# design 1

Design 1, metal 2:
Scale: 1.5 px per um.
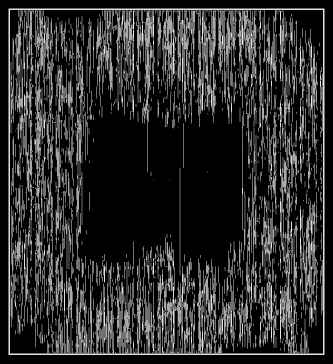

`src/rtl/mpmc11_pkg.sv`:
```
// Shared types for the mpmc11 read-data capture path: controller states, capture FSM states
// and the default strip geometry.
package mpmc11_pkg;

    typedef enum logic [2:0] {
        ST_IDLE    = 3'd0,
        PRESET1    = 3'd1,
        PRESET2    = 3'd2,
        READ_DATA0 = 3'd3,
        READ_DATA1 = 3'd4,
        WRITE_DATA = 3'd5
    } mpmc11_state_t;

    typedef enum logic [1:0] {
        CAP_IDLE    = 2'd0,
        CAP_ARMED   = 2'd1,
        CAP_COLLECT = 2'd2
    } mpmc11_cap_state_t;

    localparam int MPMC11_STRIP_WID   = 128;
    localparam int MPMC11_STRIP_BYTES = MPMC11_STRIP_WID / 8;

endpackage

```
`src/rtl/mpmc11_line_packer.sv`:
```
// Packs accepted strips into a cache line and registers one write per full line, last beat or flush.
// Latency 1 cycle from the completing accept to wr; no backpressure (cache always takes the write).
module mpmc11_line_packer
    import mpmc11_pkg::*;
#(
    parameter int STRIP_WID       = MPMC11_STRIP_WID,
    parameter int STRIPS_PER_LINE = 2
) (
    input  logic                                   clk,
    input  logic                                   rst,
    input  logic                                   accept,
    input  logic                                   last,
    input  logic                                   flush,
    input  logic                                   abort,
    input  logic [STRIP_WID-1:0]                   dat,
    input  logic [31:0]                            waddr,
    output logic                                   wr,
    output logic [31:0]                            wadr,
    output logic [STRIP_WID*STRIPS_PER_LINE-1:0]   wdat,
    output logic [STRIP_WID/8*STRIPS_PER_LINE-1:0] wsel,
    output logic                                   done
);

    localparam int SB         = STRIP_WID / 8;
    localparam int FILL_W     = (STRIPS_PER_LINE > 1) ? $clog2(STRIPS_PER_LINE) : 1;
    localparam logic [FILL_W-1:0] LAST_SLOT = FILL_W'(STRIPS_PER_LINE - 1);
    localparam logic [31:0]   OFF_MASK  = 32'(SB * STRIPS_PER_LINE - 1);

    logic [STRIPS_PER_LINE-1:0][STRIP_WID-1:0] line_q, line_d;
    logic [STRIPS_PER_LINE-1:0][SB-1:0]        sel_q, sel_d;
    logic [FILL_W-1:0]                         fill_q;
    logic                                      line_full;
    logic                                      wr_now;

    always_comb begin
        line_d = line_q;
        sel_d  = sel_q;
        if (accept) begin
            line_d[fill_q] = dat;
            sel_d[fill_q]  = '1;
        end
        line_full = accept && ((fill_q == LAST_SLOT) || last);
        // A flush with nothing buffered must not produce an empty write.
        wr_now    = !abort && (line_full || (flush && (|sel_q)));
    end

    always_ff @(posedge clk or negedge rst) begin
        if (!rst) begin
            line_q <= '0;
            sel_q  <= '0;
            fill_q <= '0;
            wr     <= 1'b0;
            wadr   <= '0;
            wdat   <= '0;
            wsel   <= '0;
            done   <= 1'b0;
        end else begin
            line_q <= line_d;
            wr     <= wr_now;
            done   <= !abort && accept && last;
            if (abort || wr_now) begin
                fill_q <= '0;
                sel_q  <= '0;
            end else if (accept) begin
                fill_q <= fill_q + 1'b1;
                sel_q  <= sel_d;
            end
            if (wr_now) begin
                wadr <= waddr & ~OFF_MASK;
                wdat <= line_d;
                wsel <= sel_d;
            end
        end
    end

endmodule

```
`src/rtl/mpmc11_rdata_capture.sv`:
```
// Captures a cache-load burst of read beats into cache-line writes; write latency 1 cycle after accept
// (2 with MPMC11_RDATA_OREG_EN); no backpressure, rd_valid outside collection is dropped.
module mpmc11_rdata_capture
    import mpmc11_pkg::*;
#(
    parameter int STRIP_WID       = MPMC11_STRIP_WID,
    parameter int STRIPS_PER_LINE = 2,
    parameter int TIMEOUT         = 255
) (
    input  logic                                   clk,
    input  logic                                   rst,
    input  mpmc11_state_t                          state,
    input  logic [5:0]                             num_strips,
    input  logic                                   rd_valid,
    input  logic [STRIP_WID-1:0]                   rd_data,
    input  logic [31:0]                            waddr,
    output logic [5:0]                             strip_cnt,
    output logic                                   beat_valid,
    output logic                                   cwr,
    output logic [31:0]                            cwadr,
    output logic [STRIP_WID*STRIPS_PER_LINE-1:0]   cwdat,
    output logic [STRIP_WID/8*STRIPS_PER_LINE-1:0] cwsel,
    output logic                                   done,
    output logic                                   err
);

    localparam int TW = $clog2(TIMEOUT + 1);

    mpmc11_cap_state_t cap_q, cap_d;
    logic [5:0]        cnt_d;
    logic [TW-1:0]     timer_q, timer_d;
    logic              err_d;
    logic              preset, accept, is_last, timeout;

    logic                                   pk_wr, pk_done;
    logic [31:0]                            pk_adr;
    logic [STRIP_WID*STRIPS_PER_LINE-1:0]   pk_dat;
    logic [STRIP_WID/8*STRIPS_PER_LINE-1:0] pk_sel;

    always_comb begin
        preset  = (state == PRESET2);
        accept  = rd_valid && (cap_q == CAP_COLLECT);
        is_last = (strip_cnt == num_strips);
        timeout = (cap_q == CAP_COLLECT) && !accept && (timer_q == TW'(TIMEOUT - 1));
        cap_d   = cap_q;
        cnt_d   = strip_cnt;
        timer_d = '0;
        err_d   = err;
        case (cap_q)
            CAP_ARMED: begin
                if (state == READ_DATA0) cap_d = CAP_COLLECT;
            end
            CAP_COLLECT: begin
                // An accept in the terminal timer cycle wins and reloads the timer.
                if (accept) begin
                    if (is_last) cap_d = CAP_IDLE;
                    else         cnt_d = strip_cnt + 6'd1;
                end else if (timeout) begin
                    cap_d = CAP_IDLE;
                    err_d = 1'b1;
                end else begin
                    timer_d = timer_q + 1'b1;
                end
            end
            default: ;
        endcase
        if (preset) begin
            cap_d   = CAP_ARMED;
            cnt_d   = '0;
            timer_d = '0;
            err_d   = 1'b0;
        end
    end

    always_ff @(posedge clk or negedge rst) begin
        if (!rst) begin
            cap_q     <= CAP_IDLE;
            strip_cnt <= '0;
            timer_q   <= '0;
            err       <= 1'b0;
        end else begin
            cap_q     <= cap_d;
            strip_cnt <= cnt_d;
            timer_q   <= timer_d;
            err       <= err_d;
        end
    end

    assign beat_valid = accept;

    mpmc11_line_packer #(
        .STRIP_WID       (STRIP_WID),
        .STRIPS_PER_LINE (STRIPS_PER_LINE)
    ) u_packer (
        .clk    (clk),
        .rst    (rst),
        .accept (accept),
        .last   (accept && is_last),
        .flush  (timeout),
        .abort  (preset),
        .dat    (rd_data),
        .waddr  (waddr),
        .wr     (pk_wr),
        .wadr   (pk_adr),
        .wdat   (pk_dat),
        .wsel   (pk_sel),
        .done   (pk_done)
    );

`ifdef MPMC11_RDATA_OREG_EN
    always_ff @(posedge clk or negedge rst) begin
        if (!rst) begin
            cwr   <= 1'b0;
            cwadr <= '0;
            cwdat <= '0;
            cwsel <= '0;
            done  <= 1'b0;
        end else begin
            cwr   <= pk_wr;
            cwadr <= pk_adr;
            cwdat <= pk_dat;
            cwsel <= pk_sel;
            done  <= pk_done;
        end
    end
`else
    assign cwr   = pk_wr;
    assign cwadr = pk_adr;
    assign cwdat = pk_dat;
    assign cwsel = pk_sel;
    assign done  = pk_done;
`endif

endmodule

```
`config.mk`:
```
export PLATFORM = sky130hd
export DESIGN_NAME = mpmc11_rdata_capture
export DESIGN_NICKNAME = d
export VERILOG_FILES = /design/src/rtl/mpmc11_pkg.sv /design/src/rtl/mpmc11_line_packer.sv /design/src/rtl/mpmc11_rdata_capture.sv
export SDC_FILE = /design/constraint.sdc
export NUM_CORES = 1
export LEC_CHECK = 0
export CAP_MARGIN = 20
export CORE_ASPECT_RATIO = 1.1
export CORE_MARGIN = 2
export CORE_UTILIZATION = 51
export CTS_CLUSTER_DIAMETER = 200
export DETAILED_ROUTE_END_ITERATION = 8
export PLACE_DENSITY = 0.9
export SYNTH_ARGS = -nofsm -noshare
export SYNTH_HDL_FRONTEND = slang
export SYNTH_SLANG_ARGS = --single-unit
```
`constraint.sdc`:
```
create_clock -name clk -period 2.6 [get_ports clk]
set_input_delay 0.39 -clock clk [delete_from_list [all_inputs] [get_ports clk]]
set_output_delay 0.39 -clock clk [all_outputs]
set_load 0.1 [all_outputs]
```
# design 2

==> src/rtl/axis_uart_rx.sv <==
// axis_uart_rx: oversampled UART receiver with majority-voted bit recovery,
// runtime parity / stop-bit selection, per-frame error tagging and a small
// receive FIFO drained through an AXI4-Stream master port.
// Optional feature macro: UART_RX_BREAK_DETECT_EN (break frames are flagged
// on break_det instead of being pushed as a framing-error word).
`timescale 1ns/1ps

module axis_uart_rx #(
  parameter int unsigned CLK_FREQ   = 50_000_000,
  parameter int unsigned BAUD       = 115200,
  parameter int unsigned OVERSAMPLE = 16,
  parameter int unsigned DATA_BITS  = 8,
  parameter int unsigned FIFO_DEPTH = 4
) (
  input  logic                          clk,
  input  logic                          rst_n,
  input  logic                          rx,
  input  logic [1:0]                    parity_mode,
  input  logic                          stop_bits,
  output logic [DATA_BITS-1:0]          m_axis_tdata,
  output logic [1:0]                    m_axis_tuser,
  output logic                          m_axis_tvalid,
  input  logic                          m_axis_tready,
  output logic [$clog2(FIFO_DEPTH):0]   fifo_level,
  output logic                          busy,
  output logic                          overrun,
  output logic                          break_det
);

  localparam int unsigned Div   = CLK_FREQ / (BAUD * OVERSAMPLE);
  localparam int unsigned DivW  = (Div > 1) ? $clog2(Div) : 1;
  localparam int unsigned OsW   = $clog2(OVERSAMPLE);
  localparam int unsigned BitW  = $clog2(DATA_BITS + 1);
  localparam int unsigned PtrW  = $clog2(FIFO_DEPTH);
  localparam int unsigned LvlW  = PtrW + 1;
  localparam int unsigned WordW = DATA_BITS + 2;

  localparam logic [DivW-1:0] DivLast = DivW'(Div - 1);
  localparam logic [OsW-1:0]  OsLast  = OsW'(OVERSAMPLE - 1);
  localparam logic [OsW-1:0]  OsS0    = OsW'(OVERSAMPLE / 2 - 1);
  localparam logic [OsW-1:0]  OsS1    = OsW'(OVERSAMPLE / 2);
  localparam logic [OsW-1:0]  OsDec   = OsW'(OVERSAMPLE / 2 + 1);
  localparam logic [BitW-1:0] BitLast = BitW'(DATA_BITS - 1);
  localparam logic [LvlW-1:0] LvlFull = LvlW'(FIFO_DEPTH);

  // Elaboration-time parameter legality checks
  if (Div < 2) begin : g_chk_div
    $error("axis_uart_rx: CLK_FREQ/(BAUD*OVERSAMPLE) must be >= 2");
  end
  if (OVERSAMPLE != 8 && OVERSAMPLE != 16) begin : g_chk_os
    $error("axis_uart_rx: OVERSAMPLE must be 8 or 16");
  end
  if (DATA_BITS < 5 || DATA_BITS > 9) begin : g_chk_bits
    $error("axis_uart_rx: DATA_BITS must be 5..9");
  end
  if (FIFO_DEPTH < 2 || (FIFO_DEPTH & (FIFO_DEPTH - 1)) != 0) begin : g_chk_depth
    $error("axis_uart_rx: FIFO_DEPTH must be a power of two >= 2");
  end

  typedef enum logic [2:0] {
    StIdle,
    StStart,
    StData,
    StParity,
    StStop,
    StPush
  } state_e;

  state_e              r_state, w_state_d;
  logic [1:0]          r_sync;
  logic                r_rx_prev;
  logic [DivW-1:0]     r_div_cnt;
  logic [OsW-1:0]      r_os_cnt;
  logic [1:0]          r_samp;
  logic [BitW-1:0]     r_bit_cnt;
  logic [DATA_BITS-1:0] r_shift;
  logic [1:0]          r_par_mode;
  logic                r_stop2;
  logic                r_stop_cnt;
  logic                r_frame_err;
  logic                r_parity_err;
  logic                r_wait_high;

  logic [WordW-1:0]    r_mem [FIFO_DEPTH];
  logic [PtrW-1:0]     r_wr_ptr;
  logic [PtrW-1:0]     r_rd_ptr;
  logic [LvlW-1:0]     r_count;

  logic                w_rx_s;
  logic                w_start;
  logic                w_tick;
  logic [OsW-1:0]      w_os_next;
  logic                w_dec;
  logic                w_maj;
  logic                w_par_on;
  logic                w_is_break;
  logic                w_push_req;
  logic                w_break;
  logic                w_pop;
  logic                w_full;
  logic                w_wr;
  logic [WordW-1:0]    w_word;

  assign w_rx_s     = r_sync[1];
  // A frame that ended in a framing error must see the line high again first
  assign w_start    = (r_state == StIdle) && !r_wait_high && r_rx_prev && !w_rx_s;
  assign w_tick     = (r_state != StIdle) && (r_div_cnt == DivLast);
  assign w_os_next  = (r_os_cnt == OsLast) ? '0 : r_os_cnt + OsW'(1);
  assign w_dec      = w_tick && (w_os_next == OsDec);
  assign w_maj      = (r_samp[0] & r_samp[1]) | (r_samp[0] & w_rx_s) | (r_samp[1] & w_rx_s);
  assign w_par_on   = (r_par_mode == 2'b01) || (r_par_mode == 2'b10);
  assign w_is_break = r_frame_err && (r_shift == '0);
  assign w_word     = {r_frame_err, r_parity_err, r_shift};

  // Two-stage synchronizer and previous-sample register for edge detection
  always_ff @(posedge clk or negedge rst_n) begin
    if (!rst_n) begin
      r_sync    <= 2'b11;
      r_rx_prev <= 1'b1;
    end else begin
      r_sync    <= {r_sync[0], rx};
      r_rx_prev <= w_rx_s;
    end
  end

  // FSM state register
  always_ff @(posedge clk or negedge rst_n) begin
    if (!rst_n) begin
      r_state <= StIdle;
    end else begin
      r_state <= w_state_d;
    end
  end

  // FSM next-state and frame-end push/break requests
  always_comb begin
    w_state_d  = r_state;
    w_push_req = 1'b0;
    w_break    = 1'b0;
    unique case (r_state)
      StIdle:   if (w_start) w_state_d = StStart;
      StStart:  if (w_dec) w_state_d = w_maj ? StIdle : StData;
      StData:   if (w_dec && (r_bit_cnt == BitLast)) w_state_d = w_par_on ? StParity : StStop;
      StParity: if (w_dec) w_state_d = StStop;
      StStop:   if (w_dec && (!r_stop2 || r_stop_cnt)) w_state_d = StPush;
      StPush: begin
        w_state_d = StIdle;
`ifdef UART_RX_BREAK_DETECT_EN
        if (w_is_break) w_break = 1'b1;
        else            w_push_req = 1'b1;
`else
        w_push_req = 1'b1;
`endif
      end
      default:  w_state_d = StIdle;
    endcase
  end

  // Tick generation, sampling and frame datapath
  always_ff @(posedge clk or negedge rst_n) begin
    if (!rst_n) begin
      r_div_cnt    <= '0;
      r_os_cnt     <= '0;
      r_samp       <= 2'b11;
      r_bit_cnt    <= '0;
      r_shift      <= '0;
      r_par_mode   <= 2'b00;
      r_stop2      <= 1'b0;
      r_stop_cnt   <= 1'b0;
      r_frame_err  <= 1'b0;
      r_parity_err <= 1'b0;
      r_wait_high  <= 1'b0;
    end else begin
      if (r_state == StIdle || w_tick) r_div_cnt <= '0;
      else                             r_div_cnt <= r_div_cnt + DivW'(1);

      if (r_state == StIdle) r_os_cnt <= '0;
      else if (w_tick)       r_os_cnt <= w_os_next;

      if (w_tick && (w_os_next == OsS0)) r_samp[0] <= w_rx_s;
      if (w_tick && (w_os_next == OsS1)) r_samp[1] <= w_rx_s;

      if (w_start) begin
        r_par_mode   <= parity_mode;
        r_stop2      <= stop_bits;
        r_bit_cnt    <= '0;
        r_stop_cnt   <= 1'b0;
        r_frame_err  <= 1'b0;
        r_parity_err <= 1'b0;
        r_shift      <= '0;
      end

      if (w_dec && (r_state == StData)) begin
        r_shift   <= {w_maj, r_shift[DATA_BITS-1:1]};
        r_bit_cnt <= r_bit_cnt + BitW'(1);
      end

      if (w_dec && (r_state == StParity)) begin
        r_parity_err <= ((^r_shift) ^ w_maj) != (r_par_mode == 2'b10);
      end

      if (w_dec && (r_state == StStop)) begin
        if (!w_maj) r_frame_err <= 1'b1;
        r_stop_cnt <= 1'b1;
      end

      if (r_state == StPush && r_frame_err)      r_wait_high <= 1'b1;
      else if (r_state == StIdle && w_rx_s)      r_wait_high <= 1'b0;
    end
  end

  assign w_pop  = (r_count != '0) && m_axis_tready;
  assign w_full = (r_count == LvlFull);
  // A pop in the same cycle frees the slot, so a full FIFO still accepts
  assign w_wr   = w_push_req && (!w_full || w_pop);

  // FIFO storage
  always_ff @(posedge clk or negedge rst_n) begin
    if (!rst_n) begin
      for (int i = 0; i < FIFO_DEPTH; i++) r_mem[i] <= '0;
    end else if (w_wr) begin
      r_mem[r_wr_ptr] <= w_word;
    end
  end

  // FIFO pointers and occupancy
  always_ff @(posedge clk or negedge rst_n) begin
    if (!rst_n) begin
      r_wr_ptr <= '0;
      r_rd_ptr <= '0;
      r_count  <= '0;
    end else begin
      if (w_wr)  r_wr_ptr <= r_wr_ptr + PtrW'(1);
      if (w_pop) r_rd_ptr <= r_rd_ptr + PtrW'(1);
      if (w_wr && !w_pop)      r_count <= r_count + LvlW'(1);
      else if (!w_wr && w_pop) r_count <= r_count - LvlW'(1);
    end
  end

  assign m_axis_tdata  = r_mem[r_rd_ptr][DATA_BITS-1:0];
  assign m_axis_tuser  = r_mem[r_rd_ptr][WordW-1 -: 2];
  assign m_axis_tvalid = (r_count != '0);
  assign fifo_level    = r_count;
  assign busy          = (r_state != StIdle);
  assign overrun       = w_push_req && w_full && !w_pop;
  assign break_det     = w_break;

endmodule
==> config.mk <==
export PLATFORM = sky130hd
export DESIGN_NAME = axis_uart_rx
export DESIGN_NICKNAME = d
export VERILOG_FILES = /design/src/rtl/axis_uart_rx.sv
export SDC_FILE = /design/constraint.sdc
export NUM_CORES = 1
export LEC_CHECK = 0
export CAP_MARGIN = 0
export CORE_UTILIZATION = 53
export DETAILED_ROUTE_END_ITERATION = 16
export PLACE_DENSITY = 0.74
export SYNTH_ARGS = -nofsm -noshare
export SYNTH_HDL_FRONTEND = slang
export SYNTH_SLANG_ARGS = --single-unit
==> constraint.sdc <==
create_clock -name clk -period 2.1 [get_ports clk]
set_input_delay 0.315 -clock clk [delete_from_list [all_inputs] [get_ports clk]]
set_output_delay 0.315 -clock clk [all_outputs]
set_load 0.01 [all_outputs]
Design 2, sizing map:
Scale: 6 px per um.
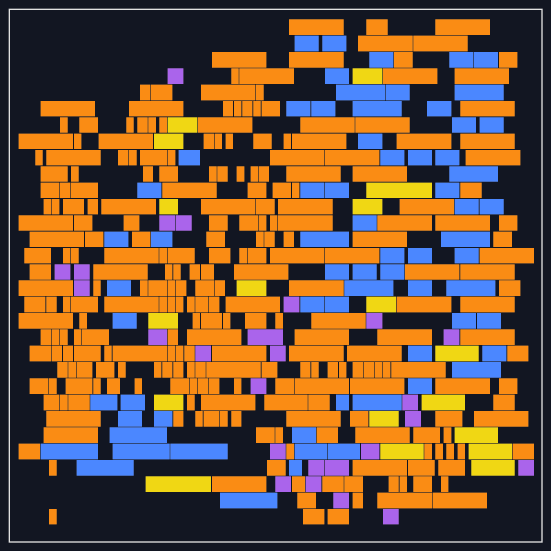
colour	size	cells	share
yellow	x6 and larger	18	4.8%
purple	x3 and x4	25	6.6%
orange	x1 and smaller	267	71%
blue	x2	67	18%
Setup WS post-layout: 77.97 ps
Layout area overhead: 19.10%

==> reports/qor.csv, design 2 <==
stage,metric,value,unit
min_path,min_path_type,reg2reg,
synth,synth.most_common_cell,dfrtp_1,
route,wl_met1,3114,um
synth,ys_sh_simple,10.78,%
clock_tree,cts_num_sinks,83,
pwr,power_leader,registers,
synth,yosys.area.top_type,dfrtp_1,
worst_setup_path,rrSetupSlack,80,ps
route,final_antenna_net_count,0,
finish,drive_gt1_share,29.18,%
worst_setup_path,critPathBufInv,1,
route,routed_wl,6985,um
flow_run,warnings,34,
global_routing,grt_pass1_wl,12020,um
min_path,min_from,r_sync[0],
worst_setup_path,path_class,reg2reg,
finish,largest_reg_flops,40,
worst_setup_path,cp_max_fo,4,
route,dr_total_vias,2551,
pwr,swShare,29.19,%
worst_setup_path,arrival,2290,ps
outcome,status,"complete, no violations",
design 2: cell type report:
cell class	instances	area (sq um)	share of cell area, %
flip-flops and latches	83	2085	44.10
multi-input cells	218	1767	37.37
repair buffers	47	478.0	10.11
clock buffers	9	123.9	2.620
well taps	99	123.9	2.620
clock inverters	7	101.3	2.144
inverters	13	48.80	1.032
design 2: what timing repair did:
item                                    CTS  global route
gates resized                            14             9
pin swaps                                 0             1
buffers inserted                          1             2
hold buffers                              1             0
endpoints found under the setup margin   12            10
endpoints found under the hold margin    22             0
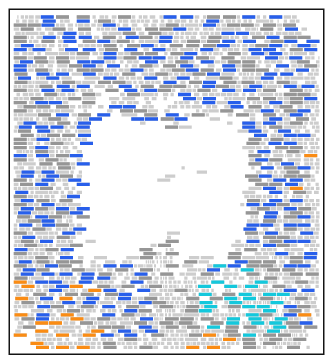
Design 1: sequential cells grouped by signal name
Scale: 1.5 px per um.
colour	signal	placed flops
orange	u_packer.wadr	27
cyan	u_packer.sel_q	32
blue	u_packer.line_q	256
not coloured	308
Seq. pwr: 14.5 mW
Flop area: 15600 sq um
fin util: 67.77%

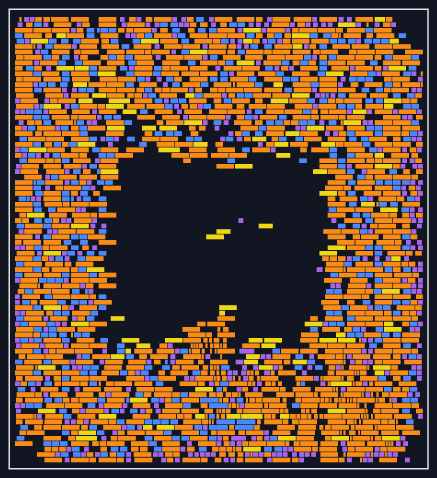
Design 1: sizing map
Scale: 2 px per um.
colour	size	cells	share
yellow	x6 and larger	109	5.3%
purple	x3 and x4	407	20%
orange	x1 and smaller	1091	53%
blue	x2	452	22%
final instance area: 30870 sq um
Signal buffers: 593

Notes on 'metal 2' of design 1 above:
longest straight run	71.4 um
main direction	vertical
wire length on this layer	29.2 mm
vias: 14050
met2 usage: 41.74%

==> reports/qor.csv, design 1 <==
stage,metric,value,unit
floorplan,rows,82,
floorplan,core_area,45550,sq um
route,routed_via_density,5.299,
synth,top_cells_by_count,"dfrtp_1 (623), mux2_2 (430), mux2_1 (110)",
clock_tree,cts_num_sinks,623,
placement,pre_cts_ws,-144.6,ps
outcome,status,"complete, no violations",
synth,yosys.stat.seqShare,66.39,%
finish,seq_cells,623,
placement,hpwl,39330,um
final_timing,max_clock_freq,424.7,MHz
clock_tree,hold_buffers,1,
route,first_pass_iters,4,
worst_setup_path,critPathBufInv,2,
synth,adder_share,0.1598,%
floorplan,die_x,208.6,um
finish,clockNetworkAreaShare,6.400,%
placement,dpl_cell_area,28870,sq um
placement,dp_cells,2539,
synth,synthCells,1429,
worst_setup_path,critical_path.endpoint_type,register,
global_routing,overflow,0,
finish,dominant_cells,registers,
pwr,swShare,44.46,%
pwr,powerDensity,1316,nW/um^2
flow_run,drv.max_cap_violation_count,0,
final_timing,grt_setup_unrepaired,false,
-- design 1: metal layers --
metal | vias up | share of wire, % | GRT usage [%]
li1 | 6172 | - | -
met1 | 7287 | 37 | 27.28
met2 | 456 | 51 | 41.74
met3 | 138 | 6.9 | 6.911
met4 | 0 | 4.3 | 10.00
met5 | - | 0 | 0
-- design 1: worst min-delay path by stage --
stage,cells past startpoint,to
2_1_floorplan,0,cap_q[0]
3_3_place_gp,1,u_packer.wdat[101]
3_5_place_dp,1,u_packer.wdat[101]
4_1_cts,2,u_packer.wdat[101]
5_1_grt,2,u_packer.line_q[101]
6_report,2,u_packer.wdat[101]

# design 3

Design 3, metal 2:
Scale: 1.5 px per um.
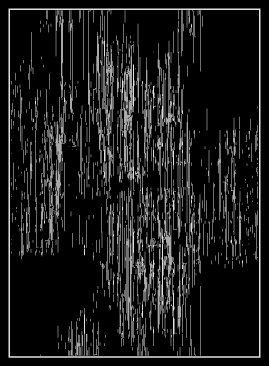

--- src/rtl/color_bbox_overlay_if.sv ---
// Pixel/sideband bundle between the highlight stage, the bbox overlay and VGA out.
// Stats fields report the last complete frame.
interface color_bbox_overlay_if #(
    parameter int XW = 10,
    parameter int YW = 10,
    parameter int CW = 19
);
    logic [7:0]    r;
    logic [7:0]    g;
    logic [7:0]    b;
    logic [23:0]   pass_in;
    logic          box_en;
    logic [7:0]    outR;
    logic [7:0]    outG;
    logic [7:0]    outB;
    logic [23:0]   pass_thru;
    logic [CW-1:0] pix_count;
    logic [XW-1:0] min_x;
    logic [XW-1:0] max_x;
    logic [YW-1:0] min_y;
    logic [YW-1:0] max_y;
    logic          box_valid;
    logic          frame_done;

    modport master (
        output r, g, b, pass_in, box_en,
        input  outR, outG, outB, pass_thru, pix_count,
        input  min_x, max_x, min_y, max_y, box_valid, frame_done
    );

    modport slave (
        input  r, g, b, pass_in, box_en,
        output outR, outG, outB, pass_thru, pix_count,
        output min_x, max_x, min_y, max_y, box_valid, frame_done
    );
endinterface

--- src/rtl/color_bbox_overlay.sv ---
// Per-frame highlighted-pixel count and bounding box, latched at vsync,
// with optional box overlay drawn on the live video (1-cycle latency).
module color_bbox_overlay #(
    parameter int          XW        = 10,
    parameter int          YW        = 10,
    parameter int          CW        = 19,
    parameter int          MIN_PIX   = 64,
    parameter logic [23:0] BOX_COLOR = 24'hFF00FF
) (
    input logic               clk,
    input logic               rst,
    color_bbox_overlay_if.slave bus
);
    logic [23:0]   pass_q;
    logic [23:0]   pix_q;
    logic [23:0]   pix_d;
    logic [XW-1:0] x_q, x_d, px;
    logic [YW-1:0] y_q, y_d, py;
    logic [CW-1:0] cnt_q, cnt_d;
    logic [XW-1:0] minx_q, maxx_q, minx_d, maxx_d;
    logic [YW-1:0] miny_q, maxy_q, miny_d, maxy_d;
    logic [CW-1:0] st_cnt;
    logic [XW-1:0] st_minx, st_maxx;
    logic [YW-1:0] st_miny, st_maxy;
    logic          st_valid;
    logic          done_q;
    logic          primed_q;
    logic          blank, fs, bfall, hl;
    logic          in_x, in_y, hit;

    always_comb begin
        blank = bus.pass_in[0];
        fs    = pass_q[2] & ~bus.pass_in[2];
        bfall = pass_q[0] & ~blank;
        hl    = blank & ~((bus.r == bus.g) & (bus.g == bus.b));
        // a pixel coincident with frame start belongs to the new frame at (0,0)
        px    = fs ? '0 : x_q;
        py    = fs ? '0 : y_q;

        x_d = x_q;
        y_d = y_q;
        if (fs) begin
            x_d = '0;
            y_d = '0;
        end else if (bfall) begin
            x_d = '0;
            if (y_q != '1)
                y_d = y_q + 1'b1;
        end
        if (blank && (px != '1))
            x_d = px + 1'b1;

        cnt_d  = fs ? '0 : cnt_q;
        minx_d = fs ? '1 : minx_q;
        maxx_d = fs ? '0 : maxx_q;
        miny_d = fs ? '1 : miny_q;
        maxy_d = fs ? '0 : maxy_q;
        if (hl) begin
            if (cnt_d != '1)
                cnt_d = cnt_d + 1'b1;
            if (px < minx_d)
                minx_d = px;
            if (px > maxx_d)
                maxx_d = px;
            if (py < miny_d)
                miny_d = py;
            if (py > maxy_d)
                maxy_d = py;
        end

        // overlay always draws the latched box of the previous frame
        in_x = (px >= st_minx) && (px <= st_maxx);
        in_y = (py >= st_miny) && (py <= st_maxy);
        hit  = bus.box_en & st_valid & blank &
               ((in_y & ((px == st_minx) | (px == st_maxx))) |
                (in_x & ((py == st_miny) | (py == st_maxy))));
        pix_d = hit ? BOX_COLOR : {bus.r, bus.g, bus.b};
    end

    always_ff @(posedge clk) begin
        if (rst) begin
            pass_q   <= '0;
            pix_q    <= '0;
            x_q      <= '0;
            y_q      <= '0;
            cnt_q    <= '0;
            minx_q   <= '1;
            maxx_q   <= '0;
            miny_q   <= '1;
            maxy_q   <= '0;
            st_cnt   <= '0;
            st_minx  <= '1;
            st_maxx  <= '0;
            st_miny  <= '1;
            st_maxy  <= '0;
            st_valid <= 1'b0;
            done_q   <= 1'b0;
            primed_q <= 1'b0;
        end else begin
            pass_q <= bus.pass_in;
            pix_q  <= pix_d;
            x_q    <= x_d;
            y_q    <= y_d;
            cnt_q  <= cnt_d;
            minx_q <= minx_d;
            maxx_q <= maxx_d;
            miny_q <= miny_d;
            maxy_q <= maxy_d;
            done_q <= 1'b0;
            if (fs) begin
                primed_q <= 1'b1;
                // the first frame start after reset only primes
                if (primed_q) begin
                    st_cnt   <= cnt_q;
                    st_minx  <= minx_q;
                    st_maxx  <= maxx_q;
                    st_miny  <= miny_q;
                    st_maxy  <= maxy_q;
                    st_valid <= (cnt_q >= CW'(MIN_PIX));
                    done_q   <= 1'b1;
                end
            end
        end
    end

    assign bus.outR       = pix_q[23:16];
    assign bus.outG       = pix_q[15:8];
    assign bus.outB       = pix_q[7:0];
    assign bus.pass_thru  = pass_q;
    assign bus.pix_count  = st_cnt;
    assign bus.min_x      = st_minx;
    assign bus.max_x      = st_maxx;
    assign bus.min_y      = st_miny;
    assign bus.max_y      = st_maxy;
    assign bus.box_valid  = st_valid;
    assign bus.frame_done = done_q;
endmodule
--- src/flat_wrapper.sv ---
// flat-port wrapper written by rule: the top's interface ports become plain ports
module color_bbox_overlay_flat 
#(
    parameter int          XW        = 10,
    parameter int          YW        = 10,
    parameter int          CW        = 19,
    parameter int          MIN_PIX   = 64,
    parameter logic [23:0] BOX_COLOR = 24'hFF00FF
)
  (clk, rst, bus_r, bus_g, bus_b, bus_pass_in, bus_box_en, bus_outR, bus_outG, bus_outB, bus_pass_thru, bus_pix_count, bus_min_x, bus_max_x, bus_min_y, bus_max_y, bus_box_valid, bus_frame_done);
  color_bbox_overlay_if #(.XW(XW), .YW(YW), .CW(CW)) bus_i ();
  input logic clk;
  input logic rst;
  input wire logic [$bits(bus_i.r)-1:0] bus_r;
  input wire logic [$bits(bus_i.g)-1:0] bus_g;
  input wire logic [$bits(bus_i.b)-1:0] bus_b;
  input wire logic [$bits(bus_i.pass_in)-1:0] bus_pass_in;
  input wire logic [$bits(bus_i.box_en)-1:0] bus_box_en;
  output wire logic [$bits(bus_i.outR)-1:0] bus_outR;
  output wire logic [$bits(bus_i.outG)-1:0] bus_outG;
  output wire logic [$bits(bus_i.outB)-1:0] bus_outB;
  output wire logic [$bits(bus_i.pass_thru)-1:0] bus_pass_thru;
  output wire logic [$bits(bus_i.pix_count)-1:0] bus_pix_count;
  output wire logic [$bits(bus_i.min_x)-1:0] bus_min_x;
  output wire logic [$bits(bus_i.max_x)-1:0] bus_max_x;
  output wire logic [$bits(bus_i.min_y)-1:0] bus_min_y;
  output wire logic [$bits(bus_i.max_y)-1:0] bus_max_y;
  output wire logic [$bits(bus_i.box_valid)-1:0] bus_box_valid;
  output wire logic [$bits(bus_i.frame_done)-1:0] bus_frame_done;
  assign bus_i.r = bus_r;
  assign bus_i.g = bus_g;
  assign bus_i.b = bus_b;
  assign bus_i.pass_in = bus_pass_in;
  assign bus_i.box_en = bus_box_en;
  assign bus_outR = bus_i.outR;
  assign bus_outG = bus_i.outG;
  assign bus_outB = bus_i.outB;
  assign bus_pass_thru = bus_i.pass_thru;
  assign bus_pix_count = bus_i.pix_count;
  assign bus_min_x = bus_i.min_x;
  assign bus_max_x = bus_i.max_x;
  assign bus_min_y = bus_i.min_y;
  assign bus_max_y = bus_i.max_y;
  assign bus_box_valid = bus_i.box_valid;
  assign bus_frame_done = bus_i.frame_done;
  color_bbox_overlay #(.XW(XW), .YW(YW), .CW(CW), .MIN_PIX(MIN_PIX), .BOX_COLOR(BOX_COLOR)) u_core (.clk(clk), .rst(rst), .bus(bus_i));
endmodule
--- config.mk ---
export PLATFORM = sky130hd
export DESIGN_NAME = color_bbox_overlay_flat
export DESIGN_NICKNAME = d
export VERILOG_FILES = /design/src/rtl/color_bbox_overlay_if.sv /design/src/rtl/color_bbox_overlay.sv /design/src/flat_wrapper.sv
export SDC_FILE = /design/constraint.sdc
export NUM_CORES = 1
export LEC_CHECK = 0
export CAP_MARGIN = 20
export CORE_ASPECT_RATIO = 1.4
export CORE_MARGIN = 2
export CORE_UTILIZATION = 25
export DETAILED_ROUTE_END_ITERATION = 8
export PLACE_DENSITY_LB_ADDON = 0.25
export SLEW_MARGIN = 20
export SYNTH_ARGS = -nofsm -noshare
export SYNTH_HDL_FRONTEND = slang
export SYNTH_SLANG_ARGS = --single-unit
--- constraint.sdc ---
create_clock -name clk -period 4.85 [get_ports clk]
set_input_delay 0.485 -clock clk [delete_from_list [all_inputs] [get_ports clk]]
set_output_delay 0.485 -clock clk [all_outputs]
set_load 0.01 [all_outputs]
# design 4

==> src/rtl/time_set_ctrl.sv <==
`default_nettype none
// ============================================================================
// Module  : time_set_ctrl
// Purpose : Front-panel time setting: key debounce, edit-mode FSM, BCD field
//           increment and parallel-load strobes for the hour/min/sec counters.
// Revision: 1.0  initial release
// ============================================================================
module time_set_ctrl #(
  parameter int DEBOUNCE_CYCLES = 16
) (
  input  logic       CP,
  input  logic       CLR,
  input  logic       key_mode,
  input  logic       key_inc,
  input  logic [7:0] Q_hour,
  input  logic [7:0] Q_min,
  input  logic [7:0] Q_sec,
  output logic [7:0] D,
  output logic       Load_hour,
  output logic       Load_min,
  output logic       Load_sec,
  output logic       En_run,
  output logic [1:0] mode
);

  localparam int CNT_W = $clog2(DEBOUNCE_CYCLES + 1);

  typedef enum logic [1:0] {
    RUN      = 2'd0,
    SET_HOUR = 2'd1,
    SET_MIN  = 2'd2,
    SET_SEC  = 2'd3
  } state_t;

  logic [1:0] key_raw;
  logic [1:0] press_ev;
  state_t     state;
  logic [7:0] edit;
  logic [7:0] inc_val;

  assign key_raw = {key_inc, key_mode};

  // Index 0 is the mode key, index 1 the increment key.
  for (genvar i = 0; i < 2; i++) begin : g_key
    logic             sync1;
    logic             sync2;
    logic             level;
    logic             ev;
    logic [CNT_W-1:0] cnt;

    // The counter only runs while the synchronized sample disagrees with the
    // accepted level; the level flips once the disagreement has persisted.
    always_ff @(posedge CP) begin
      if (CLR) begin
        sync1 <= 1'b0;
        sync2 <= 1'b0;
        level <= 1'b0;
        ev    <= 1'b0;
        cnt   <= '0;
      end else begin
        sync1 <= key_raw[i];
        sync2 <= sync1;
        ev    <= 1'b0;
        if (sync2 == level) begin
          cnt <= '0;
        end else if (cnt == CNT_W'(DEBOUNCE_CYCLES - 1)) begin
          level <= sync2;
          cnt   <= '0;
          ev    <= sync2;
        end else begin
          cnt <= cnt + 1'b1;
        end
      end
    end

    assign press_ev[i] = ev;
  end

  function automatic logic [7:0] bcd_inc(input logic [7:0] v, input logic is_hour);
    logic [7:0] lim;
    lim = is_hour ? 8'h23 : 8'h59;
    if (v[7:4] > 4'd9 || v[3:0] > 4'd9 || v >= lim)
      return 8'h00;
    else if (v[3:0] == 4'd9)
      return {v[7:4] + 4'd1, 4'd0};
    else
      return {v[7:4], v[3:0] + 4'd1};
  endfunction

  assign inc_val = bcd_inc(edit, state == SET_HOUR);
  assign mode    = state;

  // A mode event always wins over a simultaneous inc event.
  always_ff @(posedge CP) begin
    if (CLR) begin
      state     <= RUN;
      En_run    <= 1'b1;
      D         <= 8'h00;
      edit      <= 8'h00;
      Load_hour <= 1'b0;
      Load_min  <= 1'b0;
      Load_sec  <= 1'b0;
    end else begin
      Load_hour <= 1'b0;
      Load_min  <= 1'b0;
      Load_sec  <= 1'b0;
      if (press_ev[0]) begin
        case (state)
          RUN: begin
            state  <= SET_HOUR;
            edit   <= Q_hour;
            En_run <= 1'b0;
          end
          SET_HOUR: begin
            state <= SET_MIN;
            edit  <= Q_min;
          end
          SET_MIN: begin
            state <= SET_SEC;
            edit  <= Q_sec;
          end
          default: begin
            state  <= RUN;
            En_run <= 1'b1;
          end
        endcase
      end else if (press_ev[1] && state != RUN) begin
        edit <= inc_val;
        D    <= inc_val;
        case (state)
          SET_HOUR: Load_hour <= 1'b1;
          SET_MIN:  Load_min  <= 1'b1;
          default:  Load_sec  <= 1'b1;
        endcase
      end
    end
  end

endmodule
`default_nettype wire
==> config.mk <==
export PLATFORM = sky130hd
export DESIGN_NAME = time_set_ctrl
export DESIGN_NICKNAME = d
export VERILOG_FILES = /design/src/rtl/time_set_ctrl.sv
export SDC_FILE = /design/constraint.sdc
export NUM_CORES = 1
export LEC_CHECK = 0
export ABC_AREA = 0
export ABC_CLOCK_PERIOD_IN_PS = 2300
export CAP_MARGIN = 10
export CELL_PAD_IN_SITES_DETAIL_PLACEMENT = 1
export CELL_PAD_IN_SITES_GLOBAL_PLACEMENT = 1
export CORE_UTILIZATION = 38
export DETAILED_ROUTE_END_ITERATION = 8
export PLACE_DENSITY_LB_ADDON = 0.1
export SYNTH_ARGS = -nofsm -noshare
export SYNTH_HDL_FRONTEND = slang
export SYNTH_SLANG_ARGS = --single-unit
==> constraint.sdc <==
create_clock -name CP -period 2.3 [get_ports CP]
set_input_delay 0.69 -clock CP [delete_from_list [all_inputs] [get_ports CP]]
set_output_delay 0.69 -clock CP [all_outputs]
set_load 0.05 [all_outputs]
# design 5

==> config.mk <==
export PLATFORM = sky130hd
export DESIGN_NAME = instr_fetch
export DESIGN_NICKNAME = d
export VERILOG_FILES = /design/src/rtl/instr_fetch.sv
export SDC_FILE = /design/constraint.sdc
export NUM_CORES = 1
export LEC_CHECK = 0
export ABC_CLOCK_PERIOD_IN_PS = 1700
export CAP_MARGIN = 20
export CORE_ASPECT_RATIO = 0.5
export CORE_MARGIN = 1.5
export CORE_UTILIZATION = 38
export DETAILED_ROUTE_END_ITERATION = 10
export HOLD_SLACK_MARGIN = 0.15
export PLACE_DENSITY = 0.77
export SYNTH_ARGS = -nofsm -noshare
export SYNTH_HDL_FRONTEND = slang
export SYNTH_SLANG_ARGS = --single-unit
==> constraint.sdc <==
create_clock -name clock -period 1.7 [get_ports clock]
set_clock_uncertainty 0.1 [all_clocks]
set_input_delay 0.255 -clock clock [delete_from_list [all_inputs] [get_ports clock]]
set_output_delay 0.255 -clock clock [all_outputs]
set_load 0.1 [all_outputs]
==> src/rtl/instr_fetch.sv <==
// Instruction fetch sequencer: requests one word per PC value, hands it to the decoder, paces the PC.
// Optional memory timeout with sticky error flag is compiled in with `define FETCH_TIMEOUT_EN.
module instr_fetch #(
    parameter int TIMEOUT_CYCLES = 16
) (
    input  logic        clock,
    input  logic        reset,
    input  logic [15:0] pc_addr,
    output logic        pc_inc,
    output logic        mem_req,
    output logic [15:0] mem_addr,
    input  logic        mem_ack,
    input  logic [15:0] mem_rdata,
    output logic [15:0] ir_out,
    output logic        ir_valid,
    input  logic        ir_ready,
    input  logic        flush,
    output logic        fetch_err
);

    typedef enum logic [1:0] {
        IDLE   = 2'd0,
        REQ    = 2'd1,
        HOLD   = 2'd2,
        SETTLE = 2'd3
    } state_t;

    state_t      state_reg;
    logic        pc_inc_reg;
    logic        mem_req_reg;
    logic [15:0] mem_addr_reg;
    logic [15:0] ir_out_reg;
    logic        ir_valid_reg;

    // timeout_hit: REQ is being abandoned this edge; err_stop: parked in IDLE until reset
    logic        timeout_hit;
    logic        err_stop;

`ifdef FETCH_TIMEOUT_EN
    localparam int CNT_W = $clog2((TIMEOUT_CYCLES > 1) ? TIMEOUT_CYCLES : 2);
    localparam logic [CNT_W-1:0] CNT_LAST = CNT_W'(TIMEOUT_CYCLES - 1);

    logic [CNT_W-1:0] timeout_cnt_reg;
    logic             fetch_err_reg;

    assign timeout_hit = (state_reg == REQ) && !mem_ack && !flush &&
                         (timeout_cnt_reg == CNT_LAST);
    assign err_stop    = fetch_err_reg;
    assign fetch_err   = fetch_err_reg;

    // Counter sits at zero outside REQ, so every REQ entry starts a fresh count.
    always_ff @(posedge clock) begin
        if (reset) begin
            timeout_cnt_reg <= '0;
            fetch_err_reg   <= 1'b0;
        end else begin
            if (state_reg != REQ) begin
                timeout_cnt_reg <= '0;
            end else if (timeout_cnt_reg != CNT_LAST) begin
                timeout_cnt_reg <= timeout_cnt_reg + 1'b1;
            end
            if (timeout_hit) begin
                fetch_err_reg <= 1'b1;
            end
        end
    end
`else
    logic unused_timeout_cfg;

    assign unused_timeout_cfg = (TIMEOUT_CYCLES != 0);
    assign timeout_hit        = 1'b0;
    assign err_stop           = 1'b0;
    assign fetch_err          = 1'b0;
`endif

    // ir_valid rises one cycle after the capture edge; together with SETTLE this
    // keeps the next pc_addr latch three cycles behind the pc_inc pulse.
    always_ff @(posedge clock) begin
        if (reset) begin
            state_reg    <= IDLE;
            pc_inc_reg   <= 1'b0;
            mem_req_reg  <= 1'b0;
            mem_addr_reg <= 16'h0000;
            ir_out_reg   <= 16'h0000;
            ir_valid_reg <= 1'b0;
        end else begin
            pc_inc_reg <= 1'b0;
            if (flush && !err_stop) begin
                state_reg    <= SETTLE;
                mem_req_reg  <= 1'b0;
                ir_valid_reg <= 1'b0;
            end else begin
                case (state_reg)
                    IDLE: begin
                        if (!err_stop) begin
                            state_reg    <= REQ;
                            mem_addr_reg <= pc_addr;
                            mem_req_reg  <= 1'b1;
                        end
                    end
                    REQ: begin
                        if (mem_ack) begin
                            ir_out_reg  <= mem_rdata;
                            pc_inc_reg  <= 1'b1;
                            mem_req_reg <= 1'b0;
                            state_reg   <= HOLD;
                        end else if (timeout_hit) begin
                            mem_req_reg <= 1'b0;
                            state_reg   <= IDLE;
                        end
                    end
                    HOLD: begin
                        if (!ir_valid_reg) begin
                            ir_valid_reg <= 1'b1;
                        end else if (ir_ready) begin
                            ir_valid_reg <= 1'b0;
                            state_reg    <= SETTLE;
                        end
                    end
                    SETTLE: begin
                        state_reg    <= REQ;
                        mem_addr_reg <= pc_addr;
                        mem_req_reg  <= 1'b1;
                    end
                    default: begin
                        state_reg <= IDLE;
                    end
                endcase
            end
        end
    end

    assign pc_inc   = pc_inc_reg;
    assign mem_req  = mem_req_reg;
    assign mem_addr = mem_addr_reg;
    assign ir_out   = ir_out_reg;
    assign ir_valid = ir_valid_reg;

endmodule

# design 6

File: src/rtl/seq_mult_taint_param_if.sv
// Handshake and data bundle for the taint-tracking sequential multiplier.
// Every data signal travels with a same-width taint companion (_t).
interface seq_mult_taint_param_if #(
  parameter int WIDTH = 8
);
  logic               start;
  logic               start_t;
  logic               signed_mode;
  logic               signed_mode_t;
  logic [WIDTH-1:0]   multiplicand;
  logic [WIDTH-1:0]   multiplicand_t;
  logic [WIDTH-1:0]   multiplier;
  logic [WIDTH-1:0]   multiplier_t;
  logic               busy;
  logic               busy_t;
  logic               done;
  logic               done_t;
  logic [2*WIDTH-1:0] product;
  logic [2*WIDTH-1:0] product_t;

  modport master (
    output start, start_t, signed_mode, signed_mode_t,
    output multiplicand, multiplicand_t,
    output multiplier, multiplier_t,
    input  busy, busy_t, done, done_t,
    input  product, product_t
  );

  modport slave (
    input  start, start_t, signed_mode, signed_mode_t,
    input  multiplicand, multiplicand_t,
    input  multiplier, multiplier_t,
    output busy, busy_t, done, done_t,
    output product, product_t
  );
endinterface

File: src/rtl/seq_mult_taint_param.sv
// Shift-add sequential multiplier with conservative bit-level taint tracking.
// Fixed latency: WIDTH RUN cycles plus one FIN cycle, done in the cycle after.
module seq_mult_taint_param #(
  parameter int WIDTH = 8
) (
  input  logic                    clk,
  input  logic                    rst_n,
  seq_mult_taint_param_if.slave   bus
);

  localparam int W2 = 2 * WIDTH;
  localparam int CW = $clog2(WIDTH + 1);
  localparam logic [W2:0] ONE = (W2+1)'(1);

  typedef enum logic [1:0] {
    IDLE = 2'd0,
    RUN  = 2'd1,
    FIN  = 2'd2
  } state_e;

  // Sets every bit at or above the lowest set bit.
  function automatic logic [W2:0] smear(input logic [W2:0] x);
    logic [W2:0] low;
    low = x & (-x);
    smear = (x == '0) ? '0 : ~(low - ONE);
  endfunction

  state_e           state_q, state_d;
  logic [WIDTH-1:0] md_q, md_d;
  logic [WIDTH-1:0] md_t_q, md_t_d;
  logic [WIDTH-1:0] mr_q, mr_d;
  logic [WIDTH-1:0] mr_t_q, mr_t_d;
  logic [W2:0]      acc_q, acc_d;
  logic [W2:0]      acc_t_q, acc_t_d;
  logic [CW-1:0]    cnt_q, cnt_d;
  logic             neg_q, neg_d;
  logic             sgn_t_q, sgn_t_d;
  logic             sm_t_q, sm_t_d;
  logic             st_t_q, st_t_d;
  logic [W2-1:0]    prod_q, prod_d;
  logic [W2-1:0]    prod_t_q, prod_t_d;
  logic             done_q, done_d;
  logic             done_t_q, done_t_d;

  logic [WIDTH:0]   fld;
  logic [WIDTH:0]   fld_t;
  logic [W2:0]      sum;
  logic [W2:0]      sum_t;
  logic [W2:0]      sm_tmp;
  logic [W2-1:0]    pt;
  logic             sa;
  logic             sb;

  always_comb begin
    state_d  = state_q;
    md_d     = md_q;
    md_t_d   = md_t_q;
    mr_d     = mr_q;
    mr_t_d   = mr_t_q;
    acc_d    = acc_q;
    acc_t_d  = acc_t_q;
    cnt_d    = cnt_q;
    neg_d    = neg_q;
    sgn_t_d  = sgn_t_q;
    sm_t_d   = sm_t_q;
    st_t_d   = st_t_q;
    prod_d   = prod_q;
    prod_t_d = prod_t_q;
    done_d   = 1'b0;
    done_t_d = 1'b0;
    fld      = '0;
    fld_t    = '0;
    sum      = '0;
    sum_t    = '0;
    sm_tmp   = '0;
    pt       = '0;
    sa       = 1'b0;
    sb       = 1'b0;

    unique case (state_q)
      IDLE: begin
        if (bus.start) begin
          sa      = bus.signed_mode & bus.multiplicand[WIDTH-1];
          sb      = bus.signed_mode & bus.multiplier[WIDTH-1];
          md_d    = sa ? -bus.multiplicand : bus.multiplicand;
          mr_d    = sb ? -bus.multiplier : bus.multiplier;
          neg_d   = sa ^ sb;
          sgn_t_d = bus.signed_mode &
                    (bus.multiplicand_t[WIDTH-1] |
                     bus.multiplier_t[WIDTH-1]);
          md_t_d  = bus.multiplicand_t;
          mr_t_d  = bus.multiplier_t;
          if (bus.signed_mode) begin
            sm_tmp = smear((W2+1)'(bus.multiplicand_t));
            md_t_d = bus.multiplicand_t[WIDTH-1] ? '1
                                                 : sm_tmp[WIDTH-1:0];
            sm_tmp = smear((W2+1)'(bus.multiplier_t));
            mr_t_d = bus.multiplier_t[WIDTH-1] ? '1
                                               : sm_tmp[WIDTH-1:0];
          end
          sm_t_d  = bus.signed_mode_t;
          st_t_d  = bus.start_t;
          acc_d   = '0;
          acc_t_d = '0;
          cnt_d   = '0;
          state_d = RUN;
        end
      end

      RUN: begin
        fld   = acc_q[W2:WIDTH];
        fld_t = acc_t_q[W2:WIDTH];
        if (mr_q[0]) begin
          fld    = fld + {1'b0, md_q};
          sm_tmp = smear((W2+1)'(fld_t | {1'b0, md_t_q}));
          fld_t  = sm_tmp[WIDTH:0];
        end
        // A tainted multiplier bit means the add itself may or may not occur.
        if (mr_t_q[0]) fld_t = '1;
        sum     = {fld, acc_q[WIDTH-1:0]};
        sum_t   = {fld_t, acc_t_q[WIDTH-1:0]};
        acc_d   = sum >> 1;
        acc_t_d = sum_t >> 1;
        mr_d    = mr_q >> 1;
        mr_t_d  = mr_t_q >> 1;
        cnt_d   = cnt_q + CW'(1);
        if (cnt_q == CW'(WIDTH - 1)) state_d = FIN;
      end

      FIN: begin
        prod_d = neg_q ? -acc_q[W2-1:0] : acc_q[W2-1:0];
        pt     = acc_t_q[W2-1:0];
        if (neg_q) begin
          sm_tmp = smear({1'b0, pt});
          pt     = sm_tmp[W2-1:0];
        end
        if (sgn_t_q | sm_t_q | st_t_q) pt = '1;
        prod_t_d = pt;
        done_d   = 1'b1;
        done_t_d = st_t_q;
        state_d  = IDLE;
      end

      default: state_d = IDLE;
    endcase
  end

  always_ff @(posedge clk or negedge rst_n) begin
    if (!rst_n) begin
      state_q  <= IDLE;
      md_q     <= '0;
      md_t_q   <= '0;
      mr_q     <= '0;
      mr_t_q   <= '0;
      acc_q    <= '0;
      acc_t_q  <= '0;
      cnt_q    <= '0;
      neg_q    <= 1'b0;
      sgn_t_q  <= 1'b0;
      sm_t_q   <= 1'b0;
      st_t_q   <= 1'b0;
      prod_q   <= '0;
      prod_t_q <= '0;
      done_q   <= 1'b0;
      done_t_q <= 1'b0;
    end else begin
      state_q  <= state_d;
      md_q     <= md_d;
      md_t_q   <= md_t_d;
      mr_q     <= mr_d;
      mr_t_q   <= mr_t_d;
      acc_q    <= acc_d;
      acc_t_q  <= acc_t_d;
      cnt_q    <= cnt_d;
      neg_q    <= neg_d;
      sgn_t_q  <= sgn_t_d;
      sm_t_q   <= sm_t_d;
      st_t_q   <= st_t_d;
      prod_q   <= prod_d;
      prod_t_q <= prod_t_d;
      done_q   <= done_d;
      done_t_q <= done_t_d;
    end
  end

  assign bus.busy      = (state_q != IDLE);
  assign bus.busy_t    = (state_q != IDLE) & st_t_q;
  assign bus.done      = done_q;
  assign bus.done_t    = done_t_q;
  assign bus.product   = prod_q;
  assign bus.product_t = prod_t_q;

endmodule

File: src/flat_wrapper.sv
// flat-port wrapper written by rule: the top's interface ports become plain ports
module seq_mult_taint_param_flat 
#(
  parameter int WIDTH = 8
)
  (clk, rst_n, bus_start, bus_start_t, bus_signed_mode, bus_signed_mode_t, bus_multiplicand, bus_multiplicand_t, bus_multiplier, bus_multiplier_t, bus_busy, bus_busy_t, bus_done, bus_done_t, bus_product, bus_product_t);
  seq_mult_taint_param_if #(.WIDTH(WIDTH)) bus_i ();
  input  logic clk;
  input  logic rst_n;
  input wire logic [$bits(bus_i.start)-1:0] bus_start;
  input wire logic [$bits(bus_i.start_t)-1:0] bus_start_t;
  input wire logic [$bits(bus_i.signed_mode)-1:0] bus_signed_mode;
  input wire logic [$bits(bus_i.signed_mode_t)-1:0] bus_signed_mode_t;
  input wire logic [$bits(bus_i.multiplicand)-1:0] bus_multiplicand;
  input wire logic [$bits(bus_i.multiplicand_t)-1:0] bus_multiplicand_t;
  input wire logic [$bits(bus_i.multiplier)-1:0] bus_multiplier;
  input wire logic [$bits(bus_i.multiplier_t)-1:0] bus_multiplier_t;
  output wire logic [$bits(bus_i.busy)-1:0] bus_busy;
  output wire logic [$bits(bus_i.busy_t)-1:0] bus_busy_t;
  output wire logic [$bits(bus_i.done)-1:0] bus_done;
  output wire logic [$bits(bus_i.done_t)-1:0] bus_done_t;
  output wire logic [$bits(bus_i.product)-1:0] bus_product;
  output wire logic [$bits(bus_i.product_t)-1:0] bus_product_t;
  assign bus_i.start = bus_start;
  assign bus_i.start_t = bus_start_t;
  assign bus_i.signed_mode = bus_signed_mode;
  assign bus_i.signed_mode_t = bus_signed_mode_t;
  assign bus_i.multiplicand = bus_multiplicand;
  assign bus_i.multiplicand_t = bus_multiplicand_t;
  assign bus_i.multiplier = bus_multiplier;
  assign bus_i.multiplier_t = bus_multiplier_t;
  assign bus_busy = bus_i.busy;
  assign bus_busy_t = bus_i.busy_t;
  assign bus_done = bus_i.done;
  assign bus_done_t = bus_i.done_t;
  assign bus_product = bus_i.product;
  assign bus_product_t = bus_i.product_t;
  seq_mult_taint_param #(.WIDTH(WIDTH)) u_core (.clk(clk), .rst_n(rst_n), .bus(bus_i));
endmodule
File: config.mk
export PLATFORM = sky130hd
export DESIGN_NAME = seq_mult_taint_param_flat
export DESIGN_NICKNAME = d
export VERILOG_FILES = /design/src/rtl/seq_mult_taint_param_if.sv /design/src/rtl/seq_mult_taint_param.sv /design/src/flat_wrapper.sv
export SDC_FILE = /design/constraint.sdc
export NUM_CORES = 1
export LEC_CHECK = 0
export ABC_AREA = 1
export CAP_MARGIN = 10
export CORE_MARGIN = 1
export CORE_UTILIZATION = 27
export DETAILED_ROUTE_END_ITERATION = 10
export GPL_TIMING_DRIVEN = 1
export PLACE_DENSITY = 0.54
export SYNTH_ARGS = -nofsm -noshare
export SYNTH_HDL_FRONTEND = slang
export SYNTH_SLANG_ARGS = --single-unit
export TNS_END_PERCENT = 100
File: constraint.sdc
create_clock -name clk -period 2.3 [get_ports clk]
set_input_delay 0.345 -clock clk [delete_from_list [all_inputs] [get_ports clk]]
set_output_delay 0.345 -clock clk [all_outputs]
set_load 0.005 [all_outputs]
Design 6, sequential cells grouped by signal name:
Scale: 2 px per um.
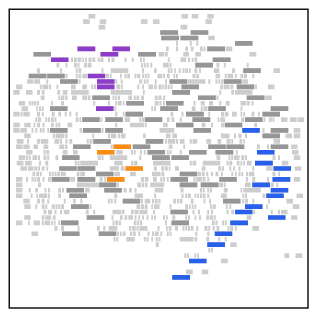
colour	signal	placed flops
blue	u_core.bus.product	16
orange	u_core.cnt_q	4
purple	u_core.md_t_q	8
not coloured	80
flop share of the area: 37.57%
Flop area: 2703 sq um
Seq. pwr: 3.45 mW
fin util: 34.22%

==> reports/qor.csv, design 6 <==
stage,metric,value,unit
outcome,status,"complete, no violations",
global_routing,grt_usage,14.81,%
synth,ys_sh_simple,24.10,%
floorplan,ios,74,
worst_setup_path,rrSetupSlack,500,ps
global_routing,overflow,0,
floorplan,fp_util,27.61,%
synth,ys_sh_mux,0.1725,%
synth,syn_area,5804,sq um
placement,pre_cts_ws,451.6,ps
final_timing,max_clock_freq,485.7,MHz
final_timing,slew_violations,0,
pwr,power_frac_seq,36.2,%
worst_setup_path,path_class,reg2out,
finish,final_nets,872,
route,final_antenna_net_count,0,
synth,top_cell_area_share,46.56,%
finish,logic_area,2633,sq um
floorplan,die_area,22090,sq um
route,routed_via_density,4.714,
worst_setup_path,critPathMaxStageDelay,490,ps
min_path,worstHoldPathCells,2,
pwr,combPwrFrac,46.2,%
clock_tree,clk_pin_slew_worst_paths,70,ps
placement,gp_congestion,0.8291,
worst_setup_path,reg2reg_from,u_core.acc_q[8],
synth,yosys.area.top_type,dfrtp_1,
-- design 6: metal layers --
metal | track usage, % | up-vias | routed length [um]
met1 | 21.67 | 2434 | 7824
li1 | - | 2610 | -
met3 | 2.791 | 11 | 808
met5 | 0 | - | 0
met4 | 4.227 | 0 | 184
met2 | 22.01 | 135 | 6565
-- design 6: what timing repair did --
action                    in CTS  in global routing
hold buffers                   1                  0
hold endpoints to repair      19                  0
gates resized                  0                  0
buffers inserted               0                  0
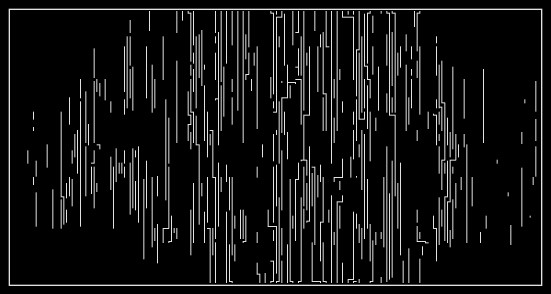
Design 5: metal 2
Scale: 6 px per um.
wire length on this layer	2000 um
share of all routed wire	56%
nets with wire on the layer	234
main direction	vertical
final WL: 3595 um
vias: 1339
met2 usage: 35.88%

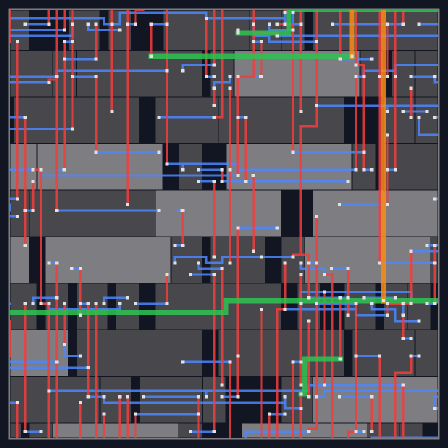
Design 5: close-up of the layout
Region (32, 10) to (57, 35) um. Cells in grey, sequential cells in the stronger grey; small squares are vias.
colour	layer
blue	M1
red	M2
orange	M4
green	M3
most frequent	nand2_1 (18), a21oi_1 (9), buf_12 (9)
netlist names of flops here include	ir_out (4), mem_addr (4)
cells with their middle in the window	50
sequential cells in the window	8

==> reports/qor.csv, design 5 <==
stage,metric,value,unit
outcome,status,"complete, no violations",
flow_run,drv.max_cap_violation_count,0,
clock_tree,htree_levels,2,
synth,ys_top_cells_by_area,"dfxtp_1 (53%), nand2_1 (18%), a21oi_1 (12%)",
synth,adder_share,1.802,%
synth,synth.most_common_cell,nand2_1,
global_routing,met3_usage,5.978,%
worst_setup_path,crit_start,state_reg[0],
floorplan,rows,15,
floorplan,die_x,88.50,um
final_timing,max_clock_freq,645.2,MHz
finish,logic_area,555.5,sq um
synth,yosys.stat.seqShare,53.33,%
worst_setup_path,rrSetupSlack,150,ps
global_routing,grt_pass1_wl,5699,um
finish,final_nets,280,
final_timing,grt_setup_unrepaired,false,
pwr,finalPower,2.682,mW
synth,yosysUniqueCellTypes,24,
route,first_pass_iters,4,
synth,xor_share,0,%
final_timing,tns,0,ps
finish,most-common-layout-cells,"nand2_1 (65), buf_12 (38), clkdlybuf4s50_1 (36), dfxtp_1 (36), a21oi_1 (33)",
route,route.met3.wl,120,um
route,final_antenna_net_count,0,
finish,regArea,742.0,sq um
worst_setup_path,endpoint,mem_addr[5],
synth,ys_sh_simple,22.52,%
worst_setup_path,path_class,reg2reg,
final_timing,setup_violations,0,
synth,syn_nets,209,
min_path,min_path_type,reg2reg,
min_path,holdPathEnd,mem_addr[2],
synth,edf_count,0,
global_routing,grt_max_degree,34,
floorplan,core_area,3472,sq um
route,wl_met1,1446,um
final_timing,worst_hold_slack,390.2,ps
route,routed_via_density,4.570,
final_timing,worst_slack,150.0,ps
synth,flop_cell,dfxtp_1,
synth,ys_chip_area,1389,sq um
global_routing,overflow,0,
synth,avgSynthCellArea,8.170,sq um
worst_setup_path,critPathMaxStageDelay,340,ps
route,route.detailed.drc,0,
worst_setup_path,slowest_stage,dfxtp_1,
finish,drive_gt1_share,21.49,%
global_routing,met1_usage,21.31,%
-- design 5: area by class of cell --
| class | instances | area share [%] |
|---|---|---|
| inverters | 3 | 0.4255 |
| flip-flops and latches | 37 | 28.04 |
| repair buffers | 76 | 43.07 |
| clock buffers | 5 | 2.600 |
| multi-input cells | 118 | 20.99 |
| well taps | 51 | 2.411 |
| clock inverters | 3 | 2.459 |
-- design 5: power breakdown --
part | total (mW) | internal [mW] | switching, mW
logic | 0.810 | 0.322 | 0.488
registers | 0.970 | 0.919 | 0.0515
clock network | 0.902 | 0.583 | 0.319
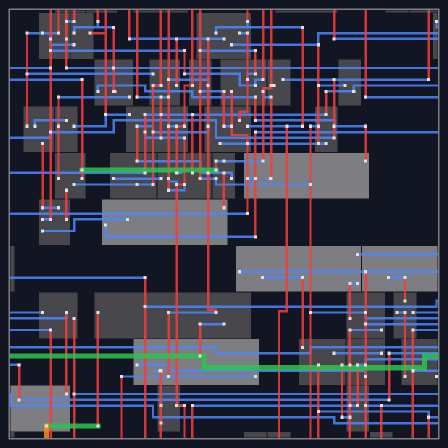
Design 3: close-up of the layout
Region (71, 103) to (96, 128) um. Cells in grey, sequential cells in the stronger grey; small squares are vias.
colour	layer
orange	M4
blue	M1
green	M3
red	M2
cells with their middle in the window	33
netlist names of flops here include	u_core.maxy_q (2), u_core.x_q (2)
most frequent	nor2_1 (5), dfxtp_1 (5), nand2_1 (3)
sequential cells in the window	5

## Picture notes: 'metal 2' of design 3
nets with wire on the layer	1117
share of all routed wire	49%
main direction	vertical
final WL: 26640 um
met2 usage: 24.33%
vias: 7883

==> reports/qor.csv, design 3 <==
stage,metric,value,unit
outcome,status,"complete, no violations",
min_path,min_from,u_core.maxx_q[8],
finish,nClkBuffers,20,
pwr,swShare,24.31,%
worst_setup_path,reg2reg_from,u_core.bus.pass_thru[2],
finish,buffers,170,
placement,pre_cts_ws,600.9,ps
final_timing,worst_hold_slack,450.4,ps
worst_setup_path,cp.depth,12,
final_timing,worst_slack,1124,ps
pwr,powerDensity,287.0,nW/um^2
synth,ys_cells,1080,
finish,final_nets,1343,
worst_setup_path,ff2ff_path_depth,11,
worst_setup_path,path_delay_family,simple AND/OR/NAND/NOR gates,
route,first_pass_iters,4,
synth,synth-compound-area-share,14.74,%
pwr,clkPwrFrac,44.2,%
synth,async_reset_ff_share,0,%
worst_setup_path,critPathBufInv,2,
final_timing,setup_violations,0,
placement,dp_cells,1666,
final_timing,slew_headroom,30.73,%
synth,adder_share,10.08,%
synth,synthCells,1080,
worst_setup_path,endpoint,u_core.pix_q[8],
synth,syn_area,9188,sq um
placement,gp_congestion,0.8287,
global_routing,grt_pass1_vias,7879,
synth,yosys.area.top_type,dfxtp_1,
route,routedWlPerCell,15.69,um
worst_setup_path,arrival,4070,ps
pwr,netSwitchingPower,0.8265,mW
route,first_iter_violations,418,
pwr,p_leak,4.878,nW
synth,ys.flops,189,
clock_tree,cts_setup_buffers,0,
global_routing,overflow,0,
clock_tree,cts_root_buffer,clkbuf_16,
floorplan,core_area,36450,sq um
final_timing,worst_pin_slew,1032,ps
placement,dpl_cell_area,11230,sq um
worst_setup_path,startpoint_type,input pin,
final_timing,grt_setup_unrepaired,false,
synth,yosys.stat.seqShare,41.18,%
clock_tree,ctsResizeCount,0,
global_routing,grt_usage,14.00,%
finish,comb-cell-share,41.29,%
min_path,min_path_type,reg2reg,
final_timing,finalClockSkew,14.72,ps
global_routing,grt_pass1_wl,42600,um
finish,area_growth,28.93,%
finish,n_antenna_cell,0,
worst_setup_path,critical_path.endpoint_type,register,
route,route.detailed.drc,0,
floorplan,die_h,230.8,um
finish,utilization,32.50,%
clock_tree,cts_buffer_depth,2,
placement,io_buffers,159,
## design 3: layer usage
| metal | routed length, um | vias to the layer above | track usage (%) | share of wire (%) |
|---|---|---|---|---|
| li1 | - | 3978 | - | - |
| met1 | 11980 | 3688 | 16.96 | 45 |
| met2 | 12980 | 177 | 24.33 | 49 |
| met3 | 1009 | 40 | 2.366 | 3.8 |
| met4 | 663 | 0 | 6.168 | 2.5 |
| met5 | 0 | - | 0 | 0 |
## design 3: registers in the layout, indices dropped and copies added (netlist names), 19 cells and up
name and cells:
u_core.cnt_q 19, u_core.bus.pass_thru 24, u_core.bus.pix_count 19, u_core.pix_q 24
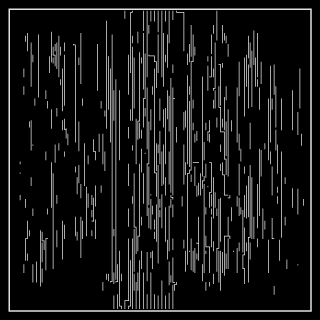
Design 4: metal 2
Scale: 4 px per um.
longest straight run	61.7 um
nets with wire on the layer	264
vias: 1751
final WL: 5103 um
met2 usage: 32.73%

==> reports/qor.csv, design 4 <==
stage,metric,value,unit
outcome,status,"complete, no violations",
clock_tree,clk_pin_slew_worst_paths,80,ps
flow_run,warnings,32,
worst_setup_path,crit_start,mode[0],
finish,n_antenna_cell,0,
clock_tree,ctsResizeCount,0,
placement,dp_cells,327,
floorplan,rows,26,
finish,fillCellCount,607,
synth,ys_top_cells_by_area,"dfxtp_1 (40%), ha_1 (8.0%), nor2_1 (5.7%)",
route,first_iter_violations,107,
min_path,min_from,g_key[0].sync1,
synth,yosys.area.top_type,dfxtp_1,
clock_tree,cts_root_buffer,clkbuf_8,
placement,dpl_cell_area,2500,sq um
finish,largest_register,g_key.cnt,
floorplan,ios,42,
global_routing,busiest_layer,met2,
clock_tree,htree_levels,2,
final_timing,grt_setup_unrepaired,false,
pwr,powerDensity,525.0,nW/um^2
route,routedWlPerCell,15.19,um
finish,drive_gt1_share,12.41,%
finish,logic_area,1169,sq um
synth,yosysUniqueCellTypes,46,
synth,synth-compound-area-share,19.07,%
synth,ys_sh_simple,18.95,%
-- design 4: final cells by class --
type	instances	area share [%]
Multi-Input combinational cell	158	43.14
Sequential cell	40	29.84
Timing Repair Buffer	48	17.55
Tap cell	70	3.233
Clock buffer	6	3.048
Inverter	12	1.755
Clock inverter	2	1.432
-- design 4: layer usage --
layer	wire [um]	vias to the layer above
met1	2348	852
met2	2572	25
met5	0	-
met3	125	5
met4	57	0
li1	-	869

==> notes/layouts.md <==
Pictures saved along the way, in no particular order.

Congestion heat map.
Plate I
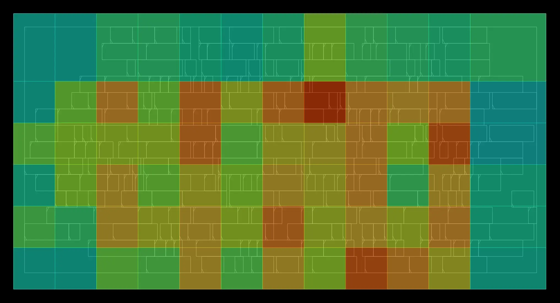
Plate II
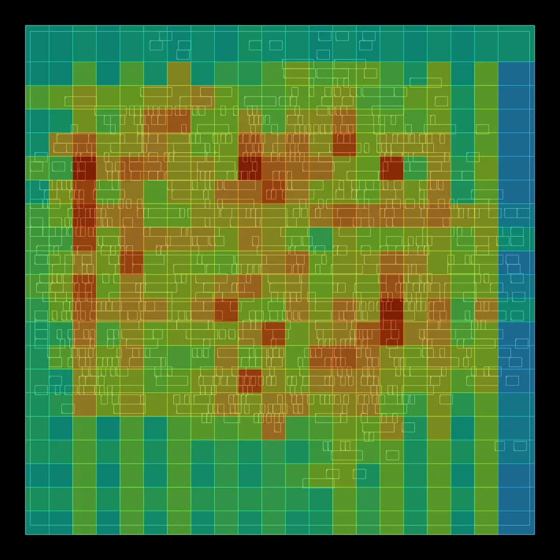
Plate III
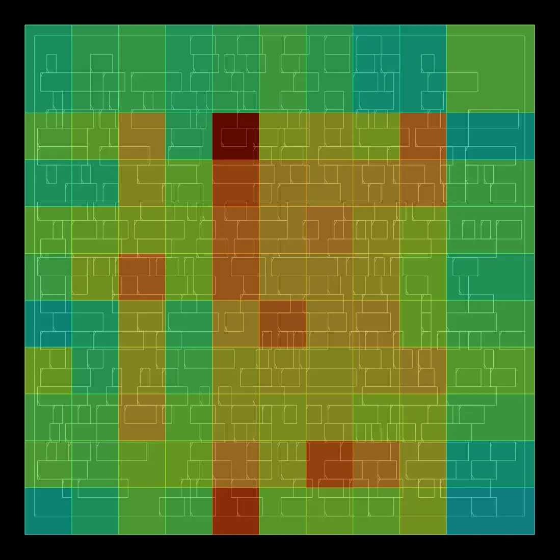
Plate IV
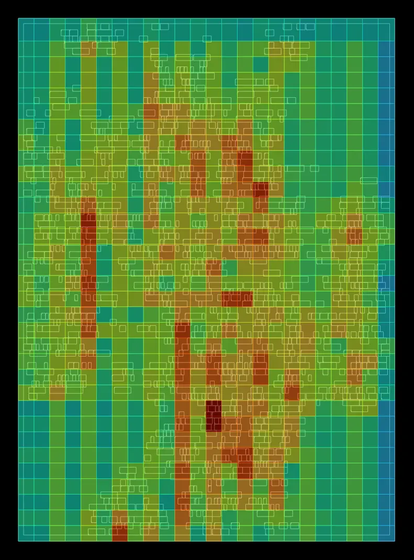
| from | picture |
|---|---|
| design 4 | Plate III |
| design 5 | Plate I |
| design 6 | Plate II |
| design 3 | Plate IV |
The one with the highest utilization is Plate I.


# design 7

Design 7, metal 2:
Scale: 2 px per um.
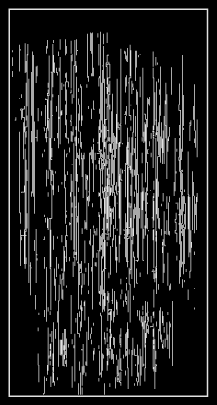

===== config.mk =====
export PLATFORM = sky130hd
export DESIGN_NAME = uart_tx_fifo
export DESIGN_NICKNAME = d
export VERILOG_FILES = /design/src/rtl/uart_pkg.sv /design/src/rtl/sync_fifo.sv /design/src/rtl/uart_tx_fifo.sv
export SDC_FILE = /design/constraint.sdc
export NUM_CORES = 1
export LEC_CHECK = 0
export ABC_CLOCK_PERIOD_IN_PS = 4770
export CAP_MARGIN = 20
export CORE_ASPECT_RATIO = 2
export CORE_MARGIN = 2
export CORE_UTILIZATION = 40
export DETAILED_ROUTE_END_ITERATION = 8
export PLACE_DENSITY_LB_ADDON = 0.12
export SLEW_MARGIN = 20
export SYNTH_ARGS = -nofsm -noshare
export SYNTH_HDL_FRONTEND = slang
export SYNTH_SLANG_ARGS = --single-unit

===== constraint.sdc =====
create_clock -name clk -period 4.77 [get_ports clk]
set_input_delay 1.1925 -clock clk [delete_from_list [all_inputs] [get_ports clk]]
set_output_delay 1.1925 -clock clk [all_outputs]
set_load 0.03 [all_outputs]

===== src/rtl/uart_pkg.sv =====
`timescale 1ns/1ps
`default_nettype none
// ============================================================================
//  Module      : uart_pkg
//  Description : Shared UART types and helpers (tx FSM states, baud divider).
//  Revision    : 1.0 - initial release
// ============================================================================
package uart_pkg;

  typedef enum logic [1:0] {
    IDLE  = 2'd0,
    START = 2'd1,
    DATA  = 2'd2,
    STOP  = 2'd3
  } tx_state_t;

  // Clocks per bit, rounded to nearest integer.
  function automatic int baud_div(input int clk_freq, input int baud_rate);
    return (clk_freq + baud_rate / 2) / baud_rate;
  endfunction

endpackage
`default_nettype wire


===== src/rtl/sync_fifo.sv =====
`timescale 1ns/1ps
`default_nettype none
// ============================================================================
//  Module      : sync_fifo
//  Description : Single-clock first-word-fall-through FIFO. A write while
//                full is accepted only if a pop happens in the same cycle.
//  Revision    : 1.0 - initial release
// ============================================================================
module sync_fifo #(
  parameter int width = 8,
  parameter int depth = 16
) (
  input  logic                     clk,
  input  logic                     rst_n,
  input  logic                     push,
  input  logic                     pop,
  input  logic [width-1:0]         din,
  output logic [width-1:0]         dout,
  output logic                     full,
  output logic                     empty,
  output logic [$clog2(depth):0]   count
);

  localparam int c_AW = $clog2(depth);
  localparam logic [c_AW:0] c_FULL_CNT = (c_AW + 1)'(depth);

  logic [width-1:0] mem_q [depth];
  logic [c_AW-1:0]  wr_ptr_q;
  logic [c_AW-1:0]  rd_ptr_q;
  logic [c_AW:0]    count_q;
  logic [c_AW:0]    count_d;
  logic             w_wr;
  logic             w_rd;

  assign full  = (count_q == c_FULL_CNT);
  assign empty = (count_q == '0);
  assign count = count_q;
  assign dout  = mem_q[rd_ptr_q];

  // A pop frees a slot in the same cycle, so a full FIFO can still take a write.
  assign w_rd    = pop && !empty;
  assign w_wr    = push && (!full || w_rd);
  assign count_d = count_q + (c_AW + 1)'(w_wr) - (c_AW + 1)'(w_rd);

  // Pointer and occupancy bookkeeping; pointers wrap naturally (depth is 2^n).
  always_ff @(posedge clk or negedge rst_n) begin
    if (!rst_n) begin
      wr_ptr_q <= '0;
      rd_ptr_q <= '0;
      count_q  <= '0;
    end else begin
      if (w_wr) wr_ptr_q <= wr_ptr_q + c_AW'(1);
      if (w_rd) rd_ptr_q <= rd_ptr_q + c_AW'(1);
      count_q <= count_d;
    end
  end

  // Storage array; contents need no reset because count gates visibility.
  always_ff @(posedge clk) begin
    if (w_wr) mem_q[wr_ptr_q] <= din;
  end

endmodule
`default_nettype wire


===== src/rtl/uart_tx_fifo.sv =====
`timescale 1ns/1ps
`default_nettype none
// ============================================================================
//  Module      : uart_tx_fifo
//  Description : Buffered 8N1 UART transmitter. Bytes are queued in a FIFO
//                and serialized back-to-back on the registered tx line.
//  Revision    : 1.0 - initial release
// ============================================================================
module uart_tx_fifo
  import uart_pkg::*;
#(
  parameter int clkFreq  = 12_000_000,
  parameter int baudRate = 115200,
  parameter int depth    = 16
) (
  input  logic       clk,
  input  logic       rst_n,
  input  logic [7:0] data,
  input  logic       send_trigger,
  output logic       signal,
  output logic       busy,
  output logic       empty,
  output logic       full,
  output logic       overflow
);

  localparam int c_BAUD_DIV = baud_div(clkFreq, baudRate);
  localparam int c_CNT_W    = $clog2(c_BAUD_DIV + 1);
  localparam logic [c_CNT_W-1:0] c_BAUD_RELOAD = c_CNT_W'(c_BAUD_DIV - 1);
  localparam logic [$clog2(depth):0] c_FULL_CNT = ($clog2(depth) + 1)'(depth);

  tx_state_t            state_q;
  logic [c_CNT_W-1:0]   baud_cnt_q;
  logic [2:0]           bit_idx_q;
  logic [7:0]           shreg_q;
  logic                 signal_q;
  logic                 busy_q;
  logic                 overflow_q;

  logic [7:0]           w_dout;
  logic                 w_fifo_full;
  logic                 w_empty;
  logic [$clog2(depth):0] w_count;
  logic                 w_bit_end;
  logic                 w_pop;

  sync_fifo #(
    .width (8),
    .depth (depth)
  ) u_fifo (
    .clk   (clk),
    .rst_n (rst_n),
    .push  (send_trigger),
    .pop   (w_pop),
    .din   (data),
    .dout  (w_dout),
    .full  (w_fifo_full),
    .empty (w_empty),
    .count (w_count)
  );

  assign w_bit_end = (baud_cnt_q == '0);
  // Bytes leave the FIFO from IDLE, or at the last clock of STOP so frames abut.
  assign w_pop = !w_empty && ((state_q == IDLE) || ((state_q == STOP) && w_bit_end));

  assign signal   = signal_q;
  assign busy     = busy_q;
  assign empty    = w_empty;
  assign full     = (w_count == c_FULL_CNT);
  assign overflow = overflow_q;

  // Transmit FSM; line and busy are registered one clock behind the state so
  // every bit on the wire still lasts exactly c_BAUD_DIV clocks.
  always_ff @(posedge clk or negedge rst_n) begin
    if (!rst_n) begin
      state_q    <= IDLE;
      baud_cnt_q <= '0;
      bit_idx_q  <= '0;
      shreg_q    <= '0;
      signal_q   <= 1'b1;
      busy_q     <= 1'b0;
    end else begin
      signal_q <= (state_q == START) ? 1'b0 :
                  (state_q == DATA)  ? shreg_q[0] : 1'b1;
      busy_q   <= (state_q != IDLE);
      case (state_q)
        IDLE: begin
          if (w_pop) begin
            shreg_q    <= w_dout;
            baud_cnt_q <= c_BAUD_RELOAD;
            state_q    <= START;
          end
        end
        START: begin
          if (w_bit_end) begin
            baud_cnt_q <= c_BAUD_RELOAD;
            bit_idx_q  <= '0;
            state_q    <= DATA;
          end else begin
            baud_cnt_q <= baud_cnt_q - c_CNT_W'(1);
          end
        end
        DATA: begin
          if (w_bit_end) begin
            baud_cnt_q <= c_BAUD_RELOAD;
            if (bit_idx_q == 3'd7) begin
              state_q <= STOP;
            end else begin
              bit_idx_q <= bit_idx_q + 3'd1;
              shreg_q   <= {1'b0, shreg_q[7:1]};
            end
          end else begin
            baud_cnt_q <= baud_cnt_q - c_CNT_W'(1);
          end
        end
        STOP: begin
          if (w_bit_end) begin
            if (w_pop) begin
              shreg_q    <= w_dout;
              baud_cnt_q <= c_BAUD_RELOAD;
              state_q    <= START;
            end else begin
              state_q <= IDLE;
            end
          end else begin
            baud_cnt_q <= baud_cnt_q - c_CNT_W'(1);
          end
        end
        default: state_q <= IDLE;
      endcase
    end
  end

  // One-clock pulse when a strobe finds the FIFO full and nothing leaves it.
  always_ff @(posedge clk or negedge rst_n) begin
    if (!rst_n) overflow_q <= 1'b0;
    else        overflow_q <= send_trigger && w_fifo_full && !w_pop;
  end

endmodule
`default_nettype wire


# design 8

## config.mk

```make
export PLATFORM = sky130hd
export DESIGN_NAME = load_store_unit_flat
export DESIGN_NICKNAME = d
export VERILOG_FILES = /design/src/rtl/lsu_pkg.sv /design/src/rtl/lsu_if.sv /design/src/rtl/lsu_lane_align.sv /design/src/rtl/load_store_unit.sv /design/src/flat_wrapper.sv
export SDC_FILE = /design/constraint.sdc
export NUM_CORES = 1
export LEC_CHECK = 0
export ABC_AREA = 1
export CAP_MARGIN = 20
export CORE_ASPECT_RATIO = 0.5
export CORE_MARGIN = 10
export CORE_UTILIZATION = 39
export CTS_CLUSTER_SIZE = 20
export DETAILED_ROUTE_END_ITERATION = 7
export PLACE_DENSITY = 0.66
export SYNTH_ARGS = -nofsm -noshare
export SYNTH_HDL_FRONTEND = slang
export SYNTH_SLANG_ARGS = --single-unit
```

## constraint.sdc

```tcl
create_clock -name clk -period 2.6 [get_ports clk]
set_clock_uncertainty 0.15 [all_clocks]
set_input_delay 0.39 -clock clk [delete_from_list [all_inputs] [get_ports clk]]
set_output_delay 0.39 -clock clk [all_outputs]
set_load 0.01 [all_outputs]
```

## src/rtl/lsu_pkg.sv

```systemverilog
// lsu_pkg: shared constants, state encoding and request fault classification for the load/store unit
package lsu_pkg;
    localparam logic [2:0] F3_B  = 3'b000;
    localparam logic [2:0] F3_H  = 3'b001;
    localparam logic [2:0] F3_W  = 3'b010;
    localparam logic [2:0] F3_BU = 3'b100;
    localparam logic [2:0] F3_HU = 3'b101;

    localparam logic [1:0] FLT_OK       = 2'b00;
    localparam logic [1:0] FLT_MISALIGN = 2'b01;
    localparam logic [1:0] FLT_RANGE    = 2'b10;
    localparam logic [1:0] FLT_ILLEGAL  = 2'b11;

    typedef enum logic [1:0] {IDLE, ACCESS, MERGE, RESP} state_t;

    // First match wins: illegal encoding, then alignment, then address range.
    // BU/HU (funct3[2]) are load-only, so a store with funct3[2] set is illegal.
    function automatic logic [1:0] check_fault(input logic we, input logic [2:0] f3,
                                               input logic [31:0] addr, input logic [32:0] limit);
        return ((f3[1:0] == 2'b11) || (f3[2] && (f3[1] || we))) ? FLT_ILLEGAL
             : ((f3[1:0] == 2'b01 && addr[0]) || (f3[1] && addr[1:0] != 2'b00)) ? FLT_MISALIGN
             : ({1'b0, addr} >= limit) ? FLT_RANGE
             : FLT_OK;
    endfunction
endpackage

```

## src/rtl/lsu_if.sv

```systemverilog
// lsu_if: pipeline request/response handshake plus the memory data port of the load/store unit
//   req_*   : request from MEM stage (valid/ready handshake, we, funct3, byte addr, store data)
//   resp_*  : one-cycle completion pulse with extended load data and fault code
//   mem_*   : word-aligned address, write enable, write data, combinational read data
//   slave   : the load/store unit; master : pipeline plus memory side
interface lsu_if;
    logic        req_valid;
    logic        req_ready;
    logic        req_we;
    logic [2:0]  req_funct3;
    logic [31:0] req_addr;
    logic [31:0] req_wdata;
    logic        resp_valid;
    logic [31:0] resp_rdata;
    logic [1:0]  resp_fault;
    logic [31:0] mem_addr;
    logic        MemWrite;
    logic [31:0] mem_write_data;
    logic [31:0] mem_read_data;

    modport slave (
        input  req_valid, req_we, req_funct3, req_addr, req_wdata, mem_read_data,
        output req_ready, resp_valid, resp_rdata, resp_fault, mem_addr, MemWrite, mem_write_data
    );

    modport master (
        output req_valid, req_we, req_funct3, req_addr, req_wdata, mem_read_data,
        input  req_ready, resp_valid, resp_rdata, resp_fault, mem_addr, MemWrite, mem_write_data
    );
endinterface

```

## src/rtl/lsu_lane_align.sv

```systemverilog
// lsu_lane_align: little-endian lane extraction for loads and lane merge for sub-word stores
//   load_word  : word read from memory      merge_word : word to merge store data into
//   wdata      : store data (low byte/half) off        : byte offset addr[1:0]
//   funct3     : access size / signedness
//   load_data  : selected lane, sign/zero extended
//   merge_data : merge_word with addressed lane(s) replaced
module lsu_lane_align (
    input  logic [31:0] load_word,
    input  logic [31:0] merge_word,
    input  logic [31:0] wdata,
    input  logic [1:0]  off,
    input  logic [2:0]  funct3,
    output logic [31:0] load_data,
    output logic [31:0] merge_data
);
    logic [7:0]  lane_b;
    logic [15:0] lane_h;
    logic [31:0] mask;
    logic [31:0] lanes;

    always_comb begin
        lane_b     = load_word[{off, 3'b000} +: 8];
        lane_h     = off[1] ? load_word[31:16] : load_word[15:0];
        // funct3[2] marks the unsigned variants, so it suppresses sign replication.
        load_data  = funct3[1] ? load_word
                   : funct3[0] ? {{16{~funct3[2] & lane_h[15]}}, lane_h}
                   : {{24{~funct3[2] & lane_b[7]}}, lane_b};
        mask       = funct3[1] ? 32'hFFFF_FFFF
                   : funct3[0] ? 32'h0000_FFFF << {off[1], 4'b0000}
                   : 32'h0000_00FF << {off, 3'b000};
        lanes      = funct3[1] ? wdata : funct3[0] ? {2{wdata[15:0]}} : {4{wdata[7:0]}};
        merge_data = (merge_word & ~mask) | (lanes & mask);
    end
endmodule

```

## src/rtl/load_store_unit.sv

```systemverilog
// load_store_unit: requester side of the memory data port with sub-word access, RMW stores and faults
//   clk, rst : clock, synchronous active-high reset
//   bus      : lsu_if.slave carrying req_*, resp_* and mem_* signals
//   MEM_WORDS: words of attached memory; byte addresses at or beyond MEM_WORDS*4 fault
module load_store_unit
    import lsu_pkg::*;
#(
    parameter int MEM_WORDS = 8192
) (
    input logic  clk,
    input logic  rst,
    lsu_if.slave bus
);
    state_t      state_q, state_d;
    logic        we_q, we_d;
    logic [2:0]  f3_q, f3_d;
    logic [31:0] addr_q, addr_d;
    logic [31:0] wdata_q, wdata_d;
    logic [31:0] word_q, word_d;
    logic [31:0] rdata_q, rdata_d;
    logic [1:0]  fault_q, fault_d;
    logic [1:0]  req_fault;
    logic [31:0] load_data;
    logic [31:0] merge_data;

    lsu_lane_align u_align (
        .load_word (bus.mem_read_data),
        .merge_word(word_q),
        .wdata     (wdata_q),
        .off       (addr_q[1:0]),
        .funct3    (f3_q),
        .load_data (load_data),
        .merge_data(merge_data)
    );

    assign req_fault          = check_fault(bus.req_we, bus.req_funct3, bus.req_addr, 33'(MEM_WORDS) * 33'd4);
    assign bus.req_ready      = state_q == IDLE;
    assign bus.resp_valid     = state_q == RESP;
    assign bus.resp_rdata     = rdata_q;
    assign bus.resp_fault     = fault_q;
    assign bus.mem_addr       = {addr_q[31:2], 2'b00};
    // Gated by rst so an aborted store cannot write during the reset cycle itself.
    assign bus.MemWrite       = ~rst & ((state_q == ACCESS && we_q && f3_q == F3_W) || state_q == MERGE);
    assign bus.mem_write_data = state_q == MERGE ? merge_data : wdata_q;

    always_comb begin
        state_d = state_q;
        we_d    = we_q;
        f3_d    = f3_q;
        addr_d  = addr_q;
        wdata_d = wdata_q;
        word_d  = word_q;
        rdata_d = rdata_q;
        fault_d = fault_q;
        case (state_q)
            IDLE: if (bus.req_valid) begin
                we_d    = bus.req_we;
                f3_d    = bus.req_funct3;
                addr_d  = bus.req_addr;
                wdata_d = bus.req_wdata;
                state_d = req_fault != FLT_OK ? RESP : ACCESS;
                if (req_fault != FLT_OK) begin
                    fault_d = req_fault;
                    rdata_d = '0;
                end
            end
            ACCESS: if (we_q && f3_q != F3_W) begin
                word_d  = bus.mem_read_data;
                state_d = MERGE;
            end else begin
                state_d = RESP;
                fault_d = FLT_OK;
                rdata_d = we_q ? '0 : load_data;
            end
            MERGE: begin
                state_d = RESP;
                fault_d = FLT_OK;
                rdata_d = '0;
            end
            default: state_d = IDLE;
        endcase
    end

    always_ff @(posedge clk) begin
        if (rst) begin
            state_q <= IDLE;
            we_q    <= 1'b0;
            f3_q    <= '0;
            addr_q  <= '0;
            wdata_q <= '0;
            word_q  <= '0;
            rdata_q <= '0;
            fault_q <= FLT_OK;
        end else begin
            state_q <= state_d;
            we_q    <= we_d;
            f3_q    <= f3_d;
            addr_q  <= addr_d;
            wdata_q <= wdata_d;
            word_q  <= word_d;
            rdata_q <= rdata_d;
            fault_q <= fault_d;
        end
    end
endmodule
```

## src/flat_wrapper.sv

```systemverilog
// flat-port wrapper written by rule: the top's interface ports become plain ports
module load_store_unit_flat import lsu_pkg::*;
#(
    parameter int MEM_WORDS = 8192
)
  (clk, rst, bus_req_valid, bus_req_we, bus_req_funct3, bus_req_addr, bus_req_wdata, bus_mem_read_data, bus_req_ready, bus_resp_valid, bus_resp_rdata, bus_resp_fault, bus_mem_addr, bus_MemWrite, bus_mem_write_data);
  lsu_if bus_i ();
  input logic clk;
  input logic rst;
  input wire logic [$bits(bus_i.req_valid)-1:0] bus_req_valid;
  input wire logic [$bits(bus_i.req_we)-1:0] bus_req_we;
  input wire logic [$bits(bus_i.req_funct3)-1:0] bus_req_funct3;
  input wire logic [$bits(bus_i.req_addr)-1:0] bus_req_addr;
  input wire logic [$bits(bus_i.req_wdata)-1:0] bus_req_wdata;
  input wire logic [$bits(bus_i.mem_read_data)-1:0] bus_mem_read_data;
  output wire logic [$bits(bus_i.req_ready)-1:0] bus_req_ready;
  output wire logic [$bits(bus_i.resp_valid)-1:0] bus_resp_valid;
  output wire logic [$bits(bus_i.resp_rdata)-1:0] bus_resp_rdata;
  output wire logic [$bits(bus_i.resp_fault)-1:0] bus_resp_fault;
  output wire logic [$bits(bus_i.mem_addr)-1:0] bus_mem_addr;
  output wire logic [$bits(bus_i.MemWrite)-1:0] bus_MemWrite;
  output wire logic [$bits(bus_i.mem_write_data)-1:0] bus_mem_write_data;
  assign bus_i.req_valid = bus_req_valid;
  assign bus_i.req_we = bus_req_we;
  assign bus_i.req_funct3 = bus_req_funct3;
  assign bus_i.req_addr = bus_req_addr;
  assign bus_i.req_wdata = bus_req_wdata;
  assign bus_i.mem_read_data = bus_mem_read_data;
  assign bus_req_ready = bus_i.req_ready;
  assign bus_resp_valid = bus_i.resp_valid;
  assign bus_resp_rdata = bus_i.resp_rdata;
  assign bus_resp_fault = bus_i.resp_fault;
  assign bus_mem_addr = bus_i.mem_addr;
  assign bus_MemWrite = bus_i.MemWrite;
  assign bus_mem_write_data = bus_i.mem_write_data;
  load_store_unit #(.MEM_WORDS(MEM_WORDS)) u_core (.clk(clk), .rst(rst), .bus(bus_i));
endmodule
```

# design 9

**config.mk**
```make
export PLATFORM = sky130hd
export DESIGN_NAME = wavetable_voice_scheduler
export DESIGN_NICKNAME = d
export VERILOG_FILES = /design/src/rtl/wavetable_voice_scheduler.sv
export SDC_FILE = /design/constraint.sdc
export NUM_CORES = 1
export LEC_CHECK = 0
export CORE_ASPECT_RATIO = 1.1
export CORE_UTILIZATION = 30
export DETAILED_ROUTE_END_ITERATION = 8
export SETUP_SLACK_MARGIN = 0.02
export SLEW_MARGIN = 20
export SYNTH_ARGS = -nofsm -noshare
export SYNTH_HDL_FRONTEND = slang
export SYNTH_SLANG_ARGS = --single-unit
```
**constraint.sdc**
```tcl
create_clock -name clk_in -period 3.4 [get_ports clk_in]
set_input_delay 0.51 -clock clk_in [delete_from_list [all_inputs] [get_ports clk_in]]
set_output_delay 0.51 -clock clk_in [all_outputs]
set_load 0.005 [all_outputs]
```
**src/rtl/wavetable_voice_scheduler.sv**
```systemverilog
// wavetable_voice_scheduler
// Shares one wavetable BRAM read port among NUM_VOICES voices. On every
// sample tick each voice gets one read slot, its phase accumulator steps,
// and the returned samples are summed into a single mixed sample.
module wavetable_voice_scheduler #(
    parameter int NUM_VOICES   = 4,
    parameter int PHASE_WIDTH  = 32,
    parameter int ADDR_WIDTH   = 8,
    parameter int DATA_WIDTH   = 8,
    parameter int READ_LATENCY = 2,
    parameter int SAMPLE_DIV   = 12500
) (
    input  logic                                          clk_in,
    input  logic                                          rst_n_in,
    input  logic [NUM_VOICES-1:0]                         voice_en_in,
    input  logic [NUM_VOICES*PHASE_WIDTH-1:0]             phase_inc_in,
    output logic [ADDR_WIDTH-1:0]                         addr_out,
    input  logic [DATA_WIDTH-1:0]                         bram_data_in,
    output logic [DATA_WIDTH+$clog2(NUM_VOICES+1)-1:0]    mix_out,
    output logic                                          mix_valid_out,
    output logic                                          busy_out,
    output logic                                          overrun_out
);

    // Wide enough for NUM_VOICES full-scale samples, so the sum never wraps.
    localparam int MIX_WIDTH   = DATA_WIDTH + $clog2(NUM_VOICES + 1);
    localparam int IDX_WIDTH   = (NUM_VOICES > 1) ? $clog2(NUM_VOICES) : 1;
    localparam int DRAIN_WIDTH = $clog2(READ_LATENCY + 1);
    localparam int TICK_WIDTH  = (SAMPLE_DIV > 1) ? $clog2(SAMPLE_DIV) : 1;

    localparam logic [IDX_WIDTH-1:0]   LAST_VOICE = IDX_WIDTH'(NUM_VOICES - 1);
    localparam logic [DRAIN_WIDTH-1:0] DRAIN_LAST = DRAIN_WIDTH'(READ_LATENCY - 1);
    localparam logic [TICK_WIDTH-1:0]  TICK_LAST  = TICK_WIDTH'(SAMPLE_DIV - 1);

    localparam logic [1:0] ST_IDLE  = 2'd0;
    localparam logic [1:0] ST_ISSUE = 2'd1;
    localparam logic [1:0] ST_DRAIN = 2'd2;
    localparam logic [1:0] ST_DONE  = 2'd3;

    logic [1:0]                   state_reg, state_next;
    logic [IDX_WIDTH-1:0]         voice_idx_reg, voice_idx_next;
    logic [DRAIN_WIDTH-1:0]       drain_cnt_reg, drain_cnt_next;
    logic [TICK_WIDTH-1:0]        tick_cnt_reg;
    logic                         tick;
    logic [READ_LATENCY-1:0]      pipe_valid_reg;
    logic [READ_LATENCY-1:0]      pipe_en_reg;
    logic [MIX_WIDTH-1:0]         acc_reg;
    logic [NUM_VOICES*ADDR_WIDTH-1:0] voice_addr;
    logic [ADDR_WIDTH-1:0]        issue_addr;
    int                           addr_sel;
    logic                         addr_load;
    logic                         issue_active;
    logic                         push_en;

    assign tick         = (tick_cnt_reg == TICK_LAST);
    assign issue_active = (state_reg == ST_ISSUE);
    assign push_en      = voice_en_in[voice_idx_reg];
    assign busy_out     = (state_reg != ST_IDLE);
    // The address register is loaded one cycle ahead so that voice v's
    // address is on the bus during voice v's own issue cycle.
    assign addr_load    = ((state_reg == ST_IDLE) && tick) ||
                          (issue_active && (voice_idx_reg != LAST_VOICE));

    // Sample-rate divider: free-running 0..SAMPLE_DIV-1, tick on the wrap cycle.
    always_ff @(posedge clk_in or negedge rst_n_in) begin
        if (!rst_n_in) begin
            tick_cnt_reg <= '0;
        end else if (tick) begin
            tick_cnt_reg <= '0;
        end else begin
            tick_cnt_reg <= tick_cnt_reg + 1'b1;
        end
    end

    // Per-voice phase accumulators; each one steps only in its own issue slot.
    for (genvar gi = 0; gi < NUM_VOICES; gi++) begin : g_voice
        logic [PHASE_WIDTH-1:0] phase_reg;
        logic [PHASE_WIDTH-1:0] phase_inc;

        assign phase_inc = phase_inc_in[gi*PHASE_WIDTH +: PHASE_WIDTH];
        assign voice_addr[gi*ADDR_WIDTH +: ADDR_WIDTH] =
            phase_reg[PHASE_WIDTH-1 -: ADDR_WIDTH];

        // A gated-off voice is parked at phase 0 so it restarts cleanly.
        always_ff @(posedge clk_in or negedge rst_n_in) begin
            if (!rst_n_in) begin
                phase_reg <= '0;
            end else if (issue_active && (voice_idx_reg == IDX_WIDTH'(gi))) begin
                phase_reg <= voice_en_in[gi] ? (phase_reg + phase_inc) : '0;
            end
        end
    end

    // Select which voice's address goes out next: voice 0 on the tick, else the following voice.
    always_comb begin
        addr_sel   = issue_active ? (int'(voice_idx_reg) + 1) : 0;
        issue_addr = voice_addr[ADDR_WIDTH-1:0];
        for (int v = 0; v < NUM_VOICES; v++) begin
            if (addr_sel == v) begin
                issue_addr = voice_addr[v*ADDR_WIDTH +: ADDR_WIDTH];
            end
        end
    end

    // Sequencer next-state: IDLE -> ISSUE (one slot per voice) -> DRAIN -> DONE.
    always_comb begin
        state_next     = state_reg;
        voice_idx_next = voice_idx_reg;
        drain_cnt_next = drain_cnt_reg;
        case (state_reg)
            ST_IDLE: begin
                if (tick) begin
                    state_next     = ST_ISSUE;
                    voice_idx_next = '0;
                end
            end
            ST_ISSUE: begin
                if (voice_idx_reg == LAST_VOICE) begin
                    state_next     = ST_DRAIN;
                    drain_cnt_next = '0;
                end else begin
                    voice_idx_next = voice_idx_reg + 1'b1;
                end
            end
            ST_DRAIN: begin
                if (drain_cnt_reg == DRAIN_LAST) begin
                    state_next = ST_DONE;
                end else begin
                    drain_cnt_next = drain_cnt_reg + 1'b1;
                end
            end
            default: begin
                state_next = ST_IDLE;
            end
        endcase
    end

    // Sequencer state registers.
    always_ff @(posedge clk_in or negedge rst_n_in) begin
        if (!rst_n_in) begin
            state_reg     <= ST_IDLE;
            voice_idx_reg <= '0;
            drain_cnt_reg <= '0;
        end else begin
            state_reg     <= state_next;
            voice_idx_reg <= voice_idx_next;
            drain_cnt_reg <= drain_cnt_next;
        end
    end

    // Read-latency tracker: each issued slot travels READ_LATENCY stages with its gate bit.
    always_ff @(posedge clk_in or negedge rst_n_in) begin
        if (!rst_n_in) begin
            pipe_valid_reg <= '0;
            pipe_en_reg    <= '0;
        end else begin
            pipe_valid_reg[0] <= issue_active;
            pipe_en_reg[0]    <= issue_active && push_en;
            for (int k = 1; k < READ_LATENCY; k++) begin
                pipe_valid_reg[k] <= pipe_valid_reg[k-1];
                pipe_en_reg[k]    <= pipe_en_reg[k-1];
            end
        end
    end

    // Mix accumulator: cleared on the tick, adds returned samples of gated-on voices.
    always_ff @(posedge clk_in or negedge rst_n_in) begin
        if (!rst_n_in) begin
            acc_reg <= '0;
        end else if ((state_reg == ST_IDLE) && tick) begin
            acc_reg <= '0;
        end else if (pipe_valid_reg[READ_LATENCY-1] && pipe_en_reg[READ_LATENCY-1]) begin
            acc_reg <= acc_reg + MIX_WIDTH'(bram_data_in);
        end
    end

    // Registered outputs: BRAM address, published mix with its strobe, sticky overrun flag.
    always_ff @(posedge clk_in or negedge rst_n_in) begin
        if (!rst_n_in) begin
            addr_out      <= '0;
            mix_out       <= '0;
            mix_valid_out <= 1'b0;
            overrun_out   <= 1'b0;
        end else begin
            if (addr_load) begin
                addr_out <= issue_addr;
            end
            mix_valid_out <= (state_reg == ST_DONE);
            if (state_reg == ST_DONE) begin
                mix_out <= acc_reg;
            end
            if (tick && (state_reg != ST_IDLE)) begin
                overrun_out <= 1'b1;
            end
        end
    end

endmodule
```

## Gallery

Close-up of the layout.
panel A
Region (92, 102) to (117, 127) um. Cells in grey, sequential cells in the stronger grey; small squares are vias.
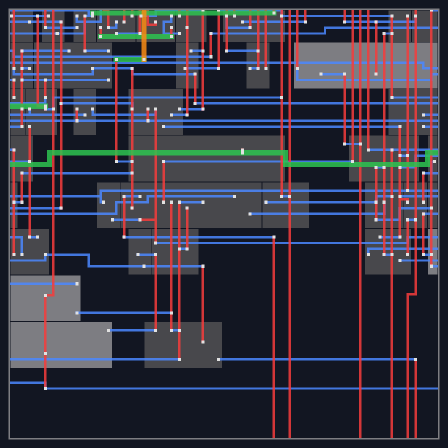
panel B
Region (37, 84) to (62, 109) um. Cells in grey, sequential cells in the stronger grey; small squares are vias.
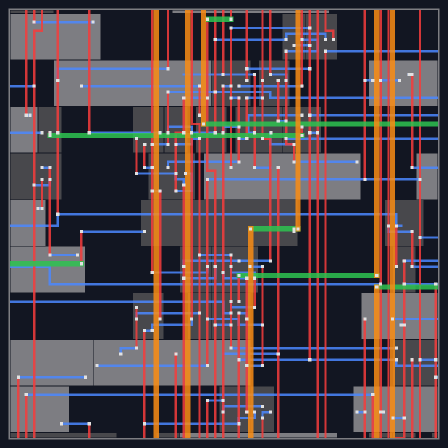
panel C
Region (90, 44) to (115, 69) um. Cells in grey, sequential cells in the stronger grey; small squares are vias.
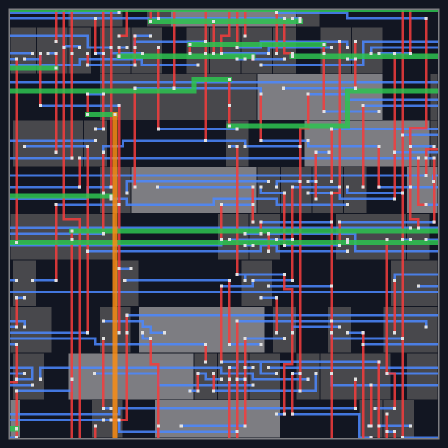
Design 8 is panel C.
Design 9 is panel A.
Design 7 is panel B.

Key to panel B:
colour	layer
orange	M4
red	M2
blue	M1
green	M3
netlist names of flops here include	shreg_q (3)
most frequent	a21oi_1 (7), nor2_1 (5)
sequential cells in the window	3
cells with their middle in the window	26

Design 7, sizing map:
Scale: 3 px per um.
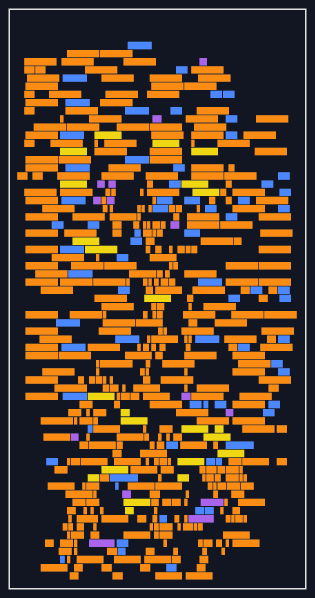
colour	size	cells	share
orange	x1 and smaller	389	79%
purple	x3 and x4	14	2.8%
yellow	x6 and larger	23	4.6%
blue	x2	69	14%
final instance area: 8065 sq um
Setup WS post-layout: 1301 ps
Layout area overhead: 13.25%
Signal buffers: 22

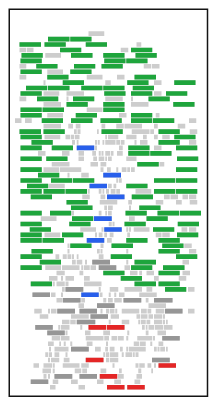
Design 7: sequential cells grouped by signal name
Scale: 2 px per um.
colour	signal	placed flops
red	baud_cnt_q	7
green	u_fifo.mem_q	128
blue	shreg_q	8
Seq. pwr: 1.80 mW
Flop area: 4747 sq um

About 'metal 2' of design 7:
longest straight run	102 um
share of all routed wire	51%
main direction	vertical
nets with wire on the layer	427
wire length on this layer	7610 um
final WL: 15060 um
vias: 3853
met2 usage: 27.94%

==> reports/qor.csv, design 7 <==
stage,metric,value,unit
worst_setup_path,path_delay_family,buffers and inverters,
worst_setup_path,path_cells,inv_1 > ha_1 > nor4b_4 > clkdlybuf4s50_1,
clock_tree,insertion_delay,420,ps
final_timing,worst_hold_slack,510.4,ps
pwr,swShare,26.47,%
global_routing,met1_usage,21.50,%
synth,synth_warnings,0,
final_timing,setup_violations,0,
global_routing,grt_usage,17.03,%
min_path,min_path_type,reg2reg,
pwr,p_int,2.607,mW
final_timing,slew_headroom,36.72,%
finish,largest_reg_flops,128,
clock_tree,cts_root_buffer,clkbuf_16,
clock_tree,cts_setup_buffers,0,
worst_setup_path,critPathMaxStageDelay,770,ps
synth,synthCells,461,
synth,ys.flops,164,
min_path,min_from,shreg_q[0],
floorplan,ios,16,
min_path,holdPathEnd,signal,
final_timing,finalClockSkew,9.848,ps
synth,netlist_logic_family_top,multiplexers,
synth,synth-compound-area-share,8.204,%
final_timing,fin_crit,3469,ps
finish,most-common-layout-cells,"edfxtp_1 (128), nor2_1 (35), mux2_2 (34), dfrtp_1 (34), inv_1 (25)",
worst_setup_path,crit_start,u_fifo.count[2],
clock_tree,cts_buffer_depth,2,
synth,avgSynthCellArea,15.45,sq um
route,routed_via_density,5.442,
synth,flop_cell,edfxtp_1,
pwr,finalPower,3.545,mW
final_timing,max_clock_freq,288.3,MHz
synth,ys_sh_mux,10.58,%
outcome,status,"complete, no violations",
finish,n_antenna_cell,0,
clock_tree,cts_tree,yes,
route,final_antenna_net_count,0,
synth,ys_top_cells_by_area,"edfxtp_1 (54%), dfrtp_1 (12%), mux2_2 (5.4%)",
final_timing,finalHoldViolCount,0,
route,route.met3.wl,465,um
synth,ys_cells,461,
pwr,p_leak,2.850,nW
synth,xor_share,1.230,%
route,wl_met1,6456,um
clock_tree,clk_pin_slew_worst_paths,60,ps
synth,syn_area,7122,sq um
flow_run,drv.max_cap_violation_count,0,
worst_setup_path,ff2ff_path_depth,6,
global_routing,busiest_layer,met2,
placement,dp_cells,676,
synth,adder_share,3.970,%
## design 7: power groups by stage
stage	registers, mW	logic (mW)	clock network, mW
final	1.80	0.452	1.30
after global routing	1.81	0.519	1.39
after CTS	1.80	0.461	1.33
after detailed placement	1.83	0.458	0
after global placement	1.83	0.455	0
after floorplan	1.78	0.324	0
## design 7: final cells by class
class                   count  area [sq um]  share of cell area [%]
inverters                  27         101.3                   1.257
well taps                 213         266.5                   3.304
clock inverters            14         126.4                   1.567
repair buffers             22         197.7                   2.451
flip-flops and latches    164          4747                   58.86
clock buffers              18         429.2                   5.321
multi-input cells         250          2197                   27.24
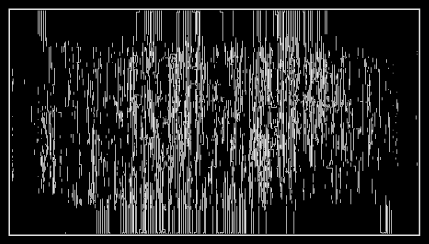
Design 8: metal 2
Scale: 2 px per um.
share of all routed wire	45%
nets with wire on the layer	953
wire length on this layer	11000 um
final WL: 24550 um
vias: 6934
met2 usage: 31.21%

==> reports/qor.csv, design 8 <==
stage,metric,value,unit
global_routing,grt_antenna_before_repair,0,
global_routing,grt_usage,20.37,%
synth,yosys.stat.seqShare,41.06,%
synth,adder_share,0.7549,%
floorplan,fp_util,40.14,%
final_timing,finalHoldViolCount,0,
synth,xor_share,0,%
synth,ys_top_cells_by_area,"dfxtp_1 (41%), o21ai_0 (12%), nor2_1 (11%)",
finish,final_nets,1234,
floorplan,die_h,112.2,um
outcome,status,finished with violations,
floorplan,rows,33,
finish,final_common_cell,nor2_1,
finish,area_growth,39.88,%
pwr,finalPower,9.910,mW
synth,ys.flops,136,
pwr,p_leak,3.798,nW
flow_run,warnings,30,
route,route.detailed.drc,1,
synth,synth-compound-area-share,22.46,%
route,first_iter_violations,641,
synth,flop_cell,dfxtp_1,
final_timing,slew_headroom,59.87,%
outcome,violations,DRC,
floorplan,ios,204,
synth,avgSynthCellArea,6.892,sq um
finish,utilization,56.15,%
synth,ys_sh_mux,1.019,%
final_timing,worst_pin_slew,601.3,ps
clock_tree,cts_tree,yes,
placement,hpwl,18410,um
route,first_pass_iters,8,
clock_tree,cts_buffers,17,
global_routing,grt_pass1_wl,37200,um
synth,edf_count,0,
finish,finalInstanceArea,9274,sq um
placement,dp_cells,1327,
final_timing,setup_violations,0,
floorplan,die_x,204.4,um
worst_setup_path,path_class,reg2out,
synth,yosys.area.top_type,dfxtp_1,
synth,syn_area,6630,sq um
finish,drive_gt1_share,11.75,%
worst_setup_path,cp.depth,9,
final_timing,worst_hold_slack,315.1,ps
worst_setup_path,cpMostUsedCell,inv_2,
floorplan,die_area,22930,sq um
worst_setup_path,cp_max_fo,8,
synth,ys_chip_area,6630,sq um
synth,yosysUniqueCellTypes,28,
worst_setup_path,r2r_end,u_core.bus.resp_rdata[30],
clock_tree,ctsResizeCount,41,
synth,ys_cells,962,
final_timing,timing.final.crit_share,98.83,%
global_routing,overflow,0,
route,routed_via_density,5.072,
worst_setup_path,slowest_stage,dfxtp_1,
floorplan,core_area,16520,sq um
synth,synth_warnings,0,
==> design 8: layout make-up <==
type,count,area [sq um]
fillers,1611,7242
repair buffers,239,2266
flip-flops and latches,136,2725
multi-input cells,680,3246
clock buffers,17,425.4
inverters,53,198.9
clock inverters,15,128.9
well taps,227,284.0
==> design 8: power by group <==
group          internal [mW]  leakage, nW  switching, mW
sequential              2.60         1.12          0.296
combinational           1.95         2.42           2.74
clock                   1.26        0.267           1.07
==> design 8: routing by layer <==
metal	track usage [%]	wire length (um)
met5	0	0
met2	31.21	11040
met3	5.138	2180
met4	6.474	465
met1	27.45	10870
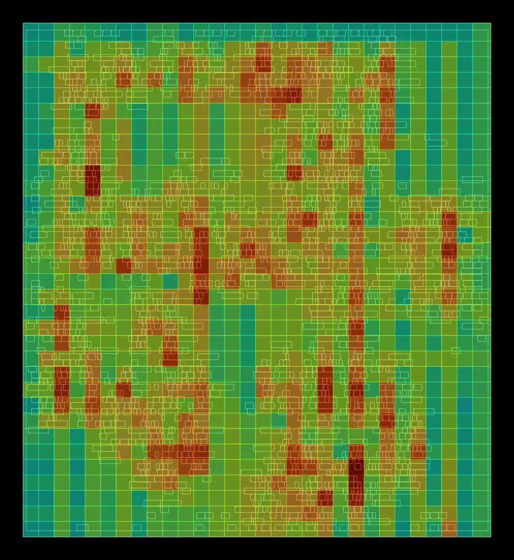
Design 9: congestion heat map
met2 usage: 28.62%
met1 Usage GRT: 20.63%
met3 usage: 3.971%
grt peak-use layer: met2

==> reports/qor.csv, design 9 <==
stage,metric,value,unit
route,route.met3.wl,1446,um
worst_setup_path,path_delay_family,AND-OR/OR-AND gates,
worst_setup_path,critPathBufInv,2,
route,wl_met1,17820,um
synth,ys_sh_mux,2.353,%
synth,synth-compound-area-share,26.26,%
placement,dpl_cell_area,16860,sq um
clock_tree,cts_tree,yes,
finish,seq_cells,184,
route,final_antenna_net_count,0,
final_timing,slew_headroom,40.84,%
synth,yosysUniqueCellTypes,84,
finish,comb-cell-share,51.64,%
global_routing,grt_pass1_wl,63600,um
synth,edf_count,0,
placement,dp_cells,2397,
finish,instances_no_fill,2429,
finish,buffers,245,
floorplan,rows,82,
floorplan,tapCellCount,588,
pwr,finalPower,5.418,mW
route,dr_wl_met2,18790,um
global_routing,grt_pass1_vias,12500,
route,dr_total_vias,12510,
global_routing,grt_antenna_before_repair,1,
worst_setup_path,ff2ff_path_depth,12,
final_timing,max_clock_freq,312.1,MHz
finish,dominant_cells,logic gates,
clock_tree,cts_buffer_depth,2,
pwr,swShare,28.18,%
worst_setup_path,cp.required,3770,ps
finish,nonClockInverterCount,63,
clock_tree,cts_root_buffer,clkbuf_16,
worst_setup_path,reg2reg_from,g_voice[2].phase_reg[0],
floorplan,ios,164,
clock_tree,ctsResizeCount,0,
worst_setup_path,path_class,in2reg,
finish,comb.multi_input.count,1317,
final_timing,timing.final.crit_share,94.23,%
route,top_layer,met4,
outcome,status,"complete, no violations",
worst_setup_path,slowest_stage,a2111oi_1,
pwr,power_frac_seq,40.6,%
route,routed_wl,38690,um
synth,syn_nets,1902,
synth,netlist_logic_family_top,AND-OR/OR-AND gates,
clock_tree,hold_buffers,0,
route,first_iter_violations,518,
worst_setup_path,startpoint_type,input pin,
placement,gp_congestion,0.8341,
finish,sh_seq_area,26.39,%
finish,finalInstanceArea,17450,sq um
final_timing,slew_violations,0,
clock_tree,cts_setup_buffers,0,
worst_setup_path,path_cells,clkdlybuf4s50_1 > ha_1 > inv_1 > fa_1 > nor2b_1 > o21ai_2 > a2111oi_1 > nor2_1 > a41oi_2 > o31a_1 > a221o_1 > a2111oi_2 > a221o_1,
synth,ys_top_cells_by_area,"dfrtp_1 (33%), ha_1 (13%), nand2_1 (5.9%)",
synth,synth.most_common_cell,nand2_1,
finish,final_nets,2117,
final_timing,grt_setup_unrepaired,false,
clock_tree,cts_num_sinks,184,
pwr,p_int,3.891,mW
global_routing,grt_usage,16.74,%
design 9: power groups by stage:
stage / combinational, mW / sequential (mW) / clock, mW
floorplan: 0.657 / 2.24 / 0
global route: 1.23 / 2.20 / 2.29
global placement: 1.09 / 2.24 / 0
finish: 1.10 / 2.20 / 2.12
detailed placement: 1.10 / 2.24 / 0
CTS: 1.11 / 2.20 / 2.22
design 9: worst register-to-register path: cells and delay by family, from the launching register on:
family / cells / cell delay [ps]
simple gates: 2 / 370
buf+inv: 1 / 50
flops: 1 / 350
compound gates: 7 / 1630
fa+ha+maj: 2 / 550

# design 10

--- config.mk ---
export PLATFORM = sky130hd
export DESIGN_NAME = r200mem
export DESIGN_NICKNAME = d
export VERILOG_FILES = /design/src/rtl/r200mem.sv
export SDC_FILE = /design/constraint.sdc
export NUM_CORES = 1
export LEC_CHECK = 0
export ABC_CLOCK_PERIOD_IN_PS = 8600
export CAP_MARGIN = 15
export CORE_MARGIN = 8
export CORE_UTILIZATION = 40
export DETAILED_ROUTE_END_ITERATION = 6
export PLACE_DENSITY = 0.77
export SLEW_MARGIN = 20
export SYNTH_ARGS = -nofsm -noshare
export SYNTH_HDL_FRONTEND = slang
export SYNTH_SLANG_ARGS = --single-unit
--- constraint.sdc ---
create_clock -name clk -period 8.6 [get_ports clk]
set_clock_uncertainty 0.15 [all_clocks]
set_input_delay 2.15 -clock clk [delete_from_list [all_inputs] [get_ports clk]]
set_output_delay 2.15 -clock clk [all_outputs]
set_load 0.02 [all_outputs]
--- src/rtl/r200mem.sv ---
// r200mem: memory-access stage of the r200 pipeline.
// ALU results pass straight through with one cycle of latency. Loads and
// stores go out on a req/ack data-memory port. Completed instructions
// reach writeback as a one-cycle out_valid pulse.
module r200mem (
   input  logic        clk,
   input  logic        rst_n,
   input  logic        in_valid,
   output logic        in_ready,
   input  logic        is_load,
   input  logic        is_store,
   input  logic [2:0]  func3,
   input  logic [31:0] alu_res,
   input  logic [31:0] store_data,
   input  logic [4:0]  rd,
   input  logic        rd_we,
   output logic        dmem_req,
   output logic        dmem_we,
   output logic [31:0] dmem_addr,
   output logic [31:0] dmem_wdata,
   output logic [3:0]  dmem_be,
   input  logic        dmem_ack,
   input  logic [31:0] dmem_rdata,
   output logic        out_valid,
   output logic [4:0]  out_rd,
   output logic        out_we,
   output logic [31:0] out_data,
   output logic        fault
);

   typedef enum logic {IDLE = 1'b0, BUSY = 1'b1} state_t;

   // Context of the in-flight memory op, needed again when the ack arrives
   typedef struct packed {
      logic       is_load;
      logic [2:0] func3;
      logic [1:0] off;
      logic [4:0] rd;
      logic       rd_we;
   } mreq_t;

   state_t      state, state_nxt;
   mreq_t       mq;
   logic        accept, is_mem, f3_ok, aligned, mem_go, mem_bad, ack_hit;
   logic [3:0]  st_be;
   logic [31:0] st_wdata, ld_sh, ld_val;

   assign in_ready = (state == IDLE);
   assign accept   = in_valid & in_ready;
   assign is_mem   = is_load | is_store;
   assign mem_go   = accept & is_mem & f3_ok & aligned;
   assign mem_bad  = accept & is_mem & ~(f3_ok & aligned);
   // BUSY always has dmem_req high; the extra term keeps acks outside a request inert
   assign ack_hit  = (state == BUSY) & dmem_req & dmem_ack;

   // Legal func3 encodings and natural alignment of the incoming access
   always_comb begin
      f3_ok = 1'b0;
      if (is_load)
         f3_ok = (func3 == 3'd0) || (func3 == 3'd1) || (func3 == 3'd2) ||
                 (func3 == 3'd4) || (func3 == 3'd5);
      else if (is_store)
         f3_ok = (func3 == 3'd0) || (func3 == 3'd1) || (func3 == 3'd2);
      case (func3[1:0])
         2'b01:   aligned = ~alu_res[0];
         2'b10:   aligned = (alu_res[1:0] == 2'b00);
         default: aligned = 1'b1;
      endcase
   end

   // Store lane placement: replicate data so any enabled lane sees the right bytes
   always_comb begin
      case (func3[1:0])
         2'b00: begin
            st_be    = 4'b0001 << alu_res[1:0];
            st_wdata = {4{store_data[7:0]}};
         end
         2'b01: begin
            st_be    = alu_res[1] ? 4'b1100 : 4'b0011;
            st_wdata = {2{store_data[15:0]}};
         end
         default: begin
            st_be    = 4'b1111;
            st_wdata = store_data;
         end
      endcase
   end

   // Load extract: bring the addressed lane to bit 0, then extend
   always_comb begin
      ld_sh = dmem_rdata >> {mq.off, 3'b000};
      case (mq.func3)
         3'd0:    ld_val = {{24{ld_sh[7]}}, ld_sh[7:0]};
         3'd1:    ld_val = {{16{ld_sh[15]}}, ld_sh[15:0]};
         3'd4:    ld_val = {24'd0, ld_sh[7:0]};
         3'd5:    ld_val = {16'd0, ld_sh[15:0]};
         default: ld_val = ld_sh;
      endcase
   end

   // State register
   always_ff @(posedge clk) begin
      if (!rst_n) state <= IDLE;
      else        state <= state_nxt;
   end

   // Next state: IDLE->BUSY on a legal memory op, BUSY->IDLE on ack
   always_comb begin
      state_nxt = state;
      case (state)
         IDLE:    if (mem_go)  state_nxt = BUSY;
         BUSY:    if (ack_hit) state_nxt = IDLE;
         default: state_nxt = IDLE;
      endcase
   end

   // Memory port, request context and writeback output registers
   always_ff @(posedge clk) begin
      if (!rst_n) begin
         dmem_req   <= 1'b0;
         dmem_we    <= 1'b0;
         dmem_addr  <= 32'd0;
         dmem_wdata <= 32'd0;
         dmem_be    <= 4'd0;
         mq         <= '0;
         out_valid  <= 1'b0;
         out_rd     <= 5'd0;
         out_we     <= 1'b0;
         out_data   <= 32'd0;
         fault      <= 1'b0;
      end else begin
         out_valid <= 1'b0;
         fault     <= 1'b0;
         if (accept && !is_mem) begin
            out_valid <= 1'b1;
            out_rd    <= rd;
            out_we    <= rd_we;
            out_data  <= alu_res;
         end else if (mem_bad) begin
            out_valid <= 1'b1;
            fault     <= 1'b1;
            out_rd    <= rd;
            out_we    <= 1'b0;
            out_data  <= alu_res;
         end else if (mem_go) begin
            dmem_req   <= 1'b1;
            dmem_we    <= is_store;
            dmem_addr  <= {alu_res[31:2], 2'b00};
            dmem_be    <= is_store ? st_be : 4'd0;
            dmem_wdata <= is_store ? st_wdata : 32'd0;
            mq         <= '{is_load: is_load, func3: func3, off: alu_res[1:0],
                            rd: rd, rd_we: rd_we};
         end
         if (ack_hit) begin
            dmem_req  <= 1'b0;
            out_valid <= 1'b1;
            out_rd    <= mq.rd;
            out_we    <= mq.is_load & mq.rd_we;
            out_data  <= mq.is_load ? ld_val : 32'd0;
         end
      end
   end

endmodule
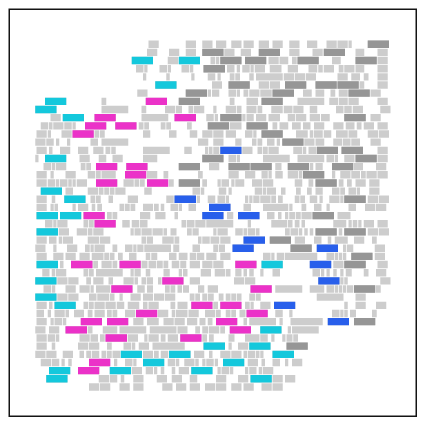
Design 10: sequential cells grouped by signal name
Scale: 3 px per um.
colour	signal	placed flops
blue	mq	12
cyan	dmem_addr	30
magenta	out_data	32
Seq. pwr: 0.603 mW
fin util: 61.26%

==> reports/qor.csv <==
stage,metric,value,unit
synth,ys_sh_simple,15.73,%
global_routing,grt_antenna_before_repair,0,
worst_setup_path,path_delay_family,buffers and inverters,
worst_setup_path,critPathMaxStageDelay,760,ps
route,dr_total_vias,5704,
worst_setup_path,critPathBufInv,3,
finish,sh_seq_area,28.49,%
finish,dominant_cells,logic gates,
final_timing,grt_setup_unrepaired,false,
global_routing,grt_pass1_vias,5611,
floorplan,ios,222,
floorplan,tapCellCount,180,
synth,synth_warnings,0,
worst_setup_path,cp.depth,9,
worst_setup_path,cp.required,8780,ps
finish,clockNetworkAreaShare,7.343,%
worst_setup_path,rrSetupSlack,5220,ps
global_routing,overflow,0,
route,first_iter_violations,368,
floorplan,fp_util,40.92,%
worst_setup_path,path_class,in2reg,
synth,avgSynthCellArea,8.317,sq um
synth,async_reset_ff_share,0,%
outcome,status,"complete, no violations",
worst_setup_path,crit_start,func3[1],
placement,dpl_cell_area,7879,sq um
floorplan,die_area,18270,sq um
synth,ys_cells,683,
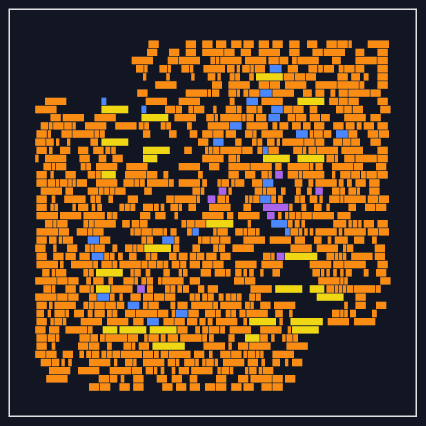
Design 10: sizing map
Scale: 3 px per um.
colour	size	cells	share
blue	x2	24	2.7%
purple	x3 and x4	8	0.91%
yellow	x6 and larger	26	3.0%
orange	x1 and smaller	820	93%
Setup WS post-layout: 3136 ps
final instance area: 8503 sq um
Layout area overhead: 49.69%
Signal buffers: 225

==> flip-flops by register name, indices dropped and copies added (netlist names) <==
| register | cells |
|---|---|
| state | 1 |
| dmem_wdata | 32 |
| fault | 1 |
| dmem_we | 1 |
| out_data | 32 |
| out_rd | 5 |
| mq | 12 |
| dmem_be | 4 |
| dmem_addr | 30 |
| dmem_req | 1 |
| out_we | 1 |
| out_valid | 1 |
==> worst reg2reg max path, cell delays in order (launching register included) <==
cell      delay [ps]
dfxtp_1          400
nand3_2          670
nand2b_1         290
o31a_2           830
o31a_1           710
a21oi_1          170


==> screenshots <==
Close-up of the layout.
shot_01.png
Region (25, 25) to (50, 50) um. Cells in grey, sequential cells in the stronger grey; small squares are vias.
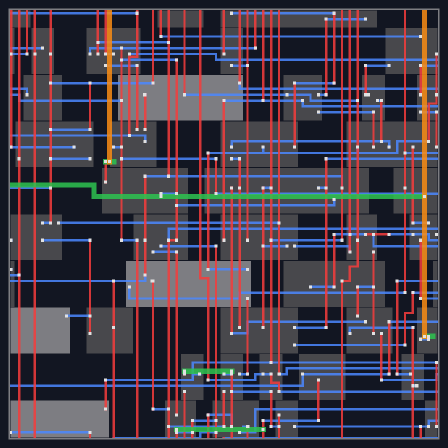
shot_02.png
Region (62, 62) to (87, 87) um. Cells in grey, sequential cells in the stronger grey; small squares are vias.
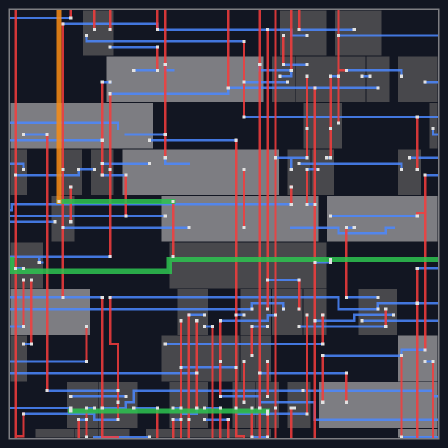
shot_03.png
Region (55, 55) to (80, 80) um. Cells in grey, sequential cells in the stronger grey; small squares are vias.
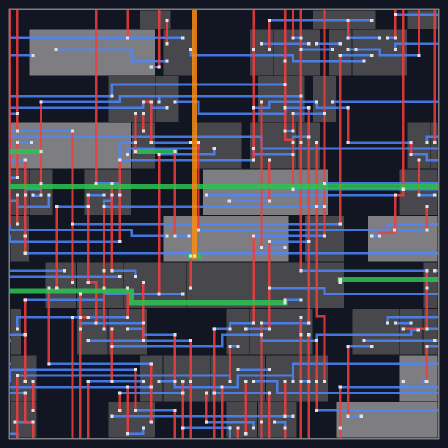
shot_04.png
Region (32, 32) to (57, 57) um. Cells in grey, sequential cells in the stronger grey; small squares are vias.
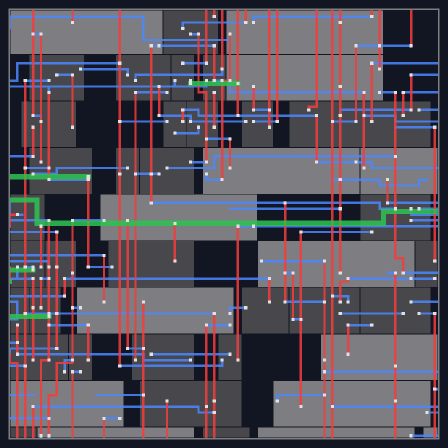
shot_02.png: design 6
shot_04.png: design 2
shot_03.png: design 10
shot_01.png: design 4


==> gallery <==
Sequential cells grouped by signal name.
picture 1
Scale: 2 px per um.
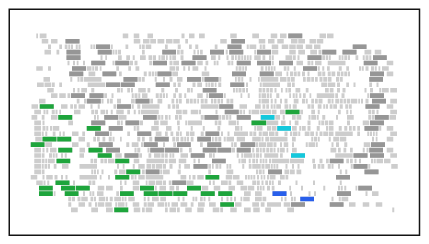
picture 2
Scale: 1.5 px per um.
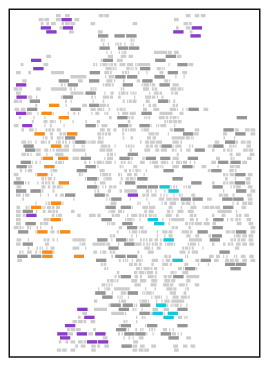
picture 3
Scale: 6 px per um.
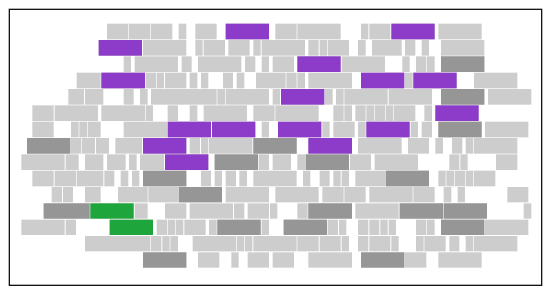
picture 4
Scale: 4 px per um.
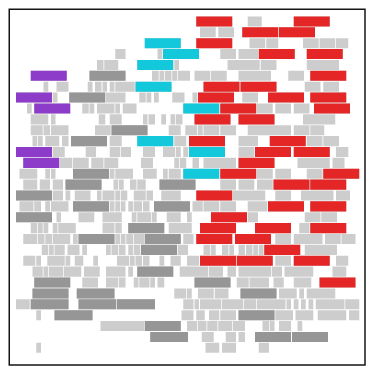
picture 5
Scale: 4 px per um.
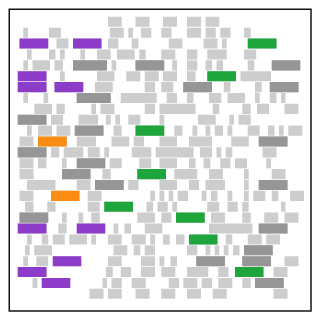
picture 6
Scale: 1.5 px per um.
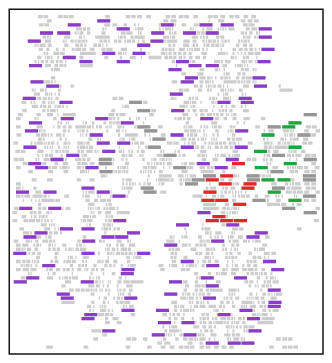
- picture 6 = design 9
- picture 5 = design 4
- picture 4 = design 2
- picture 2 = design 3
- picture 1 = design 8
- picture 3 = design 5
- largest die: picture 6
- most cells: picture 6

Key to picture 4:
colour	signal	placed flops
cyan	r_shift	8
red	r_mem	40
purple	r_div_cnt	5

Power and IR drop assume default switching activity.
